==================== block 1
Block 1, cell area per tile:
(6 px per um) 7 x 7 tiles, from dark blue (low) to red (high), 0 to 100% covered.
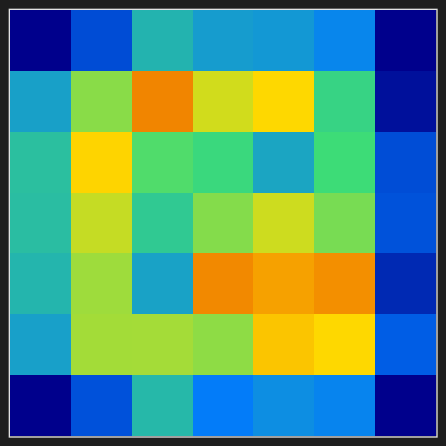

<file path="src/rtl/shift_seq_ctrl_if.sv">
// Command, shifter and result signals of the sequential shift front-end.
// slave  : the controller side (takes commands, drives the shifter, returns results).
// master : the environment side (issues commands, closes the shifter loop, takes results).
interface shift_seq_ctrl_if #(
  parameter int WIDTH = 16,
  parameter int AMT_W = 6
);
  logic             cmd_valid;
  logic             cmd_ready;
  logic [WIDTH-1:0] cmd_data;
  logic [AMT_W-1:0] cmd_amt;
  logic             cmd_lr;
  logic [WIDTH-1:0] sh_in;
  logic [3:0]       sh_amt;
  logic             sh_lr;
  logic [WIDTH-1:0] sh_out;
  logic             res_valid;
  logic             res_ready;
  logic [WIDTH-1:0] res_data;
  logic             busy;

  modport slave (
    input  cmd_valid, cmd_data, cmd_amt, cmd_lr, sh_out, res_ready,
    output cmd_ready, sh_in, sh_amt, sh_lr, res_valid, res_data, busy
  );

  modport master (
    output cmd_valid, cmd_data, cmd_amt, cmd_lr, sh_out, res_ready,
    input  cmd_ready, sh_in, sh_amt, sh_lr, res_valid, res_data, busy
  );
endinterface

</file>
<file path="src/rtl/shift_seq_ctrl.sv">
// Sequential front-end for the 16-bit combinational shifter. Breaks a 0..63
// shift into passes of at most MAX_STEP positions, registering the shifter
// output between passes, and returns the result on a valid/ready handshake.
module shift_seq_ctrl #(
  parameter int WIDTH    = 16,
  parameter int AMT_W    = 6,
  parameter int MAX_STEP = 15
) (
  input  logic              clk,
  input  logic              rst_n,
  shift_seq_ctrl_if.slave   bus
);

  typedef enum logic [1:0] {S_IDLE, S_RUN, S_DONE} state_t;

  localparam logic [AMT_W-1:0] STEP_AMT = AMT_W'(MAX_STEP);

  state_t           state_q, state_d;
  logic [WIDTH-1:0] work_q, work_d;
  logic [AMT_W-1:0] rem_q, rem_d;
  logic             lr_q, lr_d;

  logic [3:0]       chunk;
  logic [AMT_W-1:0] rem_sub;
  logic             accept;

  // Per-pass amount: a full step while more than one step remains, else the tail.
  assign chunk   = (rem_q > STEP_AMT) ? STEP_AMT[3:0] : rem_q[3:0];
  assign rem_sub = rem_q - AMT_W'(chunk);
  assign accept  = bus.cmd_valid && (state_q == S_IDLE);

  assign bus.cmd_ready = (state_q == S_IDLE);
  assign bus.busy      = (state_q != S_IDLE);
  assign bus.res_valid = (state_q == S_DONE);
  assign bus.res_data  = work_q;
  assign bus.sh_in     = work_q;
  assign bus.sh_lr     = lr_q;
  assign bus.sh_amt    = (state_q == S_RUN) ? chunk : 4'd0;

  // State and datapath registers; reset aborts any command in flight.
  always_ff @(posedge clk or negedge rst_n) begin
    if (!rst_n) begin
      state_q <= S_IDLE;
      work_q  <= '0;
      rem_q   <= '0;
      lr_q    <= 1'b0;
    end else begin
      state_q <= state_d;
      work_q  <= work_d;
      rem_q   <= rem_d;
      lr_q    <= lr_d;
    end
  end

  // Next-state: latch command in IDLE, fold one shifter pass per RUN cycle.
  always_comb begin
    state_d = state_q;
    work_d  = work_q;
    rem_d   = rem_q;
    lr_d    = lr_q;
    unique case (state_q)
      S_IDLE: begin
        if (accept) begin
          work_d  = bus.cmd_data;
          rem_d   = bus.cmd_amt;
          lr_d    = bus.cmd_lr;
          state_d = (bus.cmd_amt == '0) ? S_DONE : S_RUN;
        end
      end
      S_RUN: begin
        work_d = bus.sh_out;
        rem_d  = rem_sub;
        if (rem_sub == '0) state_d = S_DONE;
      end
      S_DONE: begin
        if (bus.res_ready) state_d = S_IDLE;
      end
      default: state_d = S_IDLE;
    endcase
  end

endmodule

</file>
<file path="src/flat_wrapper.sv">
// flat-port wrapper written by rule: the top's interface ports become plain ports
module shift_seq_ctrl_flat 
#(
  parameter int WIDTH    = 16,
  parameter int AMT_W    = 6,
  parameter int MAX_STEP = 15
)
  (clk, rst_n, bus_cmd_valid, bus_cmd_data, bus_cmd_amt, bus_cmd_lr, bus_sh_out, bus_res_ready, bus_cmd_ready, bus_sh_in, bus_sh_amt, bus_sh_lr, bus_res_valid, bus_res_data, bus_busy);
  shift_seq_ctrl_if #(.WIDTH(WIDTH), .AMT_W(AMT_W)) bus_i ();
  input  logic clk;
  input  logic rst_n;
  input wire logic [$bits(bus_i.cmd_valid)-1:0] bus_cmd_valid;
  input wire logic [$bits(bus_i.cmd_data)-1:0] bus_cmd_data;
  input wire logic [$bits(bus_i.cmd_amt)-1:0] bus_cmd_amt;
  input wire logic [$bits(bus_i.cmd_lr)-1:0] bus_cmd_lr;
  input wire logic [$bits(bus_i.sh_out)-1:0] bus_sh_out;
  input wire logic [$bits(bus_i.res_ready)-1:0] bus_res_ready;
  output wire logic [$bits(bus_i.cmd_ready)-1:0] bus_cmd_ready;
  output wire logic [$bits(bus_i.sh_in)-1:0] bus_sh_in;
  output wire logic [$bits(bus_i.sh_amt)-1:0] bus_sh_amt;
  output wire logic [$bits(bus_i.sh_lr)-1:0] bus_sh_lr;
  output wire logic [$bits(bus_i.res_valid)-1:0] bus_res_valid;
  output wire logic [$bits(bus_i.res_data)-1:0] bus_res_data;
  output wire logic [$bits(bus_i.busy)-1:0] bus_busy;
  assign bus_i.cmd_valid = bus_cmd_valid;
  assign bus_i.cmd_data = bus_cmd_data;
  assign bus_i.cmd_amt = bus_cmd_amt;
  assign bus_i.cmd_lr = bus_cmd_lr;
  assign bus_i.sh_out = bus_sh_out;
  assign bus_i.res_ready = bus_res_ready;
  assign bus_cmd_ready = bus_i.cmd_ready;
  assign bus_sh_in = bus_i.sh_in;
  assign bus_sh_amt = bus_i.sh_amt;
  assign bus_sh_lr = bus_i.sh_lr;
  assign bus_res_valid = bus_i.res_valid;
  assign bus_res_data = bus_i.res_data;
  assign bus_busy = bus_i.busy;
  shift_seq_ctrl #(.WIDTH(WIDTH), .AMT_W(AMT_W), .MAX_STEP(MAX_STEP)) u_core (.clk(clk), .rst_n(rst_n), .bus(bus_i));
endmodule
</file>
<file path="config.mk">
export PLATFORM = sky130hd
export DESIGN_NAME = shift_seq_ctrl_flat
export DESIGN_NICKNAME = d
export VERILOG_FILES = /design/src/rtl/shift_seq_ctrl_if.sv /design/src/rtl/shift_seq_ctrl.sv /design/src/flat_wrapper.sv
export SDC_FILE = /design/constraint.sdc
export NUM_CORES = 1
export LEC_CHECK = 0
export CORE_MARGIN = 5
export CORE_UTILIZATION = 40
export CTS_BUF_LIST = sky130_fd_sc_hd__clkbuf_8
export CTS_CLUSTER_DIAMETER = 200
export DETAILED_ROUTE_END_ITERATION = 12
export PLACE_DENSITY = 0.83
export RECOVER_POWER = 25
export REMOVE_ABC_BUFFERS = 1
export SLEW_MARGIN = 20
export SYNTH_ARGS = -nofsm -noshare
export SYNTH_HDL_FRONTEND = slang
export SYNTH_SLANG_ARGS = --single-unit
</file>
<file path="constraint.sdc">
create_clock -name clk -period 2 [get_ports clk]
set_input_delay 0.4 -clock clk [delete_from_list [all_inputs] [get_ports clk]]
set_output_delay 0.4 -clock clk [all_outputs]
set_load 0.02 [all_outputs]
</file>
==================== block 2
### src/rtl/sram_controller_pkg.sv
// Shared types and constants for the SRAM memory-stage controller.
package sram_ctrl_pkg;

  typedef enum logic [1:0] {
    ST_IDLE = 2'd0,
    ST_LOW  = 2'd1,
    ST_HIGH = 2'd2,
    ST_DONE = 2'd3
  } state_e;

  localparam int unsigned DEF_BASE_ADDR = 1024;
  localparam int          DEF_SRAM_AW   = 18;

  // Half-word select appended as the SRAM address LSB.
  localparam logic HALF_LOW  = 1'b0;
  localparam logic HALF_HIGH = 1'b1;

endpackage

### src/rtl/sram_controller_if.sv
// Pipeline-side request bus and SRAM pad signals of the memory-stage controller.
interface sram_controller_if #(
  parameter int SRAM_AW = 18
);
  // Handshake: wr_en/rd_en are levels held by the frozen pipeline. The controller
  // accepts only in IDLE and keeps ready low until DONE. The access retires on the
  // clock edge that ends the cycle with ready high. A request still asserted in the
  // following IDLE cycle starts a new access.
  logic               wr_en;
  logic               rd_en;
  logic [31:0]        address;
  logic [31:0]        write_data;
  logic [31:0]        read_data;
  logic               ready;
  logic [SRAM_AW-1:0] sram_addr;
  logic [15:0]        sram_dq_out;
  logic               sram_dq_oe;
  logic [15:0]        sram_dq_in;
  logic               sram_we_n;

  modport slave (
    input  wr_en, rd_en, address, write_data, sram_dq_in,
    output read_data, ready, sram_addr, sram_dq_out, sram_dq_oe, sram_we_n
  );

  modport master (
    output wr_en, rd_en, address, write_data, sram_dq_in,
    input  read_data, ready, sram_addr, sram_dq_out, sram_dq_oe, sram_we_n
  );
endinterface

### src/rtl/sram_controller_phase_timer.sv
// Loadable down-counter that times one half-word phase; last_o marks its final cycle.
module sram_phase_timer #(
  parameter int CW = 2
) (
  input  logic          clk,
  input  logic          rst,
  input  logic          load_i,
  input  logic [CW-1:0] load_val_i,
  output logic          last_o,
  output logic          last_d_o
);

  logic [CW-1:0] count_q, count_d;

  always_comb begin
    count_d = count_q;
    if (load_i) begin
      count_d = load_val_i;
    end else if (count_q != '0) begin
      count_d = count_q - 1'b1;
    end
  end

  always_ff @(posedge clk or negedge rst) begin
    if (!rst) begin
      count_q <= '0;
    end else begin
      count_q <= count_d;
    end
  end

  assign last_o   = (count_q == '0);
  // Lets the owner register strobes that depend on next cycle's phase position.
  assign last_d_o = (count_d == '0);

endmodule

### src/rtl/sram_controller.sv
// Memory-stage controller: splits 32-bit accesses into two half-word SRAM phases.
// Optional address range check is enabled by defining SRAM_CTRL_ADDR_CHECK_EN.
module sram_controller
  import sram_ctrl_pkg::*;
#(
  parameter int          WAIT_CYCLES = 3,
  parameter logic [31:0] BASE_ADDR   = 32'(DEF_BASE_ADDR),
  parameter int          SRAM_AW     = DEF_SRAM_AW
) (
  input  logic              clk,
  input  logic              rst,
  sram_controller_if.slave  bus,
  output state_e            dbg_state_o
);

  localparam int CW = (WAIT_CYCLES > 1) ? $clog2(WAIT_CYCLES) : 1;
  localparam int WW = SRAM_AW - 1;

  state_e             state_q, state_d;
  logic               wr_q, wr_d;
  logic [WW-1:0]      word_q, word_d;
  logic [31:0]        wdata_q, wdata_d;
  logic [15:0]        rlo_q, rlo_d;
  logic [31:0]        rdata_q, rdata_d;
  logic [SRAM_AW-1:0] addr_q, addr_d;
  logic [15:0]        dq_q, dq_d;
  logic               oe_q, oe_d;
  logic               we_n_q, we_n_d;
  logic               ready;
  logic               half;
  logic               req;
  logic               addr_bad;
  logic               timer_load;
  logic               phase_last;
  logic               phase_last_d;
  logic [31:0]        eff;
  logic               unused_eff_bits;

  assign req = bus.wr_en | bus.rd_en;
  assign eff = bus.address - BASE_ADDR;
  assign unused_eff_bits = ^{eff[31:SRAM_AW+1], eff[1:0]};

`ifdef SRAM_CTRL_ADDR_CHECK_EN
  assign addr_bad = (bus.address < BASE_ADDR) || (eff[31:SRAM_AW+1] != '0);
`else
  assign addr_bad = 1'b0;
`endif

  sram_phase_timer #(.CW(CW)) u_timer (
    .clk        (clk),
    .rst        (rst),
    .load_i     (timer_load),
    .load_val_i (CW'(WAIT_CYCLES - 1)),
    .last_o     (phase_last),
    .last_d_o   (phase_last_d)
  );

  always_ff @(posedge clk or negedge rst) begin
    if (!rst) begin
      state_q <= ST_IDLE;
    end else begin
      state_q <= state_d;
    end
  end

  always_comb begin
    state_d    = state_q;
    wr_d       = wr_q;
    word_d     = word_q;
    wdata_d    = wdata_q;
    timer_load = 1'b0;
    case (state_q)
      ST_IDLE: begin
        if (req) begin
          wr_d    = bus.wr_en;
          word_d  = eff[SRAM_AW:2];
          wdata_d = bus.write_data;
          if (addr_bad) begin
            state_d = ST_DONE;
          end else begin
            state_d    = ST_LOW;
            timer_load = 1'b1;
          end
        end
      end
      ST_LOW: begin
        if (phase_last) begin
          state_d    = ST_HIGH;
          timer_load = 1'b1;
        end
      end
      ST_HIGH: begin
        if (phase_last) state_d = ST_DONE;
      end
      ST_DONE: state_d = ST_IDLE;
      default: state_d = ST_IDLE;
    endcase
  end

  // Pad outputs are computed for the upcoming cycle and registered, so nothing
  // combinational reaches the pins. we_n releases on each phase's final cycle.
  always_comb begin
    addr_d  = addr_q;
    dq_d    = dq_q;
    oe_d    = 1'b0;
    we_n_d  = 1'b1;
    rlo_d   = rlo_q;
    rdata_d = rdata_q;
    half    = (state_d == ST_HIGH) ? HALF_HIGH : HALF_LOW;
    if (state_d == ST_LOW || state_d == ST_HIGH) begin
      addr_d = {word_d, half};
      oe_d   = wr_d;
      we_n_d = ~(wr_d & ~phase_last_d);
      if (wr_d) begin
        dq_d = (half == HALF_HIGH) ? wdata_d[31:16] : wdata_d[15:0];
      end else begin
        dq_d = 16'h0000;
      end
    end
    if (state_q == ST_LOW && phase_last && !wr_q) rlo_d = bus.sram_dq_in;
    if (state_q == ST_HIGH && phase_last && !wr_q) rdata_d = {bus.sram_dq_in, rlo_q};
    if (state_q == ST_IDLE && state_d == ST_DONE && !wr_d) rdata_d = '0;
    ready = ((state_q == ST_IDLE) && !req) || (state_q == ST_DONE);
  end

  always_ff @(posedge clk or negedge rst) begin
    if (!rst) begin
      wr_q    <= 1'b0;
      word_q  <= '0;
      wdata_q <= '0;
      rlo_q   <= '0;
      rdata_q <= '0;
      addr_q  <= '0;
      dq_q    <= '0;
      oe_q    <= 1'b0;
      we_n_q  <= 1'b1;
    end else begin
      wr_q    <= wr_d;
      word_q  <= word_d;
      wdata_q <= wdata_d;
      rlo_q   <= rlo_d;
      rdata_q <= rdata_d;
      addr_q  <= addr_d;
      dq_q    <= dq_d;
      oe_q    <= oe_d;
      we_n_q  <= we_n_d;
    end
  end

  assign bus.read_data   = rdata_q;
  assign bus.ready       = ready;
  assign bus.sram_addr   = addr_q;
  assign bus.sram_dq_out = dq_q;
  assign bus.sram_dq_oe  = oe_q;
  assign bus.sram_we_n   = we_n_q;
  assign dbg_state_o     = state_q;

endmodule

### src/flat_wrapper.sv
// flat-port wrapper written by rule: the top's interface ports become plain ports
module sram_controller_flat import sram_ctrl_pkg::*;
#(
  parameter int          WAIT_CYCLES = 3,
  parameter logic [31:0] BASE_ADDR   = 32'(DEF_BASE_ADDR),
  parameter int          SRAM_AW     = DEF_SRAM_AW
)
  (clk, rst, dbg_state_o, bus_wr_en, bus_rd_en, bus_address, bus_write_data, bus_sram_dq_in, bus_read_data, bus_ready, bus_sram_addr, bus_sram_dq_out, bus_sram_dq_oe, bus_sram_we_n);
  sram_controller_if #(.SRAM_AW(SRAM_AW)) bus_i ();
  input  logic clk;
  input  logic rst;
  output state_e dbg_state_o;
  input wire logic [$bits(bus_i.wr_en)-1:0] bus_wr_en;
  input wire logic [$bits(bus_i.rd_en)-1:0] bus_rd_en;
  input wire logic [$bits(bus_i.address)-1:0] bus_address;
  input wire logic [$bits(bus_i.write_data)-1:0] bus_write_data;
  input wire logic [$bits(bus_i.sram_dq_in)-1:0] bus_sram_dq_in;
  output wire logic [$bits(bus_i.read_data)-1:0] bus_read_data;
  output wire logic [$bits(bus_i.ready)-1:0] bus_ready;
  output wire logic [$bits(bus_i.sram_addr)-1:0] bus_sram_addr;
  output wire logic [$bits(bus_i.sram_dq_out)-1:0] bus_sram_dq_out;
  output wire logic [$bits(bus_i.sram_dq_oe)-1:0] bus_sram_dq_oe;
  output wire logic [$bits(bus_i.sram_we_n)-1:0] bus_sram_we_n;
  assign bus_i.wr_en = bus_wr_en;
  assign bus_i.rd_en = bus_rd_en;
  assign bus_i.address = bus_address;
  assign bus_i.write_data = bus_write_data;
  assign bus_i.sram_dq_in = bus_sram_dq_in;
  assign bus_read_data = bus_i.read_data;
  assign bus_ready = bus_i.ready;
  assign bus_sram_addr = bus_i.sram_addr;
  assign bus_sram_dq_out = bus_i.sram_dq_out;
  assign bus_sram_dq_oe = bus_i.sram_dq_oe;
  assign bus_sram_we_n = bus_i.sram_we_n;
  sram_controller #(.WAIT_CYCLES(WAIT_CYCLES), .BASE_ADDR(BASE_ADDR), .SRAM_AW(SRAM_AW)) u_core (.clk(clk), .rst(rst), .bus(bus_i), .dbg_state_o(dbg_state_o));
endmodule
### config.mk
export PLATFORM = sky130hd
export DESIGN_NAME = sram_controller_flat
export DESIGN_NICKNAME = d
export VERILOG_FILES = /design/src/rtl/sram_controller_pkg.sv /design/src/rtl/sram_controller_if.sv /design/src/rtl/sram_controller_phase_timer.sv /design/src/rtl/sram_controller.sv /design/src/flat_wrapper.sv
export SDC_FILE = /design/constraint.sdc
export NUM_CORES = 1
export LEC_CHECK = 0
export ABC_CLOCK_PERIOD_IN_PS = 2520
export CORE_MARGIN = 2
export CORE_UTILIZATION = 44
export DETAILED_ROUTE_END_ITERATION = 8
export GPL_TIMING_DRIVEN = 0
export PLACE_DENSITY = 0.76
export SETUP_SLACK_MARGIN = 0.3
export SKIP_CTS_REPAIR_TIMING = 1
export SYNTH_ARGS = -nofsm -noshare
export SYNTH_HDL_FRONTEND = slang
export SYNTH_HIERARCHICAL = 1
export SYNTH_SLANG_ARGS = --single-unit
### constraint.sdc
create_clock -name clk -period 2.52 [get_ports clk]
set_clock_uncertainty 0.1 [all_clocks]
set_input_delay 0.378 -clock clk [delete_from_list [all_inputs] [get_ports clk]]
set_output_delay 0.378 -clock clk [all_outputs]
set_load 0.1 [all_outputs]

==> gallery <==
Cell placement.
image #1
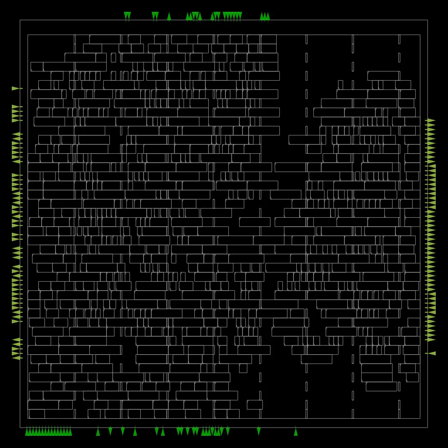
image #2
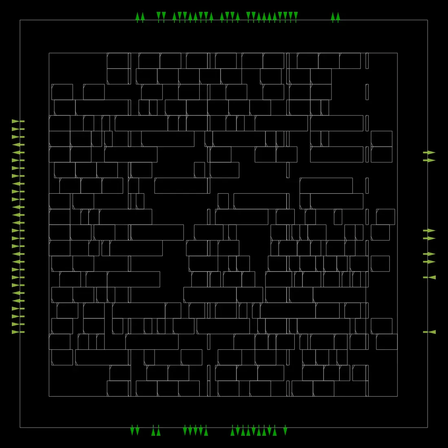
- most sequential cells: image #1
- most cells: image #1
Block 1 is image #2.
Block 2 is image #1.

Block 1, M1 wires:
(8 px per um) Supply wires on this layer in grey.
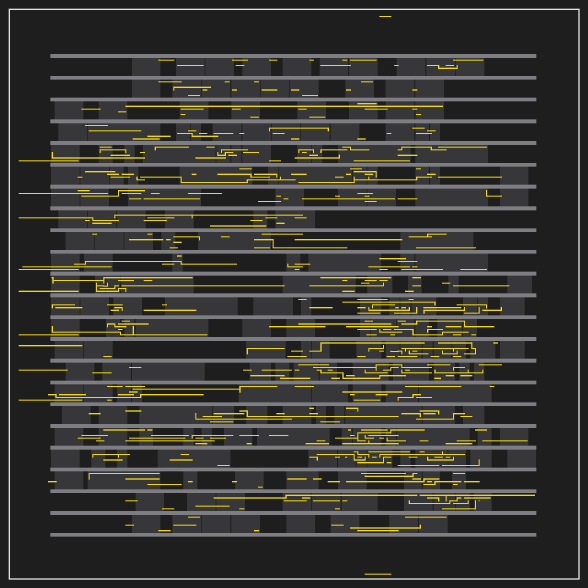
The layer holds 41% of the routed length. The layer carries 1,440 um of wire. The wires run mostly horizontal.

About 'cell area per tile' of block 1:
The fullest tile reaches 85%. 16% of the tiles are over 75% full. The mean over all tiles is 44%. 8.2% of the tiles are nearly empty. The emptiest ninth of the die: top right.
area inside the core boundary: 0.00363 sq mm
final core utilization: 62.3%
FP Core Util: 41.0%

==> impl_metrics.yaml, block 1 <==
# physical design summary
yosys:
  postSynthCellCount: 158
  syn-mean-instance-area_sq_um: 9.43
  adder_share_pct: 0.840
  synth.lib_cells_used.distinct: 36
  synth_compound_gate_area_share_pct: 14.7
  synthesis.area_sq_mm: 0.00149
  top_area_share_pct: 42.0
  synth.comb.largest_family: "simple AND/OR/NAND/NOR gates"
timing:
  final_max_slew_viol_count: 0
  timing.final.crit_share_pct: 97.4
clock_network:
  clock_tree_from_tritoncts: "built"
  cts_made_buffers: 3
  clk_latency_ns: 0.26
  cts.hold.buffers_added: 0
setup_path:
  critical_path.reg2reg.startpoint: "u_core.rem_q[5]$_DFFE_PN0P_"
  cp.arrival_ns: 1.55
detailed_routing:
  wl_per_cell_um: 13.1
  route.detailed.vias_per_inst: 4.91
run_status:
  run_status: "complete, no violations"
block 1: area by class of cell:
| class | count | area share (%) |
|---|---|---|
| Clock inverter | 1 | 0.331 |
| Inverter | 2 | 0.331 |
| Sequential cell | 25 | 27.7 |
| Tap cell | 48 | 2.65 |
| Clock buffer | 3 | 1.82 |
| Timing Repair Buffer | 87 | 37.7 |
| Multi-Input combinational cell | 104 | 29.5 |
block 1: metal layers:
layer / wire length (um) / GRT usage [%]
met5: 0 / 0
met2: 1800 / 24.6
met1: 1440 / 16.2
met3: 278 / 3.55
met4: 10 / 2.51
block 1: metrics by stage:
step / worst slack [ns] / instance area (sq um) / std cells / hold slack [ns]
CTS: 0.0243 / 2260 / 270 / 0.501
global placement: 0.203 / 2220 / 266 / 0.481
detailed placement: 0.153 / 2220 / 266 / 0.502
finish: 0.0510 / 2260 / 270 / 0.508
floorplan: 0.215 / 1300 / 131 / 0.104
global route: 0.00486 / 2260 / 270 / 0.547
block 1: flip-flops by register name, summed over array words and instances (netlist names):
name,count
u_core.bus.sh_lr,1
u_core.rem_q,6
u_core.bus.res_data,16
u_core.state_q,2
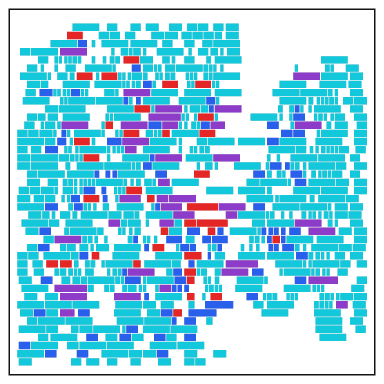
Block 2: cell sizes after repair
(3 px per um)
Key: blue = x2 [cells 94, share 12%, most used mux2_2]; cyan = x1 and smaller [cells 611, share 79%, most used nand2_1]; red = x3 and x4 [cells 35, share 4.5%, most used mux2_4]; purple = x6 and larger [cells 38, share 4.9%, most used clkbuf_16]

==> impl_metrics.yaml, block 2 <==
# physical design summary
run_status:
  run_status: "complete, no violations"
setup_path:
  rr_worst_depth: 8
  worst-setup-path-type: "input pin to flip-flop"
  worst_setup_path_endpoint: "u_core/bus.sram_dq_out[4]$_DFFE_PN0N_"
yosys:
  syn-mean-instance-area_sq_um: 10.2
  synth.comb.largest_family: "simple AND/OR/NAND/NOR gates"
  synth.cellmix.xorXnorShare_pct: 0.578
  synth_compound_gate_area_share_pct: 8.73
  yosys.area.top_type: "sky130_fd_sc_hd__dfrtp_1"
  synthesis.area_sq_mm: 0.00606
  ys_seq_share_pct: 57.0
floorplan:
  dieArea_sq_mm: 0.0147
global_route:
  groute.layer.met2.usage_pct: 37.5
  first_global_vias: 5109
  grtUsageMet3_pct: 6.48
  global_route_usage_sum_pct: 22.5
job:
  max-cap-violations: 0
detailed_routing:
  detail_route.drc_violations: 0
  dr.pass1.iters: 6
cells_and_area:
  dominant-cell-class: "registers"
  flop_area_sq_mm: 0.00346
  drive_gt1_share_pct: 21.5
placed_design:
  dp_cells: 912
  dp_worst_setup_slack_ns: -0.591
[block 2: worst max-delay path, cell delays in order]
cell and delay (ns):
sky130_fd_sc_hd__clkbuf_2 0.13, sky130_fd_sc_hd__or2_4 0.26, sky130_fd_sc_hd__buf_6 0.13, sky130_fd_sc_hd__clkbuf_8 0.17
sky130_fd_sc_hd__nor2_4 0.12, sky130_fd_sc_hd__o31a_1 0.14, sky130_fd_sc_hd__ha_2 0.20, sky130_fd_sc_hd__buf_12 0.15
sky130_fd_sc_hd__clkbuf_16 0.16, sky130_fd_sc_hd__mux2_4 0.30, sky130_fd_sc_hd__o21ai_2 0.14, sky130_fd_sc_hd__a211oi_1 0.09
[block 2: kinds of logic after synthesis]
group / after synthesis
xor+xnor: 4
compound gates: 91
buf+inv: 47
simple gates: 238
mux: 71
other cells: 2
fa+ha+maj: 3
flops: 138
[block 2: state kept, by name (all words and copies together), names as in the netlist]
register / flops
u_core/bus.read_data: 32
u_core/wdata_q: 32
u_core/bus.sram_addr: 18
u_core/word_q: 17
u_core/bus.sram_dq_out: 16
u_core/rlo_q: 16
u_core/dbg_state_o: 2
u_core/u_timer/count_q: 2
u_core/bus.sram_dq_oe: 1
u_core/bus.sram_we_n: 1
u_core/wr_q: 1

==================== block 3
Block 3, I/O nets highlighted:
(1 px per um)
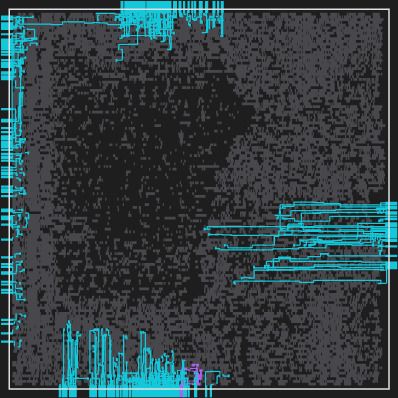

[src/rtl/sgd_predict_if.sv]
// sgd_predict_if: handshake/bus bundle between a row/weight source and the
// sgd_predict inference stage.
//   w_load/w_data    : weight latch strobe and packed 16-word weight vector
//   feat/x_valid/x_ready/x_data : feature row stream (y in the top word)
//   y_valid/y_ready/y_cap/err   : result stream (prediction and residual)
// master = source/sink side, slave = sgd_predict side.
interface sgd_predict_if #(
  parameter int unsigned LENGTH       = 16,
  parameter int unsigned MAX_FEATURES = 15,
  parameter int unsigned DATA_WIDTH   = LENGTH * (MAX_FEATURES + 1)
);
  logic                  w_load;
  logic [DATA_WIDTH-1:0] w_data;
  logic [3:0]            feat;
  logic                  x_valid;
  logic                  x_ready;
  logic [DATA_WIDTH-1:0] x_data;
  logic                  y_valid;
  logic                  y_ready;
  logic [LENGTH-1:0]     y_cap;
  logic [LENGTH-1:0]     err;

  modport master (
    output w_load, w_data, feat, x_valid, x_data, y_ready,
    input  x_ready, y_valid, y_cap, err
  );

  modport slave (
    input  w_load, w_data, feat, x_valid, x_data, y_ready,
    output x_ready, y_valid, y_cap, err
  );
endinterface

[src/rtl/sgd_predict.sv]
// sgd_predict: inference stage behind the SGD trainer. Latches the packed
// weight vector on w_load, then for each accepted feature row runs a
// LANES-wide Q7.8 MAC over ceil(feat/LANES) cycles and presents the
// saturated prediction y_cap and residual err = y - y_cap.
// Ports:
//   CLK      : clock, rising edge
//   RST      : synchronous active-high reset
//   bus      : sgd_predict_if.slave (weights, row stream, result stream)
//   w_loaded : weights have been loaded since reset
//   busy     : high while in MAC or OUT
module sgd_predict #(
  parameter int unsigned LENGTH       = 16,
  parameter int unsigned MAX_FEATURES = 15,
  parameter int unsigned DATA_WIDTH   = LENGTH * (MAX_FEATURES + 1),
  parameter int unsigned FRAC         = 8,
  parameter int unsigned LANES        = 3
) (
  input  logic          CLK,
  input  logic          RST,
  sgd_predict_if.slave  bus,
  output logic          w_loaded,
  output logic          busy
);
  localparam int unsigned NW    = MAX_FEATURES + 1;
  localparam int unsigned FW    = $clog2(NW);
  localparam int unsigned ACC_W = LENGTH + 4;
  localparam int unsigned PW    = 2 * LENGTH;

  typedef enum logic [1:0] {S_IDLE, S_READY, S_MAC, S_OUT} state_t;

  state_t                   state_q;
  logic signed [LENGTH-1:0] w_q   [NW];
  logic signed [LENGTH-1:0] row_q [NW];  // row_q[0] holds y, row_q[i] holds x_i
  logic [FW-1:0]            feat_q;
  logic [FW-1:0]            k_q;
  logic [FW-1:0]            g_q;
  logic signed [ACC_W-1:0]  acc_q;
  logic                     y_valid_q;
  logic [LENGTH-1:0]        y_cap_q;
  logic [LENGTH-1:0]        err_q;
  logic                     w_loaded_q;
  logic                     busy_q;

  logic [FW-1:0]            g_d;
  logic [FW:0]              idx;
  logic signed [PW-1:0]     prod;
  logic signed [ACC_W-1:0]  lane_sum;
  logic signed [ACC_W-1:0]  acc_d;
  logic signed [ACC_W-1:0]  fin_acc;
  logic signed [LENGTH-1:0] y_src;
  logic signed [LENGTH-1:0] y_cap_d;
  logic signed [LENGTH-1:0] err_d;

  // Saturate a PW-bit signed value to LENGTH bits: it fits only when all
  // bits from the LENGTH-1 sign position upward agree.
  function automatic logic signed [LENGTH-1:0] sat(input logic signed [PW-1:0] v);
    if (v[PW-1:LENGTH-1] == '0 || v[PW-1:LENGTH-1] == '1)
      return v[LENGTH-1:0];
    else if (v[PW-1])
      return {1'b1, {(LENGTH-1){1'b0}}};
    else
      return {1'b0, {(LENGTH-1){1'b1}}};
  endfunction

  assign g_d = FW'((32'(bus.feat) + LANES - 1) / LANES);

  // One MAC cycle: lanes cover features LANES*k+1 .. LANES*k+LANES; slots
  // beyond feat_q contribute nothing.
  always_comb begin
    lane_sum = '0;
    idx      = '0;
    prod     = '0;
    for (int unsigned j = 0; j < LANES; j++) begin
      idx  = (FW+1)'(LANES * k_q + j + 1);
      prod = '0;
      if (idx <= {1'b0, feat_q})
        prod = row_q[idx[FW-1:0]] * w_q[idx[FW-1:0]];
      lane_sum = lane_sum + ACC_W'(sat(prod >>> FRAC));
    end
  end

  // Result path is shared: with feat=0 the answer is formed straight from
  // W0 and the incoming y at accept time; otherwise from the final MAC sum.
  always_comb begin
    acc_d   = acc_q + lane_sum;
    fin_acc = (state_q == S_READY) ? ACC_W'(w_q[0]) : acc_d;
    y_src   = (state_q == S_READY) ? bus.x_data[DATA_WIDTH-1 -: LENGTH] : row_q[0];
    y_cap_d = sat(PW'(fin_acc));
    err_d   = sat(PW'(y_src) - PW'(y_cap_d));
  end

  always_ff @(posedge CLK) begin
    if (RST) begin
      state_q    <= S_IDLE;
      for (int unsigned i = 0; i < NW; i++) begin
        w_q[i]   <= '0;
        row_q[i] <= '0;
      end
      feat_q     <= '0;
      k_q        <= '0;
      g_q        <= '0;
      acc_q      <= '0;
      y_valid_q  <= 1'b0;
      y_cap_q    <= '0;
      err_q      <= '0;
      w_loaded_q <= 1'b0;
      busy_q     <= 1'b0;
    end else begin
      case (state_q)
        S_IDLE: begin
          if (bus.w_load) begin
            for (int unsigned i = 0; i < NW; i++)
              w_q[i] <= bus.w_data[DATA_WIDTH-1-LENGTH*i -: LENGTH];
            w_loaded_q <= 1'b1;
            state_q    <= S_READY;
          end
        end
        S_READY: begin
          if (bus.w_load) begin
            for (int unsigned i = 0; i < NW; i++)
              w_q[i] <= bus.w_data[DATA_WIDTH-1-LENGTH*i -: LENGTH];
          end else if (bus.x_valid) begin
            for (int unsigned i = 0; i < NW; i++)
              row_q[i] <= bus.x_data[DATA_WIDTH-1-LENGTH*i -: LENGTH];
            feat_q <= bus.feat;
            g_q    <= g_d;
            k_q    <= '0;
            acc_q  <= ACC_W'(w_q[0]);
            busy_q <= 1'b1;
            if (g_d == '0) begin
              state_q   <= S_OUT;
              y_valid_q <= 1'b1;
              y_cap_q   <= y_cap_d;
              err_q     <= err_d;
            end else begin
              state_q   <= S_MAC;
            end
          end
        end
        S_MAC: begin
          acc_q <= acc_d;
          k_q   <= k_q + FW'(1);
          if (k_q == g_q - FW'(1)) begin
            state_q   <= S_OUT;
            y_valid_q <= 1'b1;
            y_cap_q   <= y_cap_d;
            err_q     <= err_d;
          end
        end
        S_OUT: begin
          if (bus.y_ready) begin
            state_q   <= S_READY;
            y_valid_q <= 1'b0;
            busy_q    <= 1'b0;
          end
        end
        default: state_q <= S_IDLE;
      endcase
    end
  end

  assign bus.x_ready = (state_q == S_READY) && !bus.w_load;
  assign bus.y_valid = y_valid_q;
  assign bus.y_cap   = y_cap_q;
  assign bus.err     = err_q;
  assign w_loaded    = w_loaded_q;
  assign busy        = busy_q;
endmodule

[src/flat_wrapper.sv]
// flat-port wrapper written by rule: the top's interface ports become plain ports
module sgd_predict_flat 
#(
  parameter int unsigned LENGTH       = 16,
  parameter int unsigned MAX_FEATURES = 15,
  parameter int unsigned DATA_WIDTH   = LENGTH * (MAX_FEATURES + 1),
  parameter int unsigned FRAC         = 8,
  parameter int unsigned LANES        = 3
)
  (CLK, RST, w_loaded, busy, bus_w_load, bus_w_data, bus_feat, bus_x_valid, bus_x_data, bus_y_ready, bus_x_ready, bus_y_valid, bus_y_cap, bus_err);
  sgd_predict_if #(.LENGTH(LENGTH), .MAX_FEATURES(MAX_FEATURES), .DATA_WIDTH(DATA_WIDTH)) bus_i ();
  input  logic CLK;
  input  logic RST;
  output logic w_loaded;
  output logic busy;
  input wire logic [$bits(bus_i.w_load)-1:0] bus_w_load;
  input wire logic [$bits(bus_i.w_data)-1:0] bus_w_data;
  input wire logic [$bits(bus_i.feat)-1:0] bus_feat;
  input wire logic [$bits(bus_i.x_valid)-1:0] bus_x_valid;
  input wire logic [$bits(bus_i.x_data)-1:0] bus_x_data;
  input wire logic [$bits(bus_i.y_ready)-1:0] bus_y_ready;
  output wire logic [$bits(bus_i.x_ready)-1:0] bus_x_ready;
  output wire logic [$bits(bus_i.y_valid)-1:0] bus_y_valid;
  output wire logic [$bits(bus_i.y_cap)-1:0] bus_y_cap;
  output wire logic [$bits(bus_i.err)-1:0] bus_err;
  assign bus_i.w_load = bus_w_load;
  assign bus_i.w_data = bus_w_data;
  assign bus_i.feat = bus_feat;
  assign bus_i.x_valid = bus_x_valid;
  assign bus_i.x_data = bus_x_data;
  assign bus_i.y_ready = bus_y_ready;
  assign bus_x_ready = bus_i.x_ready;
  assign bus_y_valid = bus_i.y_valid;
  assign bus_y_cap = bus_i.y_cap;
  assign bus_err = bus_i.err;
  sgd_predict #(.LENGTH(LENGTH), .MAX_FEATURES(MAX_FEATURES), .DATA_WIDTH(DATA_WIDTH), .FRAC(FRAC), .LANES(LANES)) u_core (.CLK(CLK), .RST(RST), .bus(bus_i), .w_loaded(w_loaded), .busy(busy));
endmodule
[config.mk]
export PLATFORM = sky130hd
export DESIGN_NAME = sgd_predict_flat
export DESIGN_NICKNAME = d
export VERILOG_FILES = /design/src/rtl/sgd_predict_if.sv /design/src/rtl/sgd_predict.sv /design/src/flat_wrapper.sv
export SDC_FILE = /design/constraint.sdc
export NUM_CORES = 2
export LEC_CHECK = 0
export ABC_AREA = 1
export CAP_MARGIN = 20
export CORE_MARGIN = 2
export CORE_UTILIZATION = 48
export CTS_CLUSTER_DIAMETER = 200
export CTS_CLUSTER_SIZE = 28
export DETAILED_ROUTE_END_ITERATION = 6
export GPL_TIMING_DRIVEN = 0
export PLACE_DENSITY = 0.68
export SLEW_MARGIN = 10
export SYNTH_ARGS = -nofsm -noshare
export SYNTH_HDL_FRONTEND = slang
export SYNTH_SLANG_ARGS = --single-unit
[constraint.sdc]
create_clock -name CLK -period 27.5 [get_ports CLK]
set_input_delay 4.125 -clock CLK [delete_from_list [all_inputs] [get_ports CLK]]
set_output_delay 4.125 -clock CLK [all_outputs]
set_load 0.005 [all_outputs]
==================== block 4
$ cat src/rtl/wake_sched.sv
// wake_sched: producer of the per-lane Wake_Info broadcast.
// Each of the four issue lanes (ALU0, ALU1, LSU, MDU) owns a short delay
// line of wake slots. A uop accepted with latency L lands in slot L after
// the shift, so it reaches slot 0 and is broadcast exactly L+1 cycles later.
module wake_sched #(
  parameter int PRF_AW    = 6,
  parameter int LAT_DEPTH = 4,
  parameter int LAT_W     = $clog2(LAT_DEPTH),
  parameter int CNT_W     = $clog2(4*LAT_DEPTH+1)
) (
  input  logic                  clk,
  input  logic                  rst,
  input  logic                  flush,
  input  logic [3:0]            iss_valid,
  input  logic [3:0]            iss_wen,
  input  logic [4*PRF_AW-1:0]   iss_prd,
  input  logic [4*LAT_W-1:0]    iss_lat,
  output logic [3:0]            iss_rdy,
  output logic                  wen_0,
  output logic                  wen_1,
  output logic                  wen_2,
  output logic                  wen_3,
  output logic [PRF_AW-1:0]     wb_num0_i,
  output logic [PRF_AW-1:0]     wb_num1_i,
  output logic [PRF_AW-1:0]     wb_num2_i,
  output logic [PRF_AW-1:0]     wb_num3_i,
  output logic [CNT_W-1:0]      pend_cnt
);

  localparam int LANES = 4;

  logic [LAT_DEPTH-1:0] slot_v_q   [LANES];
  logic [LAT_DEPTH-1:0] slot_v_d   [LANES];
  logic [PRF_AW-1:0]    slot_tag_q [LANES][LAT_DEPTH];
  logic [PRF_AW-1:0]    slot_tag_d [LANES][LAT_DEPTH];
  logic [CNT_W-1:0]     pend_cnt_q;
  logic [CNT_W-1:0]     pend_cnt_d;

  logic [LAT_W-1:0]     lat_s        [LANES];
  logic [PRF_AW-1:0]    prd_s        [LANES];
  logic [LAT_DEPTH-1:0] busy_above_s [LANES];
  logic [3:0]           rdy_s;
  logic [3:0]           acc_s;

  // Ready/accept per lane: slot L of the post-shift state comes from slot L+1
  // today, so a set bit there means an older, longer wake would collide.
  // The top slot always shifts out empty, which makes L==LAT_DEPTH-1 always ready.
  always_comb begin
    for (int k = 0; k < LANES; k++) begin
      lat_s[k]        = iss_lat[k*LAT_W +: LAT_W];
      prd_s[k]        = iss_prd[k*PRF_AW +: PRF_AW];
      busy_above_s[k] = {1'b0, slot_v_q[k][LAT_DEPTH-1:1]};
      rdy_s[k]        = !iss_wen[k] || !busy_above_s[k][lat_s[k]];
      acc_s[k]        = iss_valid[k] && rdy_s[k] && iss_wen[k];
    end
  end

  // Next slot state: flush empties everything, an accept fills slot L,
  // otherwise each slot takes its upper neighbour and the top slot empties.
  always_comb begin
    pend_cnt_d = '0;
    for (int k = 0; k < LANES; k++) begin
      for (int d = 0; d < LAT_DEPTH; d++) begin
        if (flush) begin
          slot_v_d[k][d]   = 1'b0;
          slot_tag_d[k][d] = '0;
        end else if (acc_s[k] && (lat_s[k] == LAT_W'(d))) begin
          slot_v_d[k][d]   = 1'b1;
          slot_tag_d[k][d] = prd_s[k];
        end else if (d < LAT_DEPTH-1) begin
          slot_v_d[k][d]   = busy_above_s[k][d];
          slot_tag_d[k][d] = slot_tag_q[k][(d < LAT_DEPTH-1) ? d+1 : d];
        end else begin
          slot_v_d[k][d]   = 1'b0;
          slot_tag_d[k][d] = '0;
        end
        pend_cnt_d = pend_cnt_d + CNT_W'(slot_v_d[k][d]);
      end
    end
  end

  // Slot registers and occupancy count, synchronously cleared by rst==0.
  always_ff @(posedge clk) begin
    if (!rst) begin
      for (int k = 0; k < LANES; k++) begin
        slot_v_q[k] <= '0;
        for (int d = 0; d < LAT_DEPTH; d++) begin
          slot_tag_q[k][d] <= '0;
        end
      end
      pend_cnt_q <= '0;
    end else begin
      slot_v_q   <= slot_v_d;
      slot_tag_q <= slot_tag_d;
      pend_cnt_q <= pend_cnt_d;
    end
  end

  // Empty slots always carry a zero tag, so wb_num is 0 whenever wen is 0.
  assign wen_0     = slot_v_q[0][0];
  assign wen_1     = slot_v_q[1][0];
  assign wen_2     = slot_v_q[2][0];
  assign wen_3     = slot_v_q[3][0];
  assign wb_num0_i = slot_tag_q[0][0];
  assign wb_num1_i = slot_tag_q[1][0];
  assign wb_num2_i = slot_tag_q[2][0];
  assign wb_num3_i = slot_tag_q[3][0];
  assign iss_rdy   = rdy_s;
  assign pend_cnt  = pend_cnt_q;

endmodule
$ cat config.mk
export PLATFORM = sky130hd
export DESIGN_NAME = wake_sched
export DESIGN_NICKNAME = d
export VERILOG_FILES = /design/src/rtl/wake_sched.sv
export SDC_FILE = /design/constraint.sdc
export NUM_CORES = 1
export LEC_CHECK = 0
export ABC_AREA = 1
export CAP_MARGIN = 20
export CORE_ASPECT_RATIO = 0.5
export CORE_MARGIN = 3
export CORE_UTILIZATION = 40
export DETAILED_ROUTE_END_ITERATION = 8
export PLACE_DENSITY = 0.6
export SKIP_LAST_GASP = 1
export SLEW_MARGIN = 20
export SYNTH_ARGS = -nofsm -noshare
export SYNTH_HDL_FRONTEND = slang
export SYNTH_SLANG_ARGS = --single-unit
$ cat constraint.sdc
create_clock -name clk -period 5.4 [get_ports clk]
set_input_delay 1.35 -clock clk [delete_from_list [all_inputs] [get_ports clk]]
set_output_delay 1.35 -clock clk [all_outputs]
set_load 0.05 [all_outputs]

==> notes/layouts.md <==
Pictures saved along the way, in no particular order.

Cell placement.
(a)
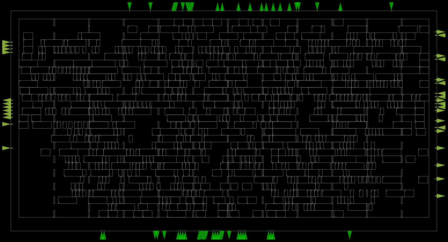
(b)
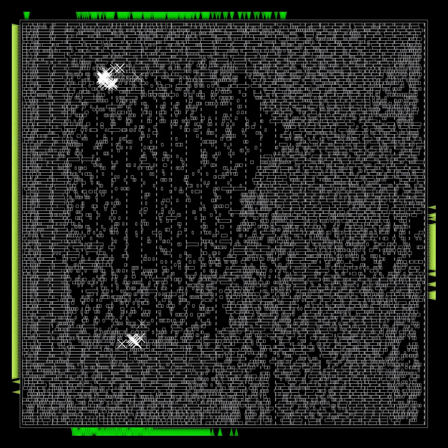
(a) is block 4.
(b) is block 3.
The one with the most sequential cells is (b).
The one with the most cells is (b).

Block 4, cell area per tile:
(3 px per um) 17 x 9 tiles, from dark blue (low) to red (high), 0 to 100% covered.
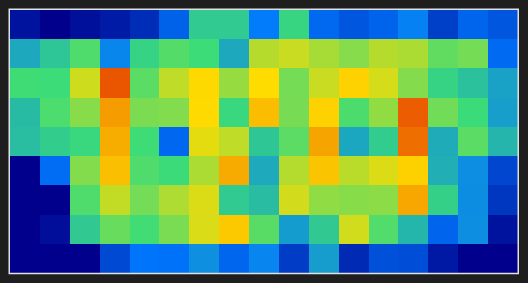
6.5% of the tiles are nearly empty. The fullest tile reaches 90%. The densest ninth of the die: middle.
final core utilization: 53.4%
area inside the core boundary: 0.0128 sq mm

==> impl_metrics.yaml, block 4 <==
# physical design summary
yosys:
  postSynthCellCount: 747
  synthesized_net_count: 805
  synthesis.area_sq_mm: 0.00533
  yosysChipArea_sq_mm: 0.00533
setup_path:
  critical_path_peak_fanout: 4
  regToRegSetupSlack_ns: 1.57
  start_kind: "input pin"
  cp.buffers_inverters: 7
  worst_setup_path_endpoint: "pend_cnt[2]$_SDFF_PN0_"
  timing.critical_path.required_ns: 5.69
detailed_routing:
  wl_per_cell_um: 10.3
  route.detailed.vias_per_inst: 4.17
run_status:
  run_status: "complete, no violations"
cells_and_area:
  layout.clock_buffers: 19
  finish.cell_count_without_fillers: 1021
  layout.filler_cells: 1222
worst_hold_path:
  hold-path-cell-count: 2
timing:
  unrepaired_setup_endpoints_after_global_routing: "no"
  timing.final.crit_share_pct: 94.1
  clock.fmax_ghz: 0.197
  period_needed_ns: 5.08
  worstMarginPinSlew_ns: 0.508
global_route:
  global_route_usage_sum_pct: 15.2
  first_global_vias: 3956
placed_design:
  dp_worst_setup_slack_ns: -0.0832
clock_network:
  cts_num_sinks: 117
## block 4: layer usage
| metal | routed length (um) | share of wire, % | GRT usage (%) |
|---|---|---|---|
| met1 | 5190 | 49 | 19.0 |
| met3 | 438 | 4.1 | 4.82 |
| met4 | 158 | 1.5 | 5.19 |
| met2 | 4770 | 45 | 25.5 |
| met5 | 0 | 0 | 0 |
## block 4: cells by family (layout without fill, tap and decap cells)
| family | after synthesis | after routing | share of synthesized area (%) |
|---|---|---|---|
| fa+ha+maj | 15 | 15 | 4.93 |
| simple gates | 398 | 398 | 31.7 |
| flops | 117 | 117 | 44.0 |
| compound gates | 23 | 23 | 2.21 |
| buf+inv | 194 | 298 | 17.1 |
## block 4: registers in the layout (all words and copies together), names as in the netlist
register      cells
wb_num1_i         6
wb_num3_i         6
wen_2             1
wb_num0_i         6
wen_3             1
wb_num2_i         6
pend_cnt          5
busy_above_s     12
wen_0             1
wen_1             1
slot_tag_q       72
## block 4: tightest hold or removal path: stages, from the launching register on
cell and delay [ns]:
sky130_fd_sc_hd__dfxtp_1 0.31, sky130_fd_sc_hd__inv_1 0.06, sky130_fd_sc_hd__a21oi_1 0.06
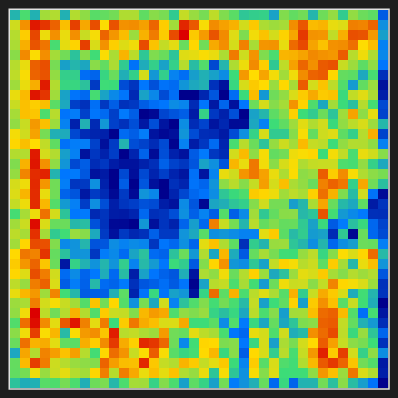
Block 3: cell area per tile
(1 px per um) 38 x 38 tiles, from dark blue (low) to red (high), 0 to 100% covered.
The mean over all tiles is 52%. 1.8% of the tiles are nearly empty. The emptiest ninth of the die: middle. 22% of the tiles are over 75% full.
FP Core Util: 48.3%
final core utilization: 55.2%

Notes on 'I/O nets highlighted' of block 3 above:
Key: purple = bus_feat [bits 4, direction input, edge bottom, end cells 12, buffers 4, wire 183 um]; cyan = bus_w_data [bits 256, direction input, edge 92 bottom, 77 left, 60 top, 27 right, end cells 256, buffers 256, wire 9,240 um]

==> impl_metrics.yaml, block 3 <==
# physical design summary
cells_and_area:
  seq_cells: 581
  sh_comb_area_pct: 55.2
  clkCellAreaFrac_pct: 0.863
  final-nonclk-buf-share_pct: 10.5
  layout.nets: 11000
clock_network:
  cts_made_buffers: 24
  clk_latency_ns: 0.69
  clk_transition_reported_paths_ns: 0.14
timing:
  clock-skew-final_ns: 0.0727
floorplan:
  chipHeight_um: 378
yosys:
  postSynthCellCount: 8712
  synth.comb.largest_family: "adder cells"
setup_path:
  cpLargestDelayFamily: "buffers and inverters"
  cpMaxStageDelayCell: "sky130_fd_sc_hd__o31ai_1"
  rr_worst_depth: 94
  cp-startpoint: "u_core.k_q[0]$_SDFFE_PP0P_"
detailed_routing:
  detail_route.drc_violations: 212
  route.antenna.remaining_nets: 0
global_route:
  first_global_vias: 64900
run_status:
  run_status: "finished, violations left"
  violations: "DRC"
job:
  openroad_warning_count: 35
block 3: logic make-up (layout without fill, tap and decap cells):
logic type                 after synthesis  after routing
xor gates and xnor gates               104            104
AOI/OAI and AO/OA                     1203           1203
buffers and inverters                 2138           2802
DFF                                    581            581
and+or+nand+nor                       3569           3569
other                                    0             16
adders and majority gates             1117           1117
block 3: per-stage QoR:
stage / cell area (sq um) / worst slack, ns / hold WS [ns] / cells
floorplan: 67200 / 10.86 / 0.437 / 8712
global placement: 75100 / 1.39 / 0.440 / 11100
detailed placement: 75900 / 2.52 / 0.434 / 11200
CTS: 76600 / 2.42 / 0.451 / 11200
global route: 76800 / 1.21 / 0.481 / 11300
finish: 76800 / 1.49 / 0.455 / 11300
block 3: per-layer routing:
layer  vias up  GRT usage (%)  share of wire, %
li1      28500              -                 -
met1     32400           59.9                37
met2      5140           69.4                42
met5         -              0             0.044
met4        22           30.4               8.4
met3      1164           12.9                13

==================== block 5
Block 5, cell area per tile:
(3 px per um) 13 x 13 tiles, from dark blue (low) to red (high), 0 to 100% covered.
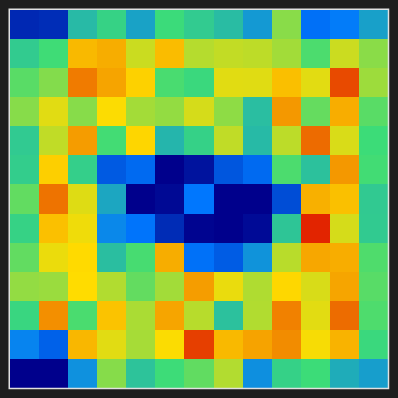

File: config.mk
export PLATFORM = sky130hd
export DESIGN_NAME = alu_gate_arbiter
export DESIGN_NICKNAME = d
export VERILOG_FILES = /design/src/rtl/alu_gate_arbiter.sv
export SDC_FILE = /design/constraint.sdc
export NUM_CORES = 1
export LEC_CHECK = 0
export ABC_CLOCK_PERIOD_IN_PS = 4690
export CAP_MARGIN = 20
export CORE_MARGIN = 2
export CORE_UTILIZATION = 35
export DETAILED_ROUTE_END_ITERATION = 7
export PLACE_DENSITY = 0.72
export SLEW_MARGIN = 5
export SYNTH_ARGS = -nofsm -noshare
export SYNTH_HDL_FRONTEND = slang
export SYNTH_SLANG_ARGS = --single-unit
export TNS_END_PERCENT = 20
File: constraint.sdc
create_clock -name clk_i -period 4.69 [get_ports clk_i]
set_input_delay 0.938 -clock clk_i [delete_from_list [all_inputs] [get_ports clk_i]]
set_output_delay 0.938 -clock clk_i [all_outputs]
set_load 0.01 [all_outputs]
File: src/rtl/alu_gate_arbiter.sv
// ---------------------------------------------------------------------------
// alu_gate_arbiter
//
// Round-robin arbiter that shares one external bitwise logic unit
// (AND / OR / XOR / NOT) between two requesters. Exactly one operation is in
// flight at a time: IDLE (arbitrate/accept) -> EXEC (drive the unit, capture
// its result) -> RESP (hold the response until the granted requester takes it).
//
// Ports
//   clk_i        block clock, all state on its rising edge
//   arst_i       asynchronous active-high reset
//   req_valid_i  [1:0]       per-requester request valid
//   req_ready_o  [1:0]       per-requester request accepted this cycle
//   req_func_i   [1:0][1:0]  per-requester function: 0 AND, 1 OR, 2 XOR, 3 NOT
//   req_rs1_i    [1:0][DW]   per-requester operand 1
//   req_rs2_i    [1:0][DW]   per-requester operand 2 (ignored for NOT)
//   rsp_valid_o  [1:0]       per-requester response valid
//   rsp_ready_i  [1:0]       per-requester response accept
//   rsp_data_o   [DW]        shared response data
//   alu_func_o   [1:0]       function to the shared logic unit
//   alu_rs1_o    [DW]        operand 1 to the shared logic unit
//   alu_rs2_o    [DW]        operand 2 to the shared logic unit
//   alu_rd_i     [DW]        combinational result from the shared logic unit
//   busy_o                   high whenever the FSM is not IDLE
//   op_count_o   [CNT_WIDTH] completed responses, wraps
// ---------------------------------------------------------------------------
module alu_gate_arbiter #(
   // Matches the processor data width (simple_processor_pkg::DATA_WIDTH).
   parameter int DATA_WIDTH = 32,
   parameter int CNT_WIDTH  = 16
) (
   input  logic                       clk_i,
   input  logic                       arst_i,
   input  logic [1:0]                 req_valid_i,
   output logic [1:0]                 req_ready_o,
   input  logic [1:0][1:0]            req_func_i,
   input  logic [1:0][DATA_WIDTH-1:0] req_rs1_i,
   input  logic [1:0][DATA_WIDTH-1:0] req_rs2_i,
   output logic [1:0]                 rsp_valid_o,
   input  logic [1:0]                 rsp_ready_i,
   output logic [DATA_WIDTH-1:0]      rsp_data_o,
   output logic [1:0]                 alu_func_o,
   output logic [DATA_WIDTH-1:0]      alu_rs1_o,
   output logic [DATA_WIDTH-1:0]      alu_rs2_o,
   input  logic [DATA_WIDTH-1:0]      alu_rd_i,
   output logic                       busy_o,
   output logic [CNT_WIDTH-1:0]       op_count_o
);

   localparam logic [1:0] FUNC_NOT = 2'd3;

   typedef enum logic [1:0] {
      IDLE = 2'd0,
      EXEC = 2'd1,
      RESP = 2'd2
   } state_t;

   state_t                  state;
   state_t                  state_next;
   logic                    ptr;        // requester favoured when both are valid
   logic                    gnt;        // requester owning the in-flight operation
   logic                    win;        // arbitration winner this cycle
   logic                    accept;
   logic                    rsp_fire;
   logic [1:0]              func_q;
   logic [DATA_WIDTH-1:0]   rs1_q;
   logic [DATA_WIDTH-1:0]   rs2_q;
   logic [DATA_WIDTH-1:0]   result_q;
   logic [CNT_WIDTH-1:0]    count_q;

   // A lone requester wins outright; the pointer only breaks ties.
   always_comb begin
      win = 1'b0;
      if (req_valid_i == 2'b11) begin
         win = ptr;
      end else if (req_valid_i[1]) begin
         win = 1'b1;
      end
   end

   always_comb begin
      state_next  = state;
      req_ready_o = 2'b00;
      rsp_valid_o = 2'b00;
      accept      = 1'b0;
      rsp_fire    = 1'b0;
      case (state)
         IDLE: begin
            // req_ready_o is combinational, so it is gated explicitly while
            // reset is held (the state register alone would leave it live).
            if ((|req_valid_i) && !arst_i) begin
               req_ready_o = win ? 2'b10 : 2'b01;
               accept      = 1'b1;
               state_next  = EXEC;
            end
         end
         EXEC: begin
            state_next = RESP;
         end
         RESP: begin
            rsp_valid_o = gnt ? 2'b10 : 2'b01;
            // Only the granted requester's ready is looked at.
            if (rsp_ready_i[gnt]) begin
               rsp_fire   = 1'b1;
               state_next = IDLE;
            end
         end
         default: begin
            state_next = IDLE;
         end
      endcase
   end

   always_ff @(posedge clk_i or posedge arst_i) begin
      if (arst_i) begin
         state    <= IDLE;
         ptr      <= 1'b0;
         gnt      <= 1'b0;
         func_q   <= 2'd0;
         rs1_q    <= '0;
         rs2_q    <= '0;
         result_q <= '0;
         count_q  <= '0;
      end else begin
         state <= state_next;
         // Operands are snapshotted at acceptance so later changes on the
         // request lines cannot disturb the operation in flight.
         if (accept) begin
            func_q <= req_func_i[win];
            rs1_q  <= req_rs1_i[win];
            rs2_q  <= (req_func_i[win] == FUNC_NOT) ? '0 : req_rs2_i[win];
            gnt    <= win;
         end
         if (state == EXEC) begin
            result_q <= alu_rd_i;
         end
         if (rsp_fire) begin
            count_q <= count_q + CNT_WIDTH'(1);
            ptr     <= ~gnt;
         end
      end
   end

   // The logic unit only ever sees registered operands.
   assign alu_func_o = func_q;
   assign alu_rs1_o  = rs1_q;
   assign alu_rs2_o  = rs2_q;
   assign rsp_data_o = result_q;
   assign busy_o     = (state != IDLE);
   assign op_count_o = count_q;

endmodule
==================== block 6
**src/rtl/div_pkg.sv**
```systemverilog
// Shared types and helpers for the sequential restoring divider.
// State encoding, step-counter sizing and the divide-by-zero quotient.
package div_pkg;

  typedef enum logic [1:0] {
    IDLE,
    PREP,
    ITER,
    FIX
  } state_t;

  function automatic int clog2(input int n);
    int r;
    r = 0;
    while ((1 << r) < n) r++;
    if (r < 1) r = 1;
    return r;
  endfunction

  // Sliced down to WIDTH by the user; WIDTH is limited to 64.
  localparam logic [63:0] DBZ_QUOT = '1;

endpackage

```
**src/rtl/div_step.sv**
```systemverilog
// One radix-2 restoring shift-subtract iteration on {P,A} against B.
// Purely combinational; the top reuses it every ITER cycle.
module div_step #(
  parameter int WIDTH = 8
) (
  input  logic [WIDTH:0]   p,
  input  logic [WIDTH-1:0] a,
  input  logic [WIDTH-1:0] b,
  output logic [WIDTH:0]   p_next,
  output logic [WIDTH-1:0] a_next
);

  logic [WIDTH+1:0] sh;
  logic [WIDTH+1:0] t;
  logic [WIDTH-1:0] a_sh;
  logic             ge;

  // Extra top bit turns the borrow into a sign we can test.
  assign sh   = {p, a[WIDTH-1]};
  assign t    = sh - {2'b00, b};
  assign ge   = ~t[WIDTH+1];
  assign a_sh = {a[WIDTH-2:0], 1'b0};

  assign p_next = ge ? t[WIDTH:0] : sh[WIDTH:0];
  assign a_next = {a_sh[WIDTH-1:1], ge};

endmodule

```
**src/rtl/seq_divider.sv**
```systemverilog
// Multi-cycle radix-2 restoring divider, signed or unsigned,
// with start/busy/done handshake and zero/overflow flags.
module seq_divider
  import div_pkg::*;
#(
  parameter int WIDTH     = 8,
  parameter bit SIGNED_EN = 1'b1
) (
  input  logic             clk,
  input  logic             rst,
  input  logic             start,
  input  logic             is_signed,
  input  logic [WIDTH-1:0] dividend,
  input  logic [WIDTH-1:0] divisor,
  output logic             busy,
  output logic             done,
  output logic [WIDTH-1:0] quotient,
  output logic [WIDTH-1:0] remainder,
  output logic             div_by_zero,
  output logic             overflow
);

  localparam int CW = clog2(WIDTH);
  localparam logic [CW-1:0] CNT_LAST = CW'(WIDTH - 1);
  localparam logic [WIDTH-1:0] MIN_VAL =
    {1'b1, {(WIDTH-1){1'b0}}};
  localparam logic [WIDTH-1:0] DBZ_Q = DBZ_QUOT[WIDTH-1:0];

  state_t state;
  state_t state_n;

  logic [WIDTH-1:0] a;
  logic [WIDTH-1:0] b;
  logic [WIDTH-1:0] dvd;
  logic [WIDTH:0]   p;
  logic [CW-1:0]    cnt;
  logic             sgn_mode;
  logic             sgn_q;
  logic             sgn_r;
  logic             dbz;
  logic             ovf;

  logic [WIDTH:0]   p_n;
  logic [WIDTH-1:0] a_n;
  logic             sa;
  logic             sb;

  div_step #(.WIDTH(WIDTH)) u_step (
    .p      (p),
    .a      (a),
    .b      (b),
    .p_next (p_n),
    .a_next (a_n)
  );

  assign sa   = sgn_mode & a[WIDTH-1];
  assign sb   = sgn_mode & b[WIDTH-1];
  assign busy = (state != IDLE);

  always_comb begin
    state_n = state;
    unique case (state)
      IDLE: if (start) state_n = PREP;
      PREP: state_n = (b == '0) ? FIX : ITER;
      ITER: if (cnt == '0) state_n = FIX;
      FIX:  state_n = IDLE;
      default: state_n = IDLE;
    endcase
  end

  always_ff @(posedge clk or posedge rst) begin
    if (rst) begin
      state       <= IDLE;
      a           <= '0;
      b           <= '0;
      dvd         <= '0;
      p           <= '0;
      cnt         <= '0;
      sgn_mode    <= 1'b0;
      sgn_q       <= 1'b0;
      sgn_r       <= 1'b0;
      dbz         <= 1'b0;
      ovf         <= 1'b0;
      done        <= 1'b0;
      quotient    <= '0;
      remainder   <= '0;
      div_by_zero <= 1'b0;
      overflow    <= 1'b0;
    end else begin
      state <= state_n;
      done  <= 1'b0;
      unique case (state)
        IDLE: begin
          if (start) begin
            a        <= dividend;
            b        <= divisor;
            dvd      <= dividend;
            sgn_mode <= is_signed & SIGNED_EN;
          end
        end
        PREP: begin
          sgn_q <= sa ^ sb;
          sgn_r <= sa;
          a     <= sa ? -a : a;
          b     <= sb ? -b : b;
          p     <= '0;
          cnt   <= CNT_LAST;
          dbz   <= (b == '0);
          ovf   <= sgn_mode && (a == MIN_VAL) && (b == '1);
        end
        ITER: begin
          p   <= p_n;
          a   <= a_n;
          cnt <= cnt - CW'(1);
        end
        FIX: begin
          done        <= 1'b1;
          div_by_zero <= dbz;
          overflow    <= ovf & ~dbz;
          if (dbz) begin
            quotient  <= DBZ_Q;
            remainder <= dvd;
          end else begin
            quotient  <= sgn_q ? -a : a;
            remainder <= sgn_r ? -p[WIDTH-1:0]
                               : p[WIDTH-1:0];
          end
        end
        default: ;
      endcase
    end
  end

endmodule

```
**config.mk**
```make
export PLATFORM = sky130hd
export DESIGN_NAME = seq_divider
export DESIGN_NICKNAME = d
export VERILOG_FILES = /design/src/rtl/div_pkg.sv /design/src/rtl/div_step.sv /design/src/rtl/seq_divider.sv
export SDC_FILE = /design/constraint.sdc
export NUM_CORES = 1
export LEC_CHECK = 0
export ABC_AREA = 1
export CAP_MARGIN = 5
export CORE_AREA = 2 2 79 96
export DETAILED_ROUTE_END_ITERATION = 6
export DIE_AREA = 0 0 81 98
export PLACE_DENSITY_LB_ADDON = 0.15
export REMOVE_ABC_BUFFERS = 1
export SLEW_MARGIN = 0
export SYNTH_ARGS = -nofsm -noshare
export SYNTH_HDL_FRONTEND = slang
export SYNTH_SLANG_ARGS = --single-unit
```
**constraint.sdc**
```tcl
create_clock -name clk -period 5 [get_ports clk]
set_input_delay 1.25 -clock clk [delete_from_list [all_inputs] [get_ports clk]]
set_output_delay 1.25 -clock clk [all_outputs]
set_load 0.005 [all_outputs]
```

## Gallery

Cell sizes after repair.
panel A
(3 px per um)
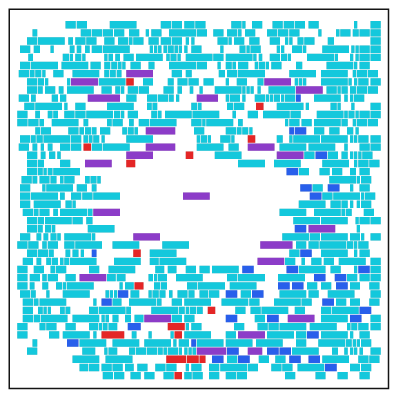
panel B
(4 px per um)
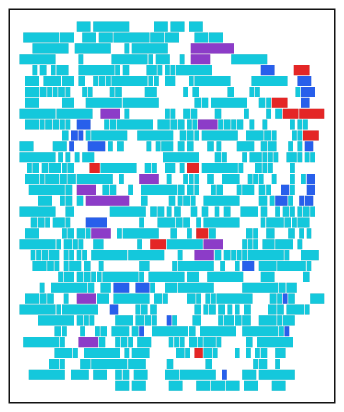
Of these, largest die: panel A
Of these, most cells: panel A
block 5: panel A
block 6: panel B

Block 6, M1 wires:
(6 px per um) Supply wires on this layer in grey.
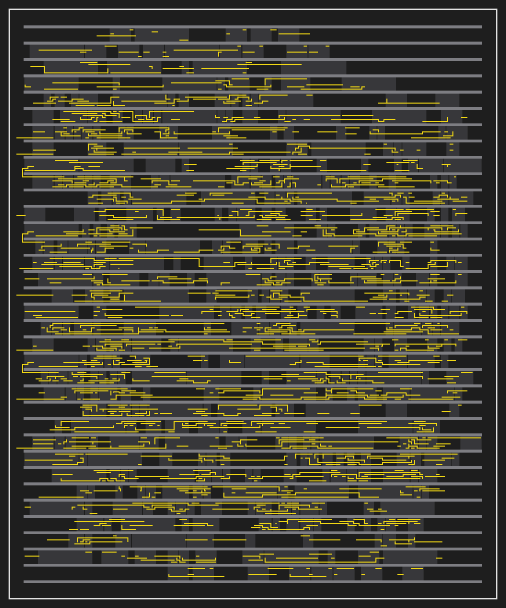
The longest straight run is 28.5 um. 514 nets have wire on it. The wires run mostly horizontal. The layer holds 44% of the routed length.

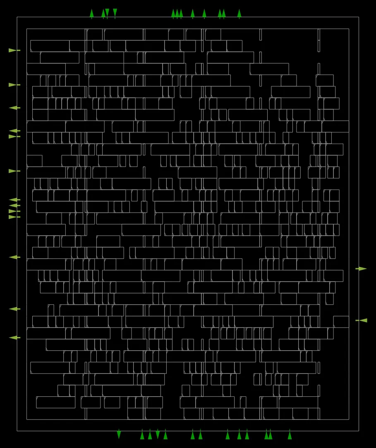
Block 6: cell placement
number of well taps: 90
final cell count without fillers: 603
final core utilization: 62.4%
cell row count: 34
fillers: 639

==> impl_metrics.yaml, block 6 <==
# physical design summary
run_status:
  run_status: "complete, no violations"
global_route:
  grt.overflow.total: 0
  largest_net_degree_at_the_start_of_global_routing: 49
  first_global_vias: 3338
job:
  openroad_warning_count: 29
  max-cap-violations: 0
detailed_routing:
  detailroute.wirelength.met3_um: 272
  total_vias_in_the_final_route: 3318
clock_network:
  clk_latency_ns: 0.35
  cts_made_buffers: 9
  clock_tree_from_tritoncts: "built"
floorplan:
  chipHeight_um: 98
  fp_util_pct: 52.8
  dieArea_sq_mm: 0.00794
  die_w_um: 81
timing:
  final_max_slew_viol_count: 0
placed_design:
  gpl.final_weighted_congestion: 0.947
  dp_cells: 587
cells_and_area:
  flop_area_sq_mm: 0.00155
yosys:
  synth.lib_cells_used.distinct: 45
  synth.cellmix.xorXnorShare_pct: 2.11
power:
  static-leakage-power_uw: 0.00215
setup_path:
  cp-startpoint: "state[0]$_DFFE_PP0P_"
==> block 6: report_power, final <==
group | total (uW) | switching, uW | internal (uW)
Combinational | 1580 | 989 | 594
Sequential | 871 | 165 | 706
Clock | 500 | 204 | 295
==> block 6: stage by stage <==
stage | utilization, % | worst slack (ns)
2_1_floorplan | - | 2.21
3_3_place_gp | 59.2 | 2.31
3_5_place_dp | 59.2 | 2.27
4_1_cts | 62.4 | 2.07
5_1_grt | 62.4 | 1.99
6_report | 62.4 | 2.09
==> block 6: area by class of cell <==
| type | instances | area share, % |
|---|---|---|
| flip-flops and latches | 62 | 35.2 |
| repair buffers | 40 | 9.03 |
| clock inverters | 5 | 1.87 |
| inverters | 65 | 5.59 |
| well taps | 90 | 2.56 |
| multi-input cells | 330 | 42.5 |
| clock buffers | 11 | 3.21 |
==> block 6: state kept, by name (all words and copies together), names as in the netlist, 2 cells and up <==
register / flops
cnt: 3
dvd: 8
quotient: 8
b: 8
a: 8
remainder: 8
p: 9
state: 2
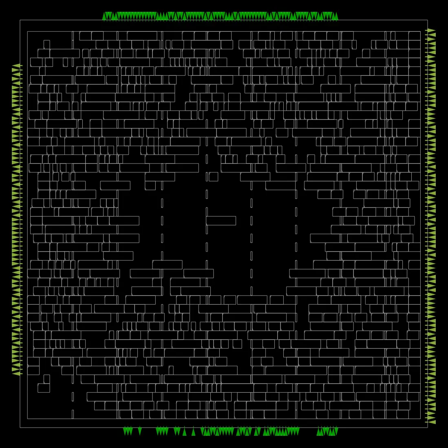
Block 5: cell placement
flip-flop and latch share of the layout cell area: 33.3%
total number of sequential cells: 118

About 'cell area per tile' of block 5:
The fullest tile reaches 96%. The emptiest ninth of the die: middle. The mean over all tiles is 54%.
area inside the core boundary: 0.0145 sq mm
final core utilization: 61.0%
FP Core Util: 35.8%

==> impl_metrics.yaml, block 5 <==
# physical design summary
setup_path:
  cpMaxStageDelayCell: "sky130_fd_sc_hd__clkdlybuf4s50_1"
  cp.arrival_ns: 2.76
  critical_path_peak_fanout: 4
  worst-setup-path-type: "input pin to primary output"
  regToRegEndpoint: "alu_rs1_o[30]$_DFFE_PP0P_"
timing:
  fin_worst_hold_slack_ns: 0.469
  clock-skew-final_ns: 0.00844
  unrepaired_setup_endpoints_after_global_routing: "no"
  timing.final.crit_share_pct: 78.9
clock_network:
  clk_transition_reported_paths_ns: 0.06
  clk_latency_ns: 0.41
yosys:
  postSynthCellCount: 525
  synth.cellmix.xorXnorShare_pct: 2.52
  ys_ff: 118
  ys_seq_share_pct: 56.7
  synth.comb.largest_family: "simple AND/OR/NAND/NOR gates"
cells_and_area:
  final-comb-area_sq_mm: 0.00206
  drive_gt1_share_pct: 9.83
  area.growth.synth_to_final_pct: 70.3
run_status:
  run_status: "complete, no violations"
detailed_routing:
  violation_count_after_the_first_detailed_routing_iteration: 335
power:
  peakVddDrop_mv: 0.234
global_route:
  grt.overflow.total: 0
-- block 5: power by group --
group / switching [uW] / internal (uW)
Combinational: 967 / 1280
Sequential: 283 / 1480
Clock: 464 / 792
Total: 1710 / 3550
-- block 5: registers in the layout, summed over array words and instances, names as in the netlist --
signal,cells
alu_func_o,2
alu_rs1_o,32
alu_rs2_o,32
gnt,1
op_count_o,16
ptr,1
rsp_data_o,32
state,2
-- block 5: per-layer routing --
layer | global-route usage, % | vias up | wire length (um)
met4 | 9.76 | 0 | 560
met5 | 0 | - | 0
li1 | - | 2379 | -
met2 | 36.7 | 237 | 8360
met1 | 23.8 | 2399 | 6440
met3 | 7.43 | 42 | 1540
-- block 5: synthesized netlist by cell type (all sizes together) --
cell,count
a21boi,1
nor4,2
or2,1
buf,21
clkinv,1
ha,1
mux2i,1
dfrtp,118
nand4,5
xor2,7
nor4b,1
nor3,3
nor2,76
clkbuf,18
mux2,33
nand2,79
a31oi,66
o21ai,2
and4,1
and2,1
or3,2
xnor2,8
nand3,68
a21o,1
nand2b,3
inv,5
-- block 5: critical path: cells and delay by family --
family                 cells  cell delay [ns]
and+or+nand+nor            3             0.67
buffers and inverters      2             1.16

==================== block 7
$ cat config.mk
export PLATFORM = sky130hd
export DESIGN_NAME = div_seq_32
export DESIGN_NICKNAME = d
export VERILOG_FILES = /design/src/rtl/div_seq_32.sv
export SDC_FILE = /design/constraint.sdc
export NUM_CORES = 1
export LEC_CHECK = 0
export CAP_MARGIN = 20
export CORE_MARGIN = 2
export CORE_UTILIZATION = 50
export CTS_CLUSTER_DIAMETER = 100
export DETAILED_ROUTE_END_ITERATION = 7
export PLACE_DENSITY = 0.69
export SLEW_MARGIN = 20
export SYNTH_ARGS = -nofsm -noshare
export SYNTH_HDL_FRONTEND = slang
export SYNTH_SLANG_ARGS = --single-unit
$ cat constraint.sdc
create_clock -name clk -period 6.2 [get_ports clk]
set_clock_uncertainty 0.15 [all_clocks]
set_input_delay 0.93 -clock clk [delete_from_list [all_inputs] [get_ports clk]]
set_output_delay 0.93 -clock clk [all_outputs]
set_load 0.1 [all_outputs]
$ cat src/rtl/div_seq_32.sv
// div_seq_32: RV32M DIV/DIVU/REM/REMU sequencer sharing one 32-bit ripple subtractor
module div_sub_32 (
   input  logic [31:0] a,
   input  logic [31:0] b,
   output logic [31:0] diff,
   output logic        cout
);
   assign {cout, diff} = {1'b0, a} + {1'b0, ~b} + 33'd1;
endmodule

module div_seq_32 (
   input  logic        clk,
   input  logic        rst,
   input  logic        start,
   input  logic [1:0]  op,
   input  logic [31:0] dividend,
   input  logic [31:0] divisor,
   output logic        busy,
   output logic        done,
   output logic [31:0] result
);
   typedef enum logic [2:0] {IDLE, ABS_A, ABS_B, CALC, FIX, DONE} state_t;
   state_t      state_q, state_d;
   logic [31:0] rem_q, rem_d, quo_q, quo_d, dmag_q, dmag_d;
   logic [31:0] dividend_q, dividend_d, divisor_q, divisor_d, result_q, result_d;
   logic [4:0]  cnt_q, cnt_d;
   logic        neg_res_q, neg_res_d;
   logic [1:0]  op_q, op_d;
   logic [31:0] sub_a, sub_b, diff, sh, v;
   logic        cout, sgn;
   div_sub_32 u_sub (.a(sub_a), .b(sub_b), .diff(diff), .cout(cout));
   assign sgn    = ~op_q[0];
   assign sh     = {rem_q[30:0], quo_q[31]};
   assign v      = op_q[1] ? rem_q : quo_q;
   assign busy   = state_q != IDLE;
   assign done   = state_q == DONE;
   assign result = result_q;
   always_comb begin
      state_d    = state_q;
      rem_d      = rem_q;
      quo_d      = quo_q;
      dmag_d     = dmag_q;
      cnt_d      = cnt_q;
      neg_res_d  = neg_res_q;
      op_d       = op_q;
      dividend_d = dividend_q;
      divisor_d  = divisor_q;
      result_d   = result_q;
      sub_a      = 32'd0;
      sub_b      = 32'd0;
      case (state_q)
         IDLE: if (start) begin
            op_d       = op;
            dividend_d = dividend;
            divisor_d  = divisor;
            neg_res_d  = ~op[0] & (op[1] ? dividend[31] : dividend[31] ^ divisor[31]);
            if (divisor == 32'd0) begin
               result_d = op[1] ? dividend : 32'hFFFF_FFFF;
               state_d  = DONE;
            end else if (~op[0] && dividend == 32'h8000_0000 && divisor == 32'hFFFF_FFFF) begin
               result_d = op[1] ? 32'd0 : 32'h8000_0000;
               state_d  = DONE;
            end else begin
               state_d = ABS_A;
            end
         end
         ABS_A: begin
            sub_b   = dividend_q;
            quo_d   = (sgn & dividend_q[31]) ? diff : dividend_q;
            rem_d   = 32'd0;
            state_d = ABS_B;
         end
         ABS_B: begin
            sub_b   = divisor_q;
            dmag_d  = (sgn & divisor_q[31]) ? diff : divisor_q;
            cnt_d   = 5'd31;
            state_d = CALC;
         end
         CALC: begin
            sub_a   = sh;
            sub_b   = dmag_q;
            rem_d   = cout ? diff : sh;
            quo_d   = {quo_q[30:0], cout};
            cnt_d   = cnt_q - 5'd1;
            state_d = (cnt_q == 5'd0) ? FIX : CALC;
         end
         FIX: begin
            sub_b    = v;
            result_d = neg_res_q ? diff : v;
            state_d  = DONE;
         end
         DONE:    state_d = IDLE;
         default: state_d = IDLE;
      endcase
   end
   always_ff @(posedge clk) begin
      if (rst) begin
         state_q    <= IDLE;
         rem_q      <= 32'd0;
         quo_q      <= 32'd0;
         dmag_q     <= 32'd0;
         cnt_q      <= 5'd0;
         neg_res_q  <= 1'b0;
         op_q       <= 2'd0;
         dividend_q <= 32'd0;
         divisor_q  <= 32'd0;
         result_q   <= 32'd0;
      end else begin
         state_q    <= state_d;
         rem_q      <= rem_d;
         quo_q      <= quo_d;
         dmag_q     <= dmag_d;
         cnt_q      <= cnt_d;
         neg_res_q  <= neg_res_d;
         op_q       <= op_d;
         dividend_q <= dividend_d;
         divisor_q  <= divisor_d;
         result_q   <= result_d;
      end
   end
endmodule

==================== block 8
### src/rtl/edge_arb_pkg.sv
// -----------------------------------------------------------------------------
// edge_arb_pkg
//   Shared definitions for the edge event arbiter.
//   - arb_state_t : two-state arbiter FSM encoding (IDLE = 0, OFFER = 1)
//   - clog2       : ceiling log2 used to size ids and counters, never below 1
// -----------------------------------------------------------------------------
package edge_arb_pkg;

  typedef enum logic {
    IDLE  = 1'b0,
    OFFER = 1'b1
  } arb_state_t;

  // Returns ceil(log2(value)) with a floor of 1 so a width derived from it is
  // always legal, even for value <= 2.
  function automatic int clog2(input int value);
    int r;
    r = 1;
    for (int i = 1; i < 32; i++) begin
      if ((1 << i) < value) begin
        r = i + 1;
      end
    end
    return r;
  endfunction

endpackage

### src/rtl/edge_chan.sv
// -----------------------------------------------------------------------------
// edge_chan
//   One channel of the edge event arbiter: registers the level input, detects
//   its rising edge and keeps a saturating count of events not yet consumed.
//
// Ports:
//   clock    in   system clock
//   reset    in   asynchronous active-high reset
//   level    in   synchronous level input for this channel
//   acc      in   the arbiter's current offer for this channel is accepted
//   pending  out  registered, count is nonzero after this cycle's update
//   overflow out  registered one-cycle pulse, an edge was dropped at saturation
// -----------------------------------------------------------------------------
module edge_chan
  import edge_arb_pkg::*;
#(
  parameter int MAX_PEND = 3,
  parameter int CW       = clog2(MAX_PEND + 1)
) (
  input  logic clock,
  input  logic reset,
  input  logic level,
  input  logic acc,
  output logic pending,
  output logic overflow
);

  logic          lvl_q;
  logic [CW-1:0] cnt_q;
  logic [CW-1:0] cnt_d;
  logic          rise;
  logic          ovf_d;

  // An edge and an accept in the same cycle cancel: one event enters while
  // one leaves, so the count is unchanged and nothing is dropped even when
  // the counter sits at its ceiling.
  always_comb begin
    rise  = level & ~lvl_q;
    cnt_d = cnt_q;
    ovf_d = 1'b0;
    if (rise && !acc) begin
      if (cnt_q == CW'(MAX_PEND)) begin
        ovf_d = 1'b1;
      end else begin
        cnt_d = cnt_q + CW'(1);
      end
    end else if (acc && !rise) begin
      cnt_d = cnt_q - CW'(1);
    end
  end

  // pending is taken from the post-update count so it agrees with cnt_q in
  // every cycle; the arbiter relies on that to search without the raw counts.
  always_ff @(posedge clock or posedge reset) begin
    if (reset) begin
      lvl_q    <= 1'b0;
      cnt_q    <= '0;
      pending  <= 1'b0;
      overflow <= 1'b0;
    end else begin
      lvl_q    <= level;
      cnt_q    <= cnt_d;
      pending  <= (cnt_d != '0);
      overflow <= ovf_d;
    end
  end

endmodule

### src/rtl/edge_event_arbiter.sv
// -----------------------------------------------------------------------------
// edge_event_arbiter
//   Multi-channel rising-edge event scheduler. Each channel counts its rising
//   edges (saturating); a round-robin arbiter offers one event at a time to a
//   single consumer.
//
//   Handshake: evt_valid/evt_id are registered. Once evt_valid is high, it
//   and evt_id stay unchanged until a clock edge at which evt_ready is high;
//   that edge is the transfer. The offer is never withdrawn or retargeted.
//   After a transfer evt_valid is low for at least one cycle.
//
// Ports:
//   clock      in   system clock
//   reset      in   asynchronous active-high reset
//   level      in   [N]    synchronous level inputs
//   evt_valid  out         event offered to the consumer
//   evt_id     out  [IDW]  channel index of the offered event
//   evt_ready  in          consumer takes the offered event this cycle
//   pending    out  [N]    channel i has a nonzero count
//   overflow   out  [N]    one-cycle pulse, channel i dropped an edge
//   arb_state  out         arbiter FSM state (debug)
//   rr_ptr     out  [IDW]  round-robin search start (debug)
// -----------------------------------------------------------------------------
module edge_event_arbiter
  import edge_arb_pkg::*;
#(
  parameter  int N        = 4,
  parameter  int MAX_PEND = 3,
  localparam int IDW      = clog2(N),
  localparam int CW       = clog2(MAX_PEND + 1)
) (
  input  logic           clock,
  input  logic           reset,
  input  logic [N-1:0]   level,
  output logic           evt_valid,
  output logic [IDW-1:0] evt_id,
  input  logic           evt_ready,
  output logic [N-1:0]   pending,
  output logic [N-1:0]   overflow,
  output arb_state_t     arb_state,
  output logic [IDW-1:0] rr_ptr
);

  logic [N-1:0] acc;

  // ---------------------------------------------------------------------------
  // Per-channel edge detect and counters
  // ---------------------------------------------------------------------------
  for (genvar i = 0; i < N; i++) begin : g_chan
    assign acc[i] = evt_valid & evt_ready & (evt_id == IDW'(i));

    edge_chan #(
      .MAX_PEND (MAX_PEND),
      .CW       (CW)
    ) u_chan (
      .clock    (clock),
      .reset    (reset),
      .level    (level[i]),
      .acc      (acc[i]),
      .pending  (pending[i]),
      .overflow (overflow[i])
    );
  end

  // ---------------------------------------------------------------------------
  // Circular search: first channel at or after rr_ptr with a pending event.
  // The index is reduced modulo N by a single conditional subtract, which is
  // enough because rr_ptr < N and the offset is < N.
  // ---------------------------------------------------------------------------
  logic           found;
  logic [IDW-1:0] sel;
  logic [IDW:0]   sum;
  logic [IDW-1:0] idx;

  always_comb begin
    found = 1'b0;
    sel   = '0;
    sum   = '0;
    idx   = '0;
    for (int k = 0; k < N; k++) begin
      sum = {1'b0, rr_ptr} + (IDW + 1)'(k);
      if (sum >= (IDW + 1)'(N)) begin
        sum = sum - (IDW + 1)'(N);
      end
      idx = sum[IDW-1:0];
      if (!found && pending[idx]) begin
        found = 1'b1;
        sel   = idx;
      end
    end
  end

  // ---------------------------------------------------------------------------
  // Arbiter FSM
  // ---------------------------------------------------------------------------
  arb_state_t     state_q;
  arb_state_t     state_d;
  logic           valid_d;
  logic [IDW-1:0] id_d;
  logic [IDW-1:0] rr_d;

  always_comb begin
    state_d = state_q;
    valid_d = evt_valid;
    id_d    = evt_id;
    rr_d    = rr_ptr;
    case (state_q)
      IDLE: begin
        if (found) begin
          valid_d = 1'b1;
          id_d    = sel;
          state_d = OFFER;
        end else begin
          valid_d = 1'b0;
        end
      end
      OFFER: begin
        if (evt_ready) begin
          valid_d = 1'b0;
          rr_d    = (evt_id == IDW'(N - 1)) ? '0 : evt_id + IDW'(1);
          state_d = IDLE;
        end
      end
      default: begin
        valid_d = 1'b0;
        state_d = IDLE;
      end
    endcase
  end

  always_ff @(posedge clock or posedge reset) begin
    if (reset) begin
      state_q   <= IDLE;
      evt_valid <= 1'b0;
      evt_id    <= '0;
      rr_ptr    <= '0;
    end else begin
      state_q   <= state_d;
      evt_valid <= valid_d;
      evt_id    <= id_d;
      rr_ptr    <= rr_d;
    end
  end

  assign arb_state = state_q;

endmodule

### config.mk
export PLATFORM = sky130hd
export DESIGN_NAME = edge_event_arbiter
export DESIGN_NICKNAME = d
export VERILOG_FILES = /design/src/rtl/edge_arb_pkg.sv /design/src/rtl/edge_chan.sv /design/src/rtl/edge_event_arbiter.sv
export SDC_FILE = /design/constraint.sdc
export NUM_CORES = 1
export LEC_CHECK = 0
export ABC_CLOCK_PERIOD_IN_PS = 7800
export CAP_MARGIN = 25
export CORE_MARGIN = 3
export CORE_UTILIZATION = 29
export CTS_CLUSTER_DIAMETER = 30
export DETAILED_ROUTE_END_ITERATION = 8
export PLACE_DENSITY = 0.48
export REMOVE_ABC_BUFFERS = 1
export SKIP_CTS_REPAIR_TIMING = 1
export SLEW_MARGIN = 10
export SYNTH_ARGS = -nofsm -noshare
export SYNTH_HDL_FRONTEND = slang
export SYNTH_HIERARCHICAL = 1
export SYNTH_SLANG_ARGS = --single-unit
### constraint.sdc
create_clock -name clock -period 7.8 [get_ports clock]
set_input_delay 1.56 -clock clock [delete_from_list [all_inputs] [get_ports clock]]
set_output_delay 1.56 -clock clock [all_outputs]
set_load 0.03 [all_outputs]
Block 8, M1 wires:
(2 px per um) Supply wires on this layer in grey.
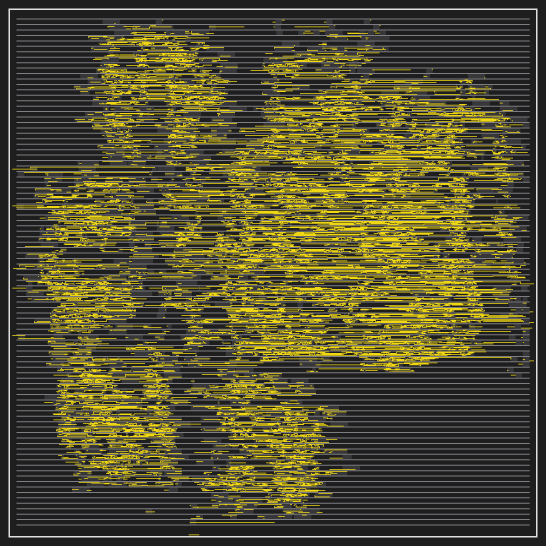
The layer holds 42% of the routed length. 2,269 nets have wire on it. The wires run mostly horizontal.

==> impl_metrics.yaml, block 8 <==
# physical design summary
run_status:
  run_status: "complete, no violations"
timing:
  setup_violations: 0
  timing.final.crit_share_pct: 75.9
  fin_worst_hold_slack_ns: 0.480
setup_path:
  timing.critical_path.to_type: "flip-flop"
  critical_path.reg2reg.startpoint: "rr_ptr[1]$_DFFE_PP0P_"
  critical_path_peak_fanout: 17
cells_and_area:
  layout_top_cell_excl_fill_tap: "sky130_fd_sc_hd__nor2_1"
  area.growth.synth_to_final_pct: 19.5
job:
  openroad_warning_count: 42
worst_hold_path:
  holdCritPathClass: "flip-flop to flip-flop"
floorplan:
  area_inside_the_core_boundary_sq_mm: 0.0649
yosys:
  yosys_most_used_dff: "sky130_fd_sc_hd__dfrtp_1"
  synthTopCellsByCount: "sky130_fd_sc_hd__nor2_1, sky130_fd_sc_hd__dfrtp_1, sky130_fd_sc_hd__nand2_1"
  asyncSetResetFlopFracSynth_pct: 100
clock_network:
  cts_num_sinks: 206
  clock_tree_from_tritoncts: "built"
global_route:
  grt_first_pass_wirelength_mm: 121
  top_usage_layer: "met2"
  grt.overflow.total: 0
  groute.layer.met2.usage_pct: 35.7
power:
  pwr.group.clock_uw: 2860
  p_sw_share_pct: 45.3
placed_design:
  buffer_ports.inserted: 80
detailed_routing:
  violation_count_after_the_first_detailed_routing_iteration: 1874
==> block 8: final cells by class <==
type,count,area share [%]
clock buffer,91,8.25
clock inverter,31,2.26
inverter,37,0.607
multi-input combinational,1968,56.8
sequential,206,22.5
tap,855,4.67
timing repair buffer,120,4.84
==> block 8: logic make-up after synthesis <==
logic type	Yosys count	share of synthesized area [%]
fa+ha+maj	28	1.83
compound gates	418	15.5
simple gates	1233	36.7
xor+xnor	264	12.1
mux	25	1.53
buf+inv	214	5.42
flops	206	26.9
==> block 8: metrics by stage <==
stage	worst slack [ns]	std cells	utilization (%)	cell area, sq um
after floorplan	2.61	2211	-	18200
after global placement	2.11	3184	31.5	20500
after detailed placement	2.12	3186	31.5	20500
after CTS	2.09	3308	35.2	22900
after global routing	1.76	3308	35.2	22900
final	1.88	3308	35.2	22900
==> block 8: state kept, by name (all words and copies together), names as in the netlist <==
| signal | count |
|---|---|
| g_chan.u_chan/overflow | 4 |
| g_chan.u_chan/lvl_q | 4 |
| evt_id | 32 |
| g_chan.u_chan/cnt_q | 128 |
| evt_valid | 1 |
| arb_state | 1 |
| g_chan.u_chan/pending | 4 |
| rr_ptr | 32 |
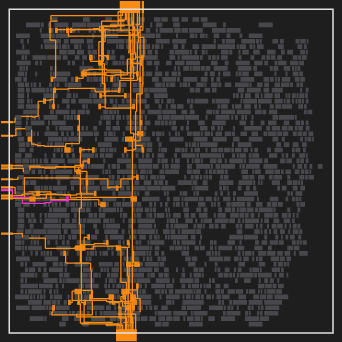
Block 7: I/O nets highlighted
(2 px per um)
Key: magenta = busy [bits 1, direction output, edge left, end cells 1, buffers 1, wire 38.8 um]; orange = dividend [bits 32, direction input, edge 12 top, 11 bottom, 9 left, end cells 76, buffers 32, wire 2,180 um]
Port Buffer Count: 102
number of I/O pins: 103

==> impl_metrics.yaml, block 7 <==
# physical design summary
placed_design:
  dp_worst_setup_slack_ns: 0.973
yosys:
  synthTopCellsByCount: "sky130_fd_sc_hd__nand2_1, sky130_fd_sc_hd__dfxtp_1, sky130_fd_sc_hd__a21oi_1"
  top_area_share_pct: 32.9
  synth.top_cells.by_area: "sky130_fd_sc_hd__dfxtp_1, sky130_fd_sc_hd__nand2_1, sky130_fd_sc_hd__a21oi_1"
  adder_share_pct: 3.61
  yosysChipArea_sq_mm: 0.0123
  synth.area.mux_share_pct: 8.40
  number_of_synthesized_flops_with_an_enable_pin: 0
clock_network:
  post-cts-setup-buffer-count: 0
floorplan:
  fp_util_pct: 50.9
setup_path:
  regToRegEndpoint: "rem_q[31]$_SDFFE_PP0P_"
  start_kind: "flip-flop"
  rr_worst_depth: 17
  worst_setup_path_endpoint: "rem_q[31]$_SDFFE_PP0P_"
cells_and_area:
  finish.cell_count_without_fillers: 2004
global_route:
  grt_first_pass_wirelength_mm: 69.8
power:
  static-leakage-power_uw: 0.00527
run_status:
  run_status: "complete, no violations"
timing:
  hold_viol: 0
## block 7: layer usage
layer  wire length, um  up-vias  track usage (%)  share of wire, %
met2             18400      777             47.7                40
met1             20100     5920             50.6                44
met3              6190       95             11.5                13
met4              1470        0             11.0               3.2
met5                 0        -                0                 0
li1                  -     5955                -                 -
## block 7: flip-flops by register name, indices dropped and copies added (netlist names), 3 cells and up
register	count
state_q	3
dmag_q	32
dividend_q	32
rem_q	32
result	32
quo_q	32
divisor_q	32
cnt_q	5
## block 7: metrics by stage
step                      total power, uW  hold slack (ns)
after floorplan                      2250            0.278
after global placement               2590            0.289
after detailed placement             2600            0.297
after CTS                            3990            0.308
after global routing                 4180            0.327
final                                4040            0.312
## block 7: worst max-delay path: cells and delay by family, from the launching register on
family,cells,cell delay [ns]
AOI/OAI and AO/OA,10,2.35
DFF,1,0.83
buffers and inverters,3,0.81
muxes,2,0.61
adders and majority gates,2,0.45
## block 7: power by group
group,leakage [uW],internal [uW],switching [uW]
Clock,0.000390,857,560
Combinational,0.00323,401,759
Sequential,0.00165,1380,80.4
Total,0.00527,2640,1400

==================== block 9
[config.mk]
export PLATFORM = sky130hd
export DESIGN_NAME = logic_unit_arbiter
export DESIGN_NICKNAME = d
export VERILOG_FILES = /design/src/rtl/logic_unit_arbiter.sv
export SDC_FILE = /design/constraint.sdc
export NUM_CORES = 1
export LEC_CHECK = 0
export ABC_AREA = 1
export CORE_UTILIZATION = 39
export CTS_BUF_LIST = sky130_fd_sc_hd__clkbuf_8
export DETAILED_ROUTE_END_ITERATION = 7
export PLACE_DENSITY = 0.87
export SYNTH_ARGS = -nofsm -noshare
export SYNTH_HDL_FRONTEND = slang
export SYNTH_SLANG_ARGS = --single-unit
[constraint.sdc]
create_clock -name CLK -period 2.79 [get_ports CLK]
set_input_delay 0.4185 -clock CLK [delete_from_list [all_inputs] [get_ports CLK]]
set_output_delay 0.4185 -clock CLK [all_outputs]
set_load 0.02 [all_outputs]
[src/rtl/logic_unit_arbiter.sv]
// Round-robin arbiter that shares one registered AND/OR/NAND/NOR unit among
// NUM_REQ requesters. One transaction at a time: grant, issue, capture, respond.
module logic_unit_arbiter #(
   parameter int unsigned WIDTH   = 16,
   parameter int unsigned NUM_REQ = 4,
   parameter int unsigned ID_W    = 2
) (
   input  logic                     CLK,
   input  logic                     RST,
   input  logic [NUM_REQ-1:0]       req_valid,
   output logic [NUM_REQ-1:0]       req_ready,
   input  logic [NUM_REQ*WIDTH-1:0] req_A,
   input  logic [NUM_REQ*WIDTH-1:0] req_B,
   input  logic [NUM_REQ*2-1:0]     req_OP,
   output logic [WIDTH-1:0]         alu_A,
   output logic [WIDTH-1:0]         alu_B,
   output logic [1:0]               alu_OP,
   output logic                     alu_enable,
   input  logic [WIDTH-1:0]         alu_out,
   input  logic                     alu_flag,
   output logic                     resp_valid,
   input  logic                     resp_ready,
   output logic [WIDTH-1:0]         resp_data,
   output logic [ID_W-1:0]          resp_id,
   output logic                     resp_err,
   output logic                     busy,
   output logic [15:0]              ops_done
);

   typedef enum logic [1:0] {StIdle, StIssue, StCapture, StResp} state_e;

   state_e            state_q, state_d;
   logic [ID_W-1:0]   ptr_q, ptr_d;
   logic [ID_W-1:0]   id_q, id_d;
   logic [WIDTH-1:0]  a_q, a_d;
   logic [WIDTH-1:0]  b_q, b_d;
   logic [1:0]        op_q, op_d;
   logic [WIDTH-1:0]  resp_data_q, resp_data_d;
   logic [ID_W-1:0]   resp_id_q, resp_id_d;
   logic              resp_err_q, resp_err_d;
   logic [15:0]       ops_done_q, ops_done_d;

   logic              found;
   logic [ID_W-1:0]   win;
   logic [31:0]       idx;
   logic [ID_W-1:0]   cand;

   // Winner search: first valid requester at or above the pointer, wrapping around
   always_comb begin
      found = 1'b0;
      win   = '0;
      idx   = '0;
      cand  = '0;
      for (int unsigned k = 0; k < NUM_REQ; k++) begin
         idx  = (32'(ptr_q) + k) % NUM_REQ;
         cand = idx[ID_W-1:0];
         if (!found && req_valid[cand]) begin
            found = 1'b1;
            win   = cand;
         end
      end
   end

   // State and datapath registers
   always_ff @(posedge CLK or posedge RST) begin
      if (RST) begin
         state_q     <= StIdle;
         ptr_q       <= '0;
         id_q        <= '0;
         a_q         <= '0;
         b_q         <= '0;
         op_q        <= '0;
         resp_data_q <= '0;
         resp_id_q   <= '0;
         resp_err_q  <= 1'b0;
         ops_done_q  <= '0;
      end else begin
         state_q     <= state_d;
         ptr_q       <= ptr_d;
         id_q        <= id_d;
         a_q         <= a_d;
         b_q         <= b_d;
         op_q        <= op_d;
         resp_data_q <= resp_data_d;
         resp_id_q   <= resp_id_d;
         resp_err_q  <= resp_err_d;
         ops_done_q  <= ops_done_d;
      end
   end

   // Next-state and register updates per state
   always_comb begin
      state_d     = state_q;
      ptr_d       = ptr_q;
      id_d        = id_q;
      a_d         = a_q;
      b_d         = b_q;
      op_d        = op_q;
      resp_data_d = resp_data_q;
      resp_id_d   = resp_id_q;
      resp_err_d  = resp_err_q;
      ops_done_d  = ops_done_q;
      unique case (state_q)
         StIdle: begin
            if (found) begin
               a_d     = req_A[win*WIDTH +: WIDTH];
               b_d     = req_B[win*WIDTH +: WIDTH];
               op_d    = req_OP[win*2 +: 2];
               id_d    = win;
               state_d = StIssue;
            end
         end
         StIssue: state_d = StCapture;
         StCapture: begin
            resp_data_d = alu_out;
            resp_err_d  = ~alu_flag;
            resp_id_d   = id_q;
            state_d     = StResp;
         end
         StResp: begin
            if (resp_ready) begin
               state_d = StIdle;
               // Pointer moves only on completion, to the requester after the one served
               ptr_d   = (id_q == ID_W'(NUM_REQ - 1)) ? '0 : id_q + 1'b1;
               if (ops_done_q != 16'hFFFF) begin
                  ops_done_d = ops_done_q + 16'd1;
               end
            end
         end
         default: state_d = StIdle;
      endcase
   end

   // Outputs decoded from state and registers
   always_comb begin
      req_ready = '0;
      if (state_q == StIdle && found) begin
         req_ready[win] = 1'b1;
      end
      alu_A      = a_q;
      alu_B      = b_q;
      alu_OP     = op_q;
      alu_enable = (state_q == StIssue);
      resp_valid = (state_q == StResp);
      resp_data  = resp_data_q;
      resp_id    = resp_id_q;
      resp_err   = resp_err_q;
      busy       = (state_q != StIdle);
      ops_done   = ops_done_q;
   end

endmodule

==================== block 10
[src/rtl/sysarr_ctrl_pkg.sv]
// Shared constants, state encodings and element-index helpers for the 3x3 systolic sequencer.
package sysarr_ctrl_pkg;

  localparam int unsigned DIM         = 3;
  localparam int unsigned NUM_ELEM    = DIM * DIM;
  localparam int unsigned FEED_CYCLES = 2 * DIM - 1;

  localparam logic [1:0] ST_IDLE  = 2'd0;
  localparam logic [1:0] ST_FEED  = 2'd1;
  localparam logic [1:0] ST_DRAIN = 2'd2;
  localparam logic [1:0] ST_DONE  = 2'd3;

  // Row-major flat index of element (row, col).
  function automatic logic [3:0] elem_idx(input int unsigned row, input int unsigned col);
    return 4'(row * DIM + col);
  endfunction

  // True when idx addresses a real matrix element.
  function automatic logic idx_valid(input logic [3:0] idx);
    return idx < 4'(NUM_ELEM);
  endfunction

endpackage

[src/rtl/sysarr_ctrl_if.sv]
// Host and array-edge signal bundle; slave is the sequencer's view, master the driver's view.
interface sysarr_ctrl_if
  import sysarr_ctrl_pkg::*;
#(
  parameter int unsigned WIDTH = 32
) ();

  logic                         wr_en;
  logic                         wr_sel;
  logic [3:0]                   wr_idx;
  logic [WIDTH-1:0]             wr_data;
  logic                         start;
  logic                         busy;
  logic                         done;
  logic                         feed_valid;
  logic [DIM*WIDTH-1:0]         a_feed;
  logic [DIM*WIDTH-1:0]         b_feed;
  logic [NUM_ELEM*WIDTH-1:0]    res_in;
  logic [3:0]                   rd_idx;
  logic [WIDTH-1:0]             rd_data;

  modport slave (
    input  wr_en, wr_sel, wr_idx, wr_data, start, res_in, rd_idx,
    output busy, done, feed_valid, a_feed, b_feed, rd_data
  );

  modport master (
    output wr_en, wr_sel, wr_idx, wr_data, start, res_in, rd_idx,
    input  busy, done, feed_valid, a_feed, b_feed, rd_data
  );

endinterface

[src/rtl/sysarr_skew_lane.sv]
// One skewed edge lane: lane n presents word (t - n) of its vector, or zero outside the window.
module sysarr_skew_lane
  import sysarr_ctrl_pkg::*;
#(
  parameter int unsigned WIDTH = 32,
  parameter int unsigned LANE  = 0
) (
  input  logic             en,
  input  logic [2:0]       t,
  input  logic [WIDTH-1:0] w0,
  input  logic [WIDTH-1:0] w1,
  input  logic [WIDTH-1:0] w2,
  output logic [WIDTH-1:0] word
);

  localparam logic [2:0] LANE3 = 3'(LANE);

  logic [2:0] off;

  assign off = t - LANE3;

  // Select the word whose diagonal reaches this lane at step t.
  always_comb begin
    word = '0;
    if (en && (t >= LANE3) && (off < 3'(DIM))) begin
      case (off)
        3'd0:    word = w0;
        3'd1:    word = w1;
        default: word = w2;
      endcase
    end
  end

endmodule

[src/rtl/sysarr_ctrl.sv]
// Sequencer for the 3x3 systolic array: holds A/B, streams skewed edges, captures C after latency.
module sysarr_ctrl
  import sysarr_ctrl_pkg::*;
#(
  parameter int unsigned WIDTH   = 32,
  parameter int unsigned ARR_LAT = 7
) (
  input logic         clock,
  input logic         reset,
  sysarr_ctrl_if.slave bus
);

  localparam int unsigned      CNT_W    = (ARR_LAT > 1) ? $clog2(ARR_LAT) : 1;
  localparam logic [CNT_W-1:0] CNT_LAST = (ARR_LAT > 0) ? CNT_W'(ARR_LAT - 1) : '0;
  localparam logic [2:0]       T_LAST   = 3'(FEED_CYCLES - 1);

  logic [1:0]           state_q, state_d;
  logic [2:0]           t_q, t_d;
  logic [CNT_W-1:0]     cnt_q, cnt_d;
  logic                 capture;
  logic                 wr_ok;
  logic                 feed_en;

  logic [WIDTH-1:0]     a_q [NUM_ELEM];
  logic [WIDTH-1:0]     a_d [NUM_ELEM];
  logic [WIDTH-1:0]     b_q [NUM_ELEM];
  logic [WIDTH-1:0]     b_d [NUM_ELEM];
  logic [WIDTH-1:0]     c_q [NUM_ELEM];

  logic [DIM*WIDTH-1:0] a_feed_q, a_feed_d;
  logic [DIM*WIDTH-1:0] b_feed_q, b_feed_d;

  assign wr_ok = bus.wr_en && ((state_q == ST_IDLE) || (state_q == ST_DONE)) &&
                 idx_valid(bus.wr_idx);

  // Bank next-state; a write in the start cycle is already visible to the first feed step.
  always_comb begin
    a_d = a_q;
    b_d = b_q;
    if (wr_ok) begin
      if (bus.wr_sel) b_d[bus.wr_idx] = bus.wr_data;
      else            a_d[bus.wr_idx] = bus.wr_data;
    end
  end

  // Sequencer next-state: feed step counter, drain counter and capture strobe.
  always_comb begin
    state_d = state_q;
    t_d     = t_q;
    cnt_d   = cnt_q;
    capture = 1'b0;
    unique case (state_q)
      ST_IDLE: begin
        if (bus.start) begin
          state_d = ST_FEED;
          t_d     = '0;
        end
      end
      ST_FEED: begin
        if (t_q == T_LAST) begin
          if (ARR_LAT == 0) begin
            state_d = ST_DONE;
            capture = 1'b1;
          end else begin
            state_d = ST_DRAIN;
            cnt_d   = '0;
          end
        end else begin
          t_d = t_q + 3'd1;
        end
      end
      ST_DRAIN: begin
        if (cnt_q == CNT_LAST) begin
          state_d = ST_DONE;
          capture = 1'b1;
        end else begin
          cnt_d = cnt_q + CNT_W'(1);
        end
      end
      ST_DONE: state_d = ST_IDLE;
    endcase
  end

  // Feeds are registered, so lanes are computed from next-cycle state and step.
  assign feed_en = (state_d == ST_FEED);

  for (genvar i = 0; i < DIM; i++) begin : g_lane
    sysarr_skew_lane #(
      .WIDTH (WIDTH),
      .LANE  (i)
    ) u_a_lane (
      .en   (feed_en),
      .t    (t_d),
      .w0   (a_d[elem_idx(i, 0)]),
      .w1   (a_d[elem_idx(i, 1)]),
      .w2   (a_d[elem_idx(i, 2)]),
      .word (a_feed_d[i*WIDTH +: WIDTH])
    );

    sysarr_skew_lane #(
      .WIDTH (WIDTH),
      .LANE  (i)
    ) u_b_lane (
      .en   (feed_en),
      .t    (t_d),
      .w0   (b_d[elem_idx(0, i)]),
      .w1   (b_d[elem_idx(1, i)]),
      .w2   (b_d[elem_idx(2, i)]),
      .word (b_feed_d[i*WIDTH +: WIDTH])
    );
  end

  // Control state and registered edge feeds.
  always_ff @(posedge clock) begin
    if (reset) begin
      state_q  <= ST_IDLE;
      t_q      <= '0;
      cnt_q    <= '0;
      a_feed_q <= '0;
      b_feed_q <= '0;
    end else begin
      state_q  <= state_d;
      t_q      <= t_d;
      cnt_q    <= cnt_d;
      a_feed_q <= a_feed_d;
      b_feed_q <= b_feed_d;
    end
  end

  // Operand banks and the C result bank.
  always_ff @(posedge clock) begin
    if (reset) begin
      for (int unsigned k = 0; k < NUM_ELEM; k++) begin
        a_q[k] <= '0;
        b_q[k] <= '0;
        c_q[k] <= '0;
      end
    end else begin
      a_q <= a_d;
      b_q <= b_d;
      if (capture) begin
        for (int unsigned k = 0; k < NUM_ELEM; k++) begin
          c_q[k] <= bus.res_in[k*WIDTH +: WIDTH];
        end
      end
    end
  end

  assign bus.busy       = (state_q == ST_FEED) || (state_q == ST_DRAIN);
  assign bus.done       = (state_q == ST_DONE);
  assign bus.feed_valid = (state_q == ST_FEED);
  assign bus.a_feed     = a_feed_q;
  assign bus.b_feed     = b_feed_q;

  // Combinational C read; out-of-range indices read as zero.
  always_comb begin
    bus.rd_data = '0;
    if (idx_valid(bus.rd_idx)) bus.rd_data = c_q[bus.rd_idx];
  end

endmodule

[src/flat_wrapper.sv]
// flat-port wrapper written by rule: the top's interface ports become plain ports
module sysarr_ctrl_flat import sysarr_ctrl_pkg::*;
#(
  parameter int unsigned WIDTH   = 32,
  parameter int unsigned ARR_LAT = 7
)
  (clock, reset, bus_wr_en, bus_wr_sel, bus_wr_idx, bus_wr_data, bus_start, bus_res_in, bus_rd_idx, bus_busy, bus_done, bus_feed_valid, bus_a_feed, bus_b_feed, bus_rd_data);
  sysarr_ctrl_if #(.WIDTH(WIDTH)) bus_i ();
  input logic clock;
  input logic reset;
  input wire logic [$bits(bus_i.wr_en)-1:0] bus_wr_en;
  input wire logic [$bits(bus_i.wr_sel)-1:0] bus_wr_sel;
  input wire logic [$bits(bus_i.wr_idx)-1:0] bus_wr_idx;
  input wire logic [$bits(bus_i.wr_data)-1:0] bus_wr_data;
  input wire logic [$bits(bus_i.start)-1:0] bus_start;
  input wire logic [$bits(bus_i.res_in)-1:0] bus_res_in;
  input wire logic [$bits(bus_i.rd_idx)-1:0] bus_rd_idx;
  output wire logic [$bits(bus_i.busy)-1:0] bus_busy;
  output wire logic [$bits(bus_i.done)-1:0] bus_done;
  output wire logic [$bits(bus_i.feed_valid)-1:0] bus_feed_valid;
  output wire logic [$bits(bus_i.a_feed)-1:0] bus_a_feed;
  output wire logic [$bits(bus_i.b_feed)-1:0] bus_b_feed;
  output wire logic [$bits(bus_i.rd_data)-1:0] bus_rd_data;
  assign bus_i.wr_en = bus_wr_en;
  assign bus_i.wr_sel = bus_wr_sel;
  assign bus_i.wr_idx = bus_wr_idx;
  assign bus_i.wr_data = bus_wr_data;
  assign bus_i.start = bus_start;
  assign bus_i.res_in = bus_res_in;
  assign bus_i.rd_idx = bus_rd_idx;
  assign bus_busy = bus_i.busy;
  assign bus_done = bus_i.done;
  assign bus_feed_valid = bus_i.feed_valid;
  assign bus_a_feed = bus_i.a_feed;
  assign bus_b_feed = bus_i.b_feed;
  assign bus_rd_data = bus_i.rd_data;
  sysarr_ctrl #(.WIDTH(WIDTH), .ARR_LAT(ARR_LAT)) u_core (.clock(clock), .reset(reset), .bus(bus_i));
endmodule
[config.mk]
export PLATFORM = sky130hd
export DESIGN_NAME = sysarr_ctrl_flat
export DESIGN_NICKNAME = d
export VERILOG_FILES = /design/src/rtl/sysarr_ctrl_pkg.sv /design/src/rtl/sysarr_ctrl_if.sv /design/src/rtl/sysarr_skew_lane.sv /design/src/rtl/sysarr_ctrl.sv /design/src/flat_wrapper.sv
export SDC_FILE = /design/constraint.sdc
export NUM_CORES = 2
export LEC_CHECK = 0
export ABC_AREA = 1
export CORE_MARGIN = 3
export CORE_UTILIZATION = 60
export DETAILED_ROUTE_END_ITERATION = 8
export PLACE_DENSITY_LB_ADDON = 0.2
export SLEW_MARGIN = 5
export SYNTH_ARGS = -nofsm -noshare
export SYNTH_HDL_FRONTEND = slang
export SYNTH_SLANG_ARGS = --single-unit
[constraint.sdc]
create_clock -name clock -period 13.37 [get_ports clock]
set_input_delay 2.0055 -clock clock [delete_from_list [all_inputs] [get_ports clock]]
set_output_delay 2.0055 -clock clock [all_outputs]
set_load 0.01 [all_outputs]
==================== block 11
### config.mk
export PLATFORM = sky130hd
export DESIGN_NAME = race_game_ctrl_flat
export DESIGN_NICKNAME = d
export VERILOG_FILES = /design/src/rtl/race_game_ctrl_if.sv /design/src/rtl/race_game_ctrl.sv /design/src/flat_wrapper.sv
export SDC_FILE = /design/constraint.sdc
export NUM_CORES = 1
export LEC_CHECK = 0
export CAP_MARGIN = 0
export CORE_AREA = 2 2 65 67
export CTS_CLUSTER_DIAMETER = 50
export CTS_CLUSTER_SIZE = 12
export DETAILED_ROUTE_END_ITERATION = 10
export DIE_AREA = 0 0 67 69
export PLACE_DENSITY_LB_ADDON = 0.2
export SYNTH_ARGS = -nofsm -noshare
export SYNTH_HDL_FRONTEND = slang
export SYNTH_SLANG_ARGS = --single-unit
export TNS_END_PERCENT = 30
### constraint.sdc
create_clock -name clock -period 2.9 [get_ports clock]
set_input_delay 0.58 -clock clock [delete_from_list [all_inputs] [get_ports clock]]
set_output_delay 0.58 -clock clock [all_outputs]
set_load 0.01 [all_outputs]
### src/rtl/race_game_ctrl_if.sv
// Board-side bundle for race_game_ctrl: the button/switch synchroniser drives
// the master side, and the controller serves the slave side.
interface race_game_ctrl_if #(
  parameter int MOVE_W = 4,
  parameter int TOT_W  = 8,
  parameter int DEPTH  = 4
);
  logic                    newGame;
  logic                    enter;
  logic [MOVE_W-1:0]       hMove;
  logic [MOVE_W-1:0]       cMove;
  logic [TOT_W-1:0]        total;
  logic [DEPTH*MOVE_W-1:0] hHist;
  logic [DEPTH*MOVE_W-1:0] cHist;
  logic                    illegal;
  logic                    win;
  logic                    lose;
  logic                    humanTurn;

  modport master (
    output newGame, enter, hMove,
    input  cMove, total, hHist, cHist, illegal, win, lose, humanTurn
  );
  modport slave (
    input  newGame, enter, hMove,
    output cMove, total, hHist, cHist, illegal, win, lose, humanTurn
  );
endinterface

### src/rtl/race_game_ctrl.sv
// Race-to-TARGET game controller: the human and an optimal computer alternately add 1..MAX_MOVE.
// Define GAME_HIST_EN to build the per-player move history shift registers.
module race_game_ctrl #(
  parameter int MOVE_W   = 4,
  parameter int MAX_MOVE = 7,
  parameter int TARGET   = 50,
  parameter int TOT_W    = 8,
  parameter int DEPTH    = 4
) (
  input logic             clock,
  input logic             reset,
  race_game_ctrl_if.slave gif
);
  localparam int SW = ((TOT_W > MOVE_W) ? TOT_W : MOVE_W) + 1;
  localparam int HW = DEPTH * MOVE_W;

  typedef enum logic [2:0] {IDLE, HUMAN_TURN, COMP_TURN, HUMAN_WIN, COMP_WIN} state_e;

  state_e            state_q;
  logic              enter_q;
  logic              illegal_q;
  logic [TOT_W-1:0]  total_q;
  logic [MOVE_W-1:0] cmove_q;

  logic              enter_rise;
  logic              h_legal;
  logic [SW-1:0]     h_sum, c_sum, c_mod;
  logic [MOVE_W-1:0] c_move;

  assign enter_rise = gif.enter & ~enter_q;

  // Sums are one bit wider than the total, so a big move cannot wrap past TARGET.
  assign h_sum   = SW'(total_q) + SW'(gif.hMove);
  assign h_legal = (gif.hMove != '0) && (gif.hMove <= MOVE_W'(MAX_MOVE)) &&
                   (h_sum <= SW'(TARGET));

  // Leave the remainder at a multiple of MAX_MOVE+1. A one-step move is used when
  // that is already the case: the remainder is then at least MAX_MOVE+1.
  assign c_mod  = (SW'(TARGET) - SW'(total_q)) % SW'(MAX_MOVE + 1);
  assign c_move = (c_mod == '0) ? MOVE_W'(1) : MOVE_W'(c_mod);
  assign c_sum  = SW'(total_q) + SW'(c_move);

  always_ff @(posedge clock) begin
    if (reset) begin
      state_q   <= IDLE;
      enter_q   <= 1'b0;
      illegal_q <= 1'b0;
      total_q   <= '0;
      cmove_q   <= '0;
    end else begin
      enter_q   <= gif.enter;
      illegal_q <= 1'b0;
      if (gif.newGame) begin
        state_q <= HUMAN_TURN;
        total_q <= '0;
        cmove_q <= '0;
      end else begin
        case (state_q)
          HUMAN_TURN:
            if (enter_rise) begin
              if (h_legal) begin
                total_q <= TOT_W'(h_sum);
                state_q <= (h_sum == SW'(TARGET)) ? HUMAN_WIN : COMP_TURN;
              end else begin
                illegal_q <= 1'b1;
              end
            end
          COMP_TURN: begin
            total_q <= TOT_W'(c_sum);
            cmove_q <= c_move;
            state_q <= (c_sum == SW'(TARGET)) ? COMP_WIN : HUMAN_TURN;
          end
          default: ;
        endcase
      end
    end
  end

`ifdef GAME_HIST_EN
  logic [HW-1:0] hhist_q, chist_q;
  logic          push_h, push_c;

  assign push_h = !gif.newGame && (state_q == HUMAN_TURN) && enter_rise && h_legal;
  assign push_c = !gif.newGame && (state_q == COMP_TURN);

  always_ff @(posedge clock) begin
    if (reset || gif.newGame) begin
      hhist_q <= '0;
      chist_q <= '0;
    end else begin
      if (push_h) hhist_q <= (hhist_q << MOVE_W) | HW'(gif.hMove);
      if (push_c) chist_q <= (chist_q << MOVE_W) | HW'(c_move);
    end
  end

  assign gif.hHist = hhist_q;
  assign gif.cHist = chist_q;
`else
  assign gif.hHist = '0;
  assign gif.cHist = '0;
`endif

  assign gif.total     = total_q;
  assign gif.cMove     = cmove_q;
  assign gif.illegal   = illegal_q;
  assign gif.win       = (state_q == HUMAN_WIN);
  assign gif.lose      = (state_q == COMP_WIN);
  assign gif.humanTurn = (state_q == HUMAN_TURN);
endmodule
### src/flat_wrapper.sv
// flat-port wrapper written by rule: the top's interface ports become plain ports
module race_game_ctrl_flat 
#(
  parameter int MOVE_W   = 4,
  parameter int MAX_MOVE = 7,
  parameter int TARGET   = 50,
  parameter int TOT_W    = 8,
  parameter int DEPTH    = 4
)
  (clock, reset, gif_newGame, gif_enter, gif_hMove, gif_cMove, gif_total, gif_hHist, gif_cHist, gif_illegal, gif_win, gif_lose, gif_humanTurn);
  race_game_ctrl_if #(.MOVE_W(MOVE_W), .TOT_W(TOT_W), .DEPTH(DEPTH)) gif_i ();
  input logic clock;
  input logic reset;
  input wire logic [$bits(gif_i.newGame)-1:0] gif_newGame;
  input wire logic [$bits(gif_i.enter)-1:0] gif_enter;
  input wire logic [$bits(gif_i.hMove)-1:0] gif_hMove;
  output wire logic [$bits(gif_i.cMove)-1:0] gif_cMove;
  output wire logic [$bits(gif_i.total)-1:0] gif_total;
  output wire logic [$bits(gif_i.hHist)-1:0] gif_hHist;
  output wire logic [$bits(gif_i.cHist)-1:0] gif_cHist;
  output wire logic [$bits(gif_i.illegal)-1:0] gif_illegal;
  output wire logic [$bits(gif_i.win)-1:0] gif_win;
  output wire logic [$bits(gif_i.lose)-1:0] gif_lose;
  output wire logic [$bits(gif_i.humanTurn)-1:0] gif_humanTurn;
  assign gif_i.newGame = gif_newGame;
  assign gif_i.enter = gif_enter;
  assign gif_i.hMove = gif_hMove;
  assign gif_cMove = gif_i.cMove;
  assign gif_total = gif_i.total;
  assign gif_hHist = gif_i.hHist;
  assign gif_cHist = gif_i.cHist;
  assign gif_illegal = gif_i.illegal;
  assign gif_win = gif_i.win;
  assign gif_lose = gif_i.lose;
  assign gif_humanTurn = gif_i.humanTurn;
  race_game_ctrl #(.MOVE_W(MOVE_W), .MAX_MOVE(MAX_MOVE), .TARGET(TARGET), .TOT_W(TOT_W), .DEPTH(DEPTH)) u_core (.clock(clock), .reset(reset), .gif(gif_i));
endmodule
Block 11, cell placement:
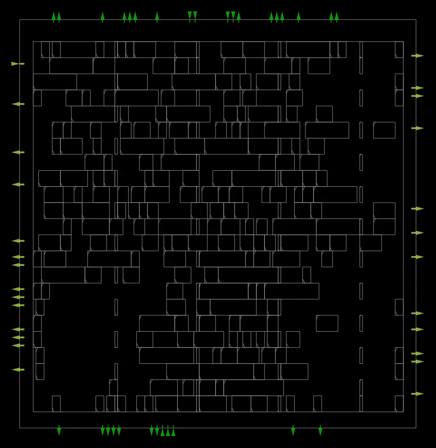
flip-flop and latch share of the layout cell area: 16.4%
cell row count: 23

==> impl_metrics.yaml, block 11 <==
# physical design summary
cells_and_area:
  final-nonclk-buf-share_pct: 19.3
  multiInputCombCellCount: 158
  area.growth.synth_to_final_pct: 30.0
  layout.clock_buffers: 4
  flop_area_sq_um: 320
yosys:
  adder_share_pct: 7.15
  syn-mean-instance-area_sq_um: 8.00
clock_network:
  cts_made_buffers: 3
  clk_latency_ns: 0.25
power:
  static-leakage-power_uw: 0.000774
  peakVddDrop_mv: 0.295
  internal_power_uw: 387
  power_frac_clock_pct: 38.1
setup_path:
  cp.arrival_ns: 2.89
  start_kind: "input pin"
  cpLargestDelayFamily: "AND-OR/OR-AND gates"
  timing.critical_path.to_type: "flip-flop"
  worst_setup_path_endpoint: "u_core.gif.total[4]$_SDFFE_PP0P_"
floorplan:
  dieArea_sq_mm: 0.00462
timing:
  unrepaired_setup_endpoints_after_global_routing: "no"
  timing.final.crit_share_pct: 95.1
  worstMarginPinSlew_ns: 0.567
run_status:
  run_status: "complete, no violations"
placed_design:
  dp_cells: 271
  detailed_place_hpwl_mm: 2.77
detailed_routing:
  wl_per_cell_um: 13.1
global_route:
  antenna_violations_before_repair: 0
block 11: through the flow:
| stage | setup TNS (ns) | power [uW] | hold WS (ns) |
|---|---|---|---|
| final | 0 | 532 | 0.466 |
| after detailed placement | -4.52 | 322 | 0.464 |
| after global routing | 0 | 558 | 0.494 |
| after CTS | -0.00700 | 530 | 0.473 |
| after floorplan | 0 | 318 | 0.461 |
| after global placement | -4.06 | 322 | 0.453 |
block 11: layer usage:
layer	part of all wire (%)	GRT usage, %
met5	0	0
met4	2.6	5.22
met3	4.6	3.43
met2	48	26.6
met1	45	21.1
block 11: power by group through the flow:
stage | clock, uW | sequential, uW | combinational, uW
3_3_place_gp | 0 | 230 | 91.9
3_5_place_dp | 0 | 230 | 91.4
4_1_cts | 206 | 225 | 98.8
5_1_grt | 218 | 226 | 114
2_1_floorplan | 0 | 231 | 87.2
6_report | 202 | 226 | 104
block 11: cell families (layout without fill, tap and decap cells):
| family | after synthesis | after routing |
|---|---|---|
| flops | 16 | 16 |
| simple gates | 58 | 58 |
| compound gates | 50 | 50 |
| mux | 1 | 1 |
| xor+xnor | 8 | 8 |
| other cells | 1 | 33 |
| fa+ha+maj | 8 | 8 |
| buf+inv | 46 | 53 |
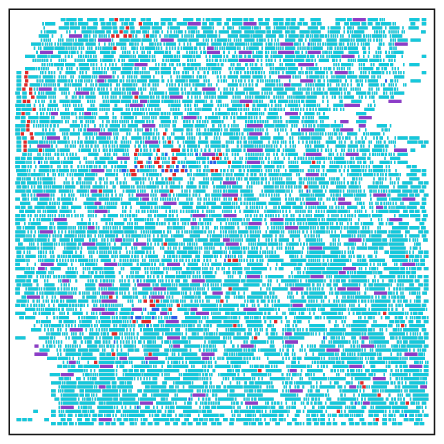
Block 10: cell sizes after repair
(1.5 px per um)
Key: red = x3 and x4 [cells 96, share 1.4%, most used buf_4]; blue = x2 [cells 39, share 0.59%, most used nand2_2]; purple = x6 and larger [cells 160, share 2.4%, most used clkbuf_16]; cyan = x1 and smaller [cells 6,328, share 96%, most used nor2_1]

==> impl_metrics.yaml, block 10 <==
# physical design summary
run_status:
  run_status: "complete, no violations"
global_route:
  grt.overflow.total: 0
  largest_net_degree_at_the_start_of_global_routing: 248
  antenna_violations_before_repair: 35
clock_network:
  cts.hold.buffers_added: 0
  cts_num_sinks: 1064
  ctsLongestPathBuffers: 3
yosys:
  yosys.cell_count.top_type: "sky130_fd_sc_hd__nor2_1"
  synthTopCellsByCount: "sky130_fd_sc_hd__nor2_1, sky130_fd_sc_hd__nand2_1, sky130_fd_sc_hd__inv_1"
  yosys.area.top_type: "sky130_fd_sc_hd__dfxtp_1"
  ys_seq_share_pct: 52.7
detailed_routing:
  m1WireLength_mm: 59.3
  route.antenna.remaining_nets: 0
  violation_count_after_the_first_detailed_routing_iteration: 5944
setup_path:
  regToRegEndpoint: "u_core.bus.b_feed[41]$_SDFF_PP0_"
  critical_path_peak_fanout: 35
cells_and_area:
  layout.nets: 6883
  layout_top_cell_excl_fill_tap: "sky130_fd_sc_hd__nor2_1"
power:
  power-per-cell-area_mw_per_mm2: 129
timing:
  clock-skew-final_ns: 0.0295
-- block 10: through the flow --
stage / cell area (sq um) / instances
final: 55600 / 7624
after global routing: 55600 / 7622
after CTS: 55500 / 7592
after detailed placement: 51800 / 7394
after global placement: 51800 / 7394
after floorplan: 45900 / 6197
-- block 10: power groups by stage --
stage / combinational [uW] / sequential, uW / clock, uW
finish: 649 / 3380 / 3160
detailed placement: 621 / 3440 / 0
global placement: 614 / 3440 / 0
CTS: 626 / 3370 / 3160
floorplan: 314 / 3440 / 0
global route: 677 / 3380 / 3300
-- block 10: flip-flops by register name, summed over array words and instances (netlist names) --
signal / count
u_core.b_q: 288
u_core.a_q: 288
u_core.bus.b_feed: 96
u_core.state_q: 2
u_core.cnt_q: 3
u_core.bus.a_feed: 96
u_core.t_q: 3
u_core.c_q: 288
-- block 10: critical path, delay by kind of cell --
kind                   cells  cell delay [ns]
AND/OR/NAND/NOR            2             0.29
buffers and inverters      6             1.76
AND-OR/OR-AND              1             0.89
-- block 10: area by class of cell --
cell class              count  area share [%]
well taps                 969            2.18
clock buffers             173            6.00
flip-flops and latches   1064            43.5
multi-input cells        3882            30.5
diodes                     32           0.144
inverters                 837            5.66
repair buffers            642            11.2
clock inverters            25           0.712
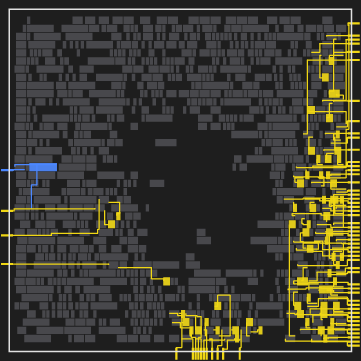
Block 9: I/O nets highlighted
(3 px per um)
Key: yellow = req_A [bits 64, direction input, edge 50 right, 11 bottom, 3 left, end cells 64, buffers 64, wire 1,330 um]; blue = resp_err [bits 1, direction output, edge left, end cells 1, buffers 1, wire 35.5 um]
Port Buffer Count: 235
number of I/O pins: 236

==> impl_metrics.yaml, block 9 <==
# physical design summary
setup_path:
  timing.critical_path.required_ns: 2.37
  slowest_delay_ns: 0.47
  cp.arrival_ns: 2.18
  critical_path.reg2reg.startpoint: "ptr_q[0]$_DFFE_PP0P_"
cells_and_area:
  drive_gt1_share_pct: 5.46
  layout.clock_buffers: 9
  multiInputCombCellCount: 592
  non_clock_buffers: 255
floorplan:
  placementRows: 40
yosys:
  synth_compound_gate_area_share_pct: 1.78
  yosysChipArea_sq_mm: 0.00485
timing:
  clock-skew-final_ns: 0.00874
  slew-limit-headroom_pct: 50.7
clock_network:
  cts-resized-gates: 5
  cts_made_buffers: 9
  clk_transition_reported_paths_ns: 0.09
  ctsLongestPathBuffers: 2
detailed_routing:
  wl_per_cell_um: 14.1
  route.detailed.vias_per_inst: 4.88
  m1WireLength_mm: 6.76
power:
  power-per-cell-area_mw_per_mm2: 1200
global_route:
  first_global_vias: 5402
  groute.layer.met2.usage_pct: 43.6
  largest_net_degree_at_the_start_of_global_routing: 69
run_status:
  run_status: "complete, no violations"
-- block 9: metrics by stage --
step | setup WS [ns] | hold slack [ns] | instance area [sq um] | cells
after detailed placement | -0.186 | 0.464 | 7360 | 1122
after floorplan | 0.462 | 0.460 | 4850 | 746
after global placement | -0.148 | 0.455 | 7360 | 1122
after global routing | 0.00842 | 0.471 | 7520 | 1138
after CTS | 0.0164 | 0.460 | 7530 | 1138
final | 0.189 | 0.443 | 7520 | 1138
-- block 9: synthesized netlist by cell type, drive strengths merged --
cell,number,area share (%)
nand3,16,2.1
clkbuf,11,0.85
o22ai,1,0.26
ha,7,1.8
buf,36,3.9
o21ai,10,1.0
clkinv,1,0.077
xor2,9,1.6
a31oi,1,0.13
nor3,6,0.62
nor2,13,1.2
nor4,3,0.39
xnor2,4,0.72
inv,31,2.4
nand4,70,9.0
nand3b,1,0.15
a21oi,2,0.21
nand2,448,35
o31ai,1,0.15
dfrtp,75,39


==> screenshots <==
Cell area per tile.
Plate I
(4 px per um) 8 x 10 tiles, from dark blue (low) to red (high), 0 to 100% covered.
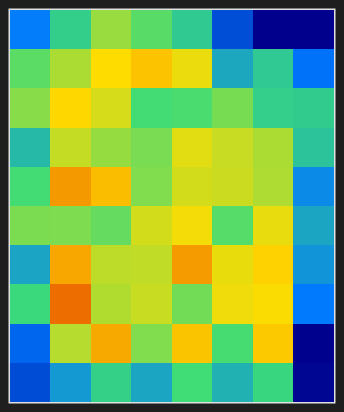
Plate II
(3 px per um) 12 x 12 tiles, from dark blue (low) to red (high), 0 to 100% covered.
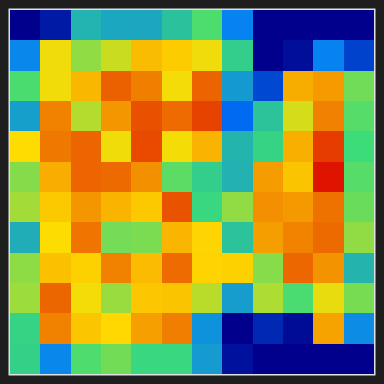
Plate III
(2 px per um) 16 x 16 tiles, from dark blue (low) to red (high), 0 to 100% covered.
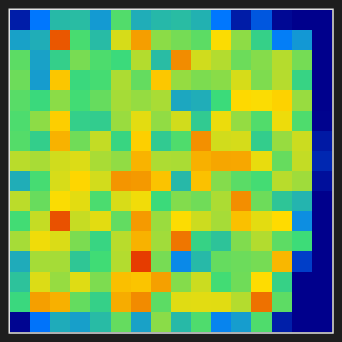
Plate IV
(1.5 px per um) 26 x 26 tiles, from dark blue (low) to red (high), 0 to 100% covered.
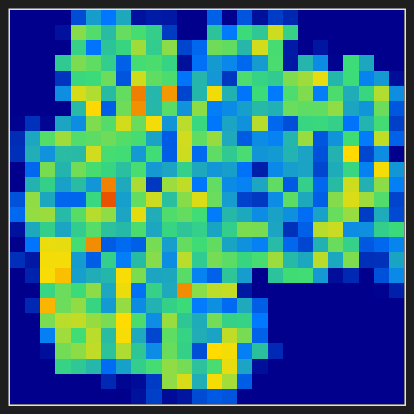
Plate V
(3 px per um) 11 x 11 tiles, from dark blue (low) to red (high), 0 to 100% covered.
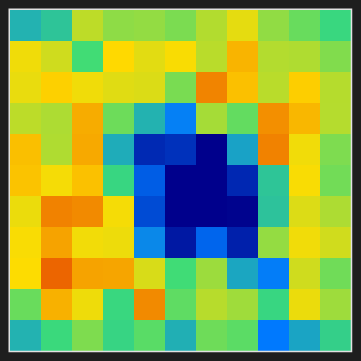
Plate VI
(1.5 px per um) 28 x 28 tiles, from dark blue (low) to red (high), 0 to 100% covered.
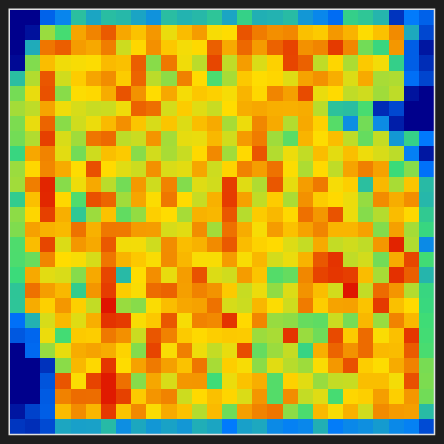
- lowest utilization: Plate IV
- smallest die: Plate I
| from | picture |
|---|---|
| block 7 | Plate III |
| block 6 | Plate I |
| block 8 | Plate IV |
| block 9 | Plate V |
| block 10 | Plate VI |
| block 2 | Plate II |


==> layout pictures side by side <==
M1 wires.
picture 1
(4 px per um) Supply wires on this layer in grey.
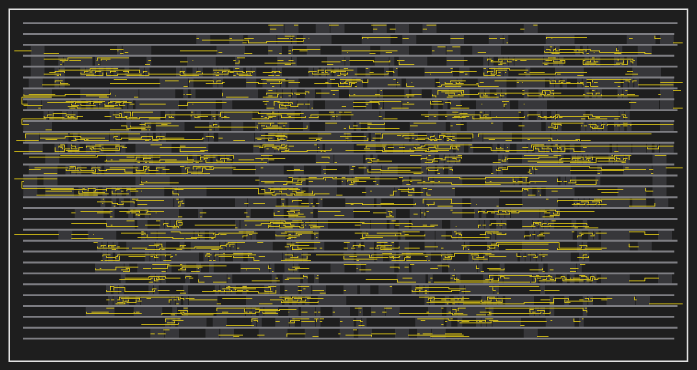
picture 2
(4 px per um) Supply wires on this layer in grey.
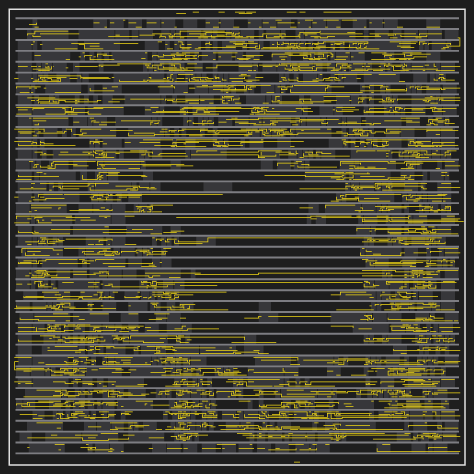
picture 3
(4 px per um) Supply wires on this layer in grey.
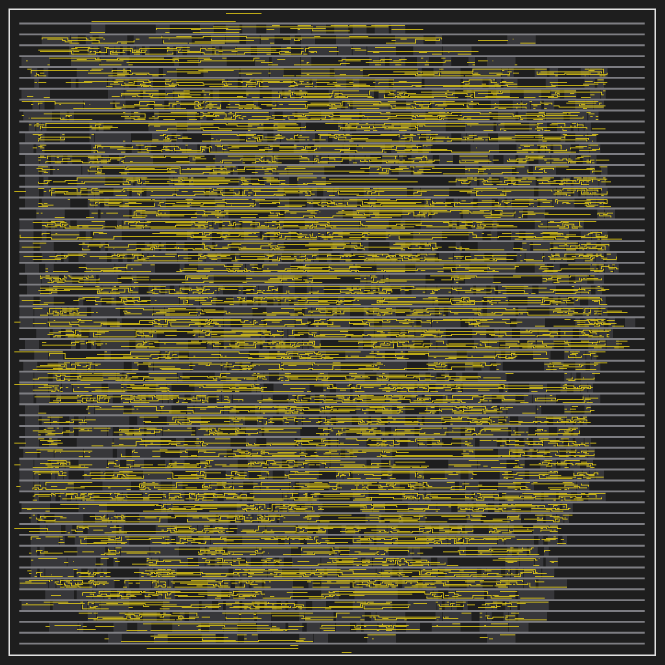
picture 4
(1.5 px per um) Supply wires on this layer in grey.
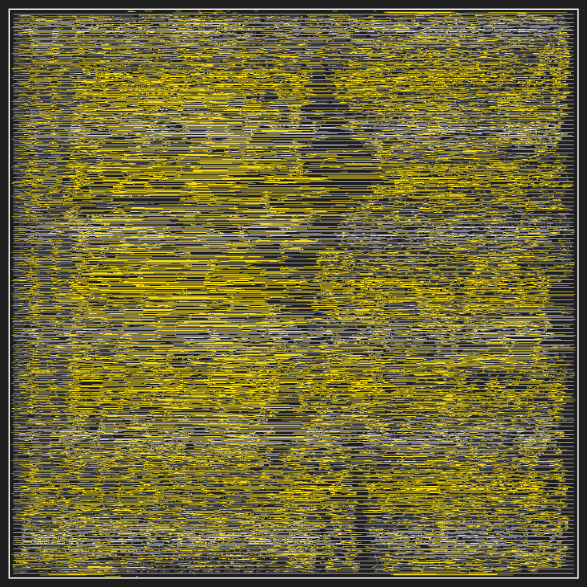
picture 5
(2 px per um) Supply wires on this layer in grey.
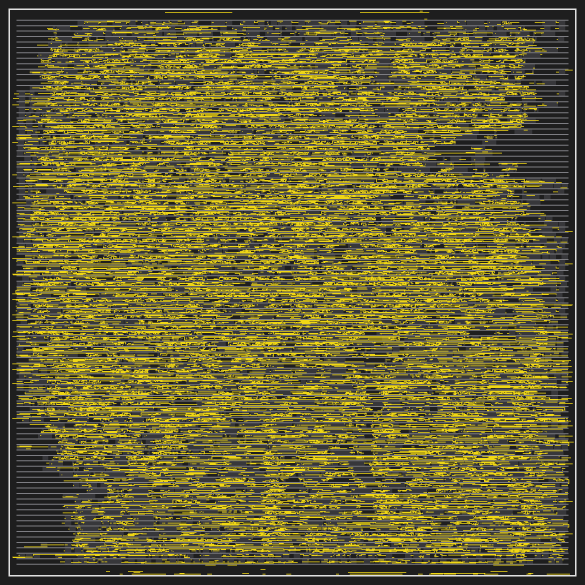
picture 6
(4 px per um) Supply wires on this layer in grey.
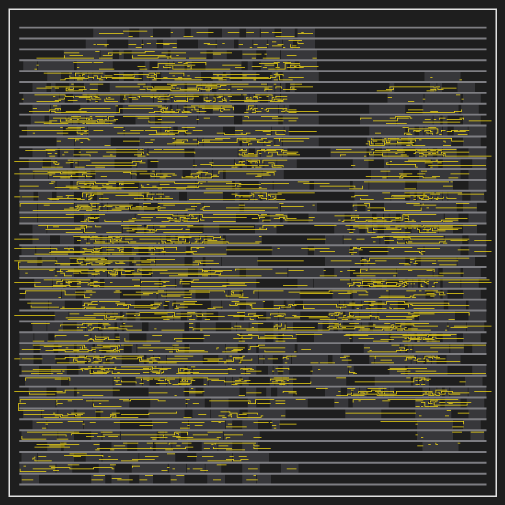
Picture 4 comes from block 3.
Picture 2 comes from block 9.
Picture 1 comes from block 4.
Picture 3 comes from block 7.
Picture 6 comes from block 2.
Picture 5 comes from block 10.

Key to picture 2:
958 nets have wire on it. The layer carries 6,760 um of wire.

Power and IR drop assume default switching activity.
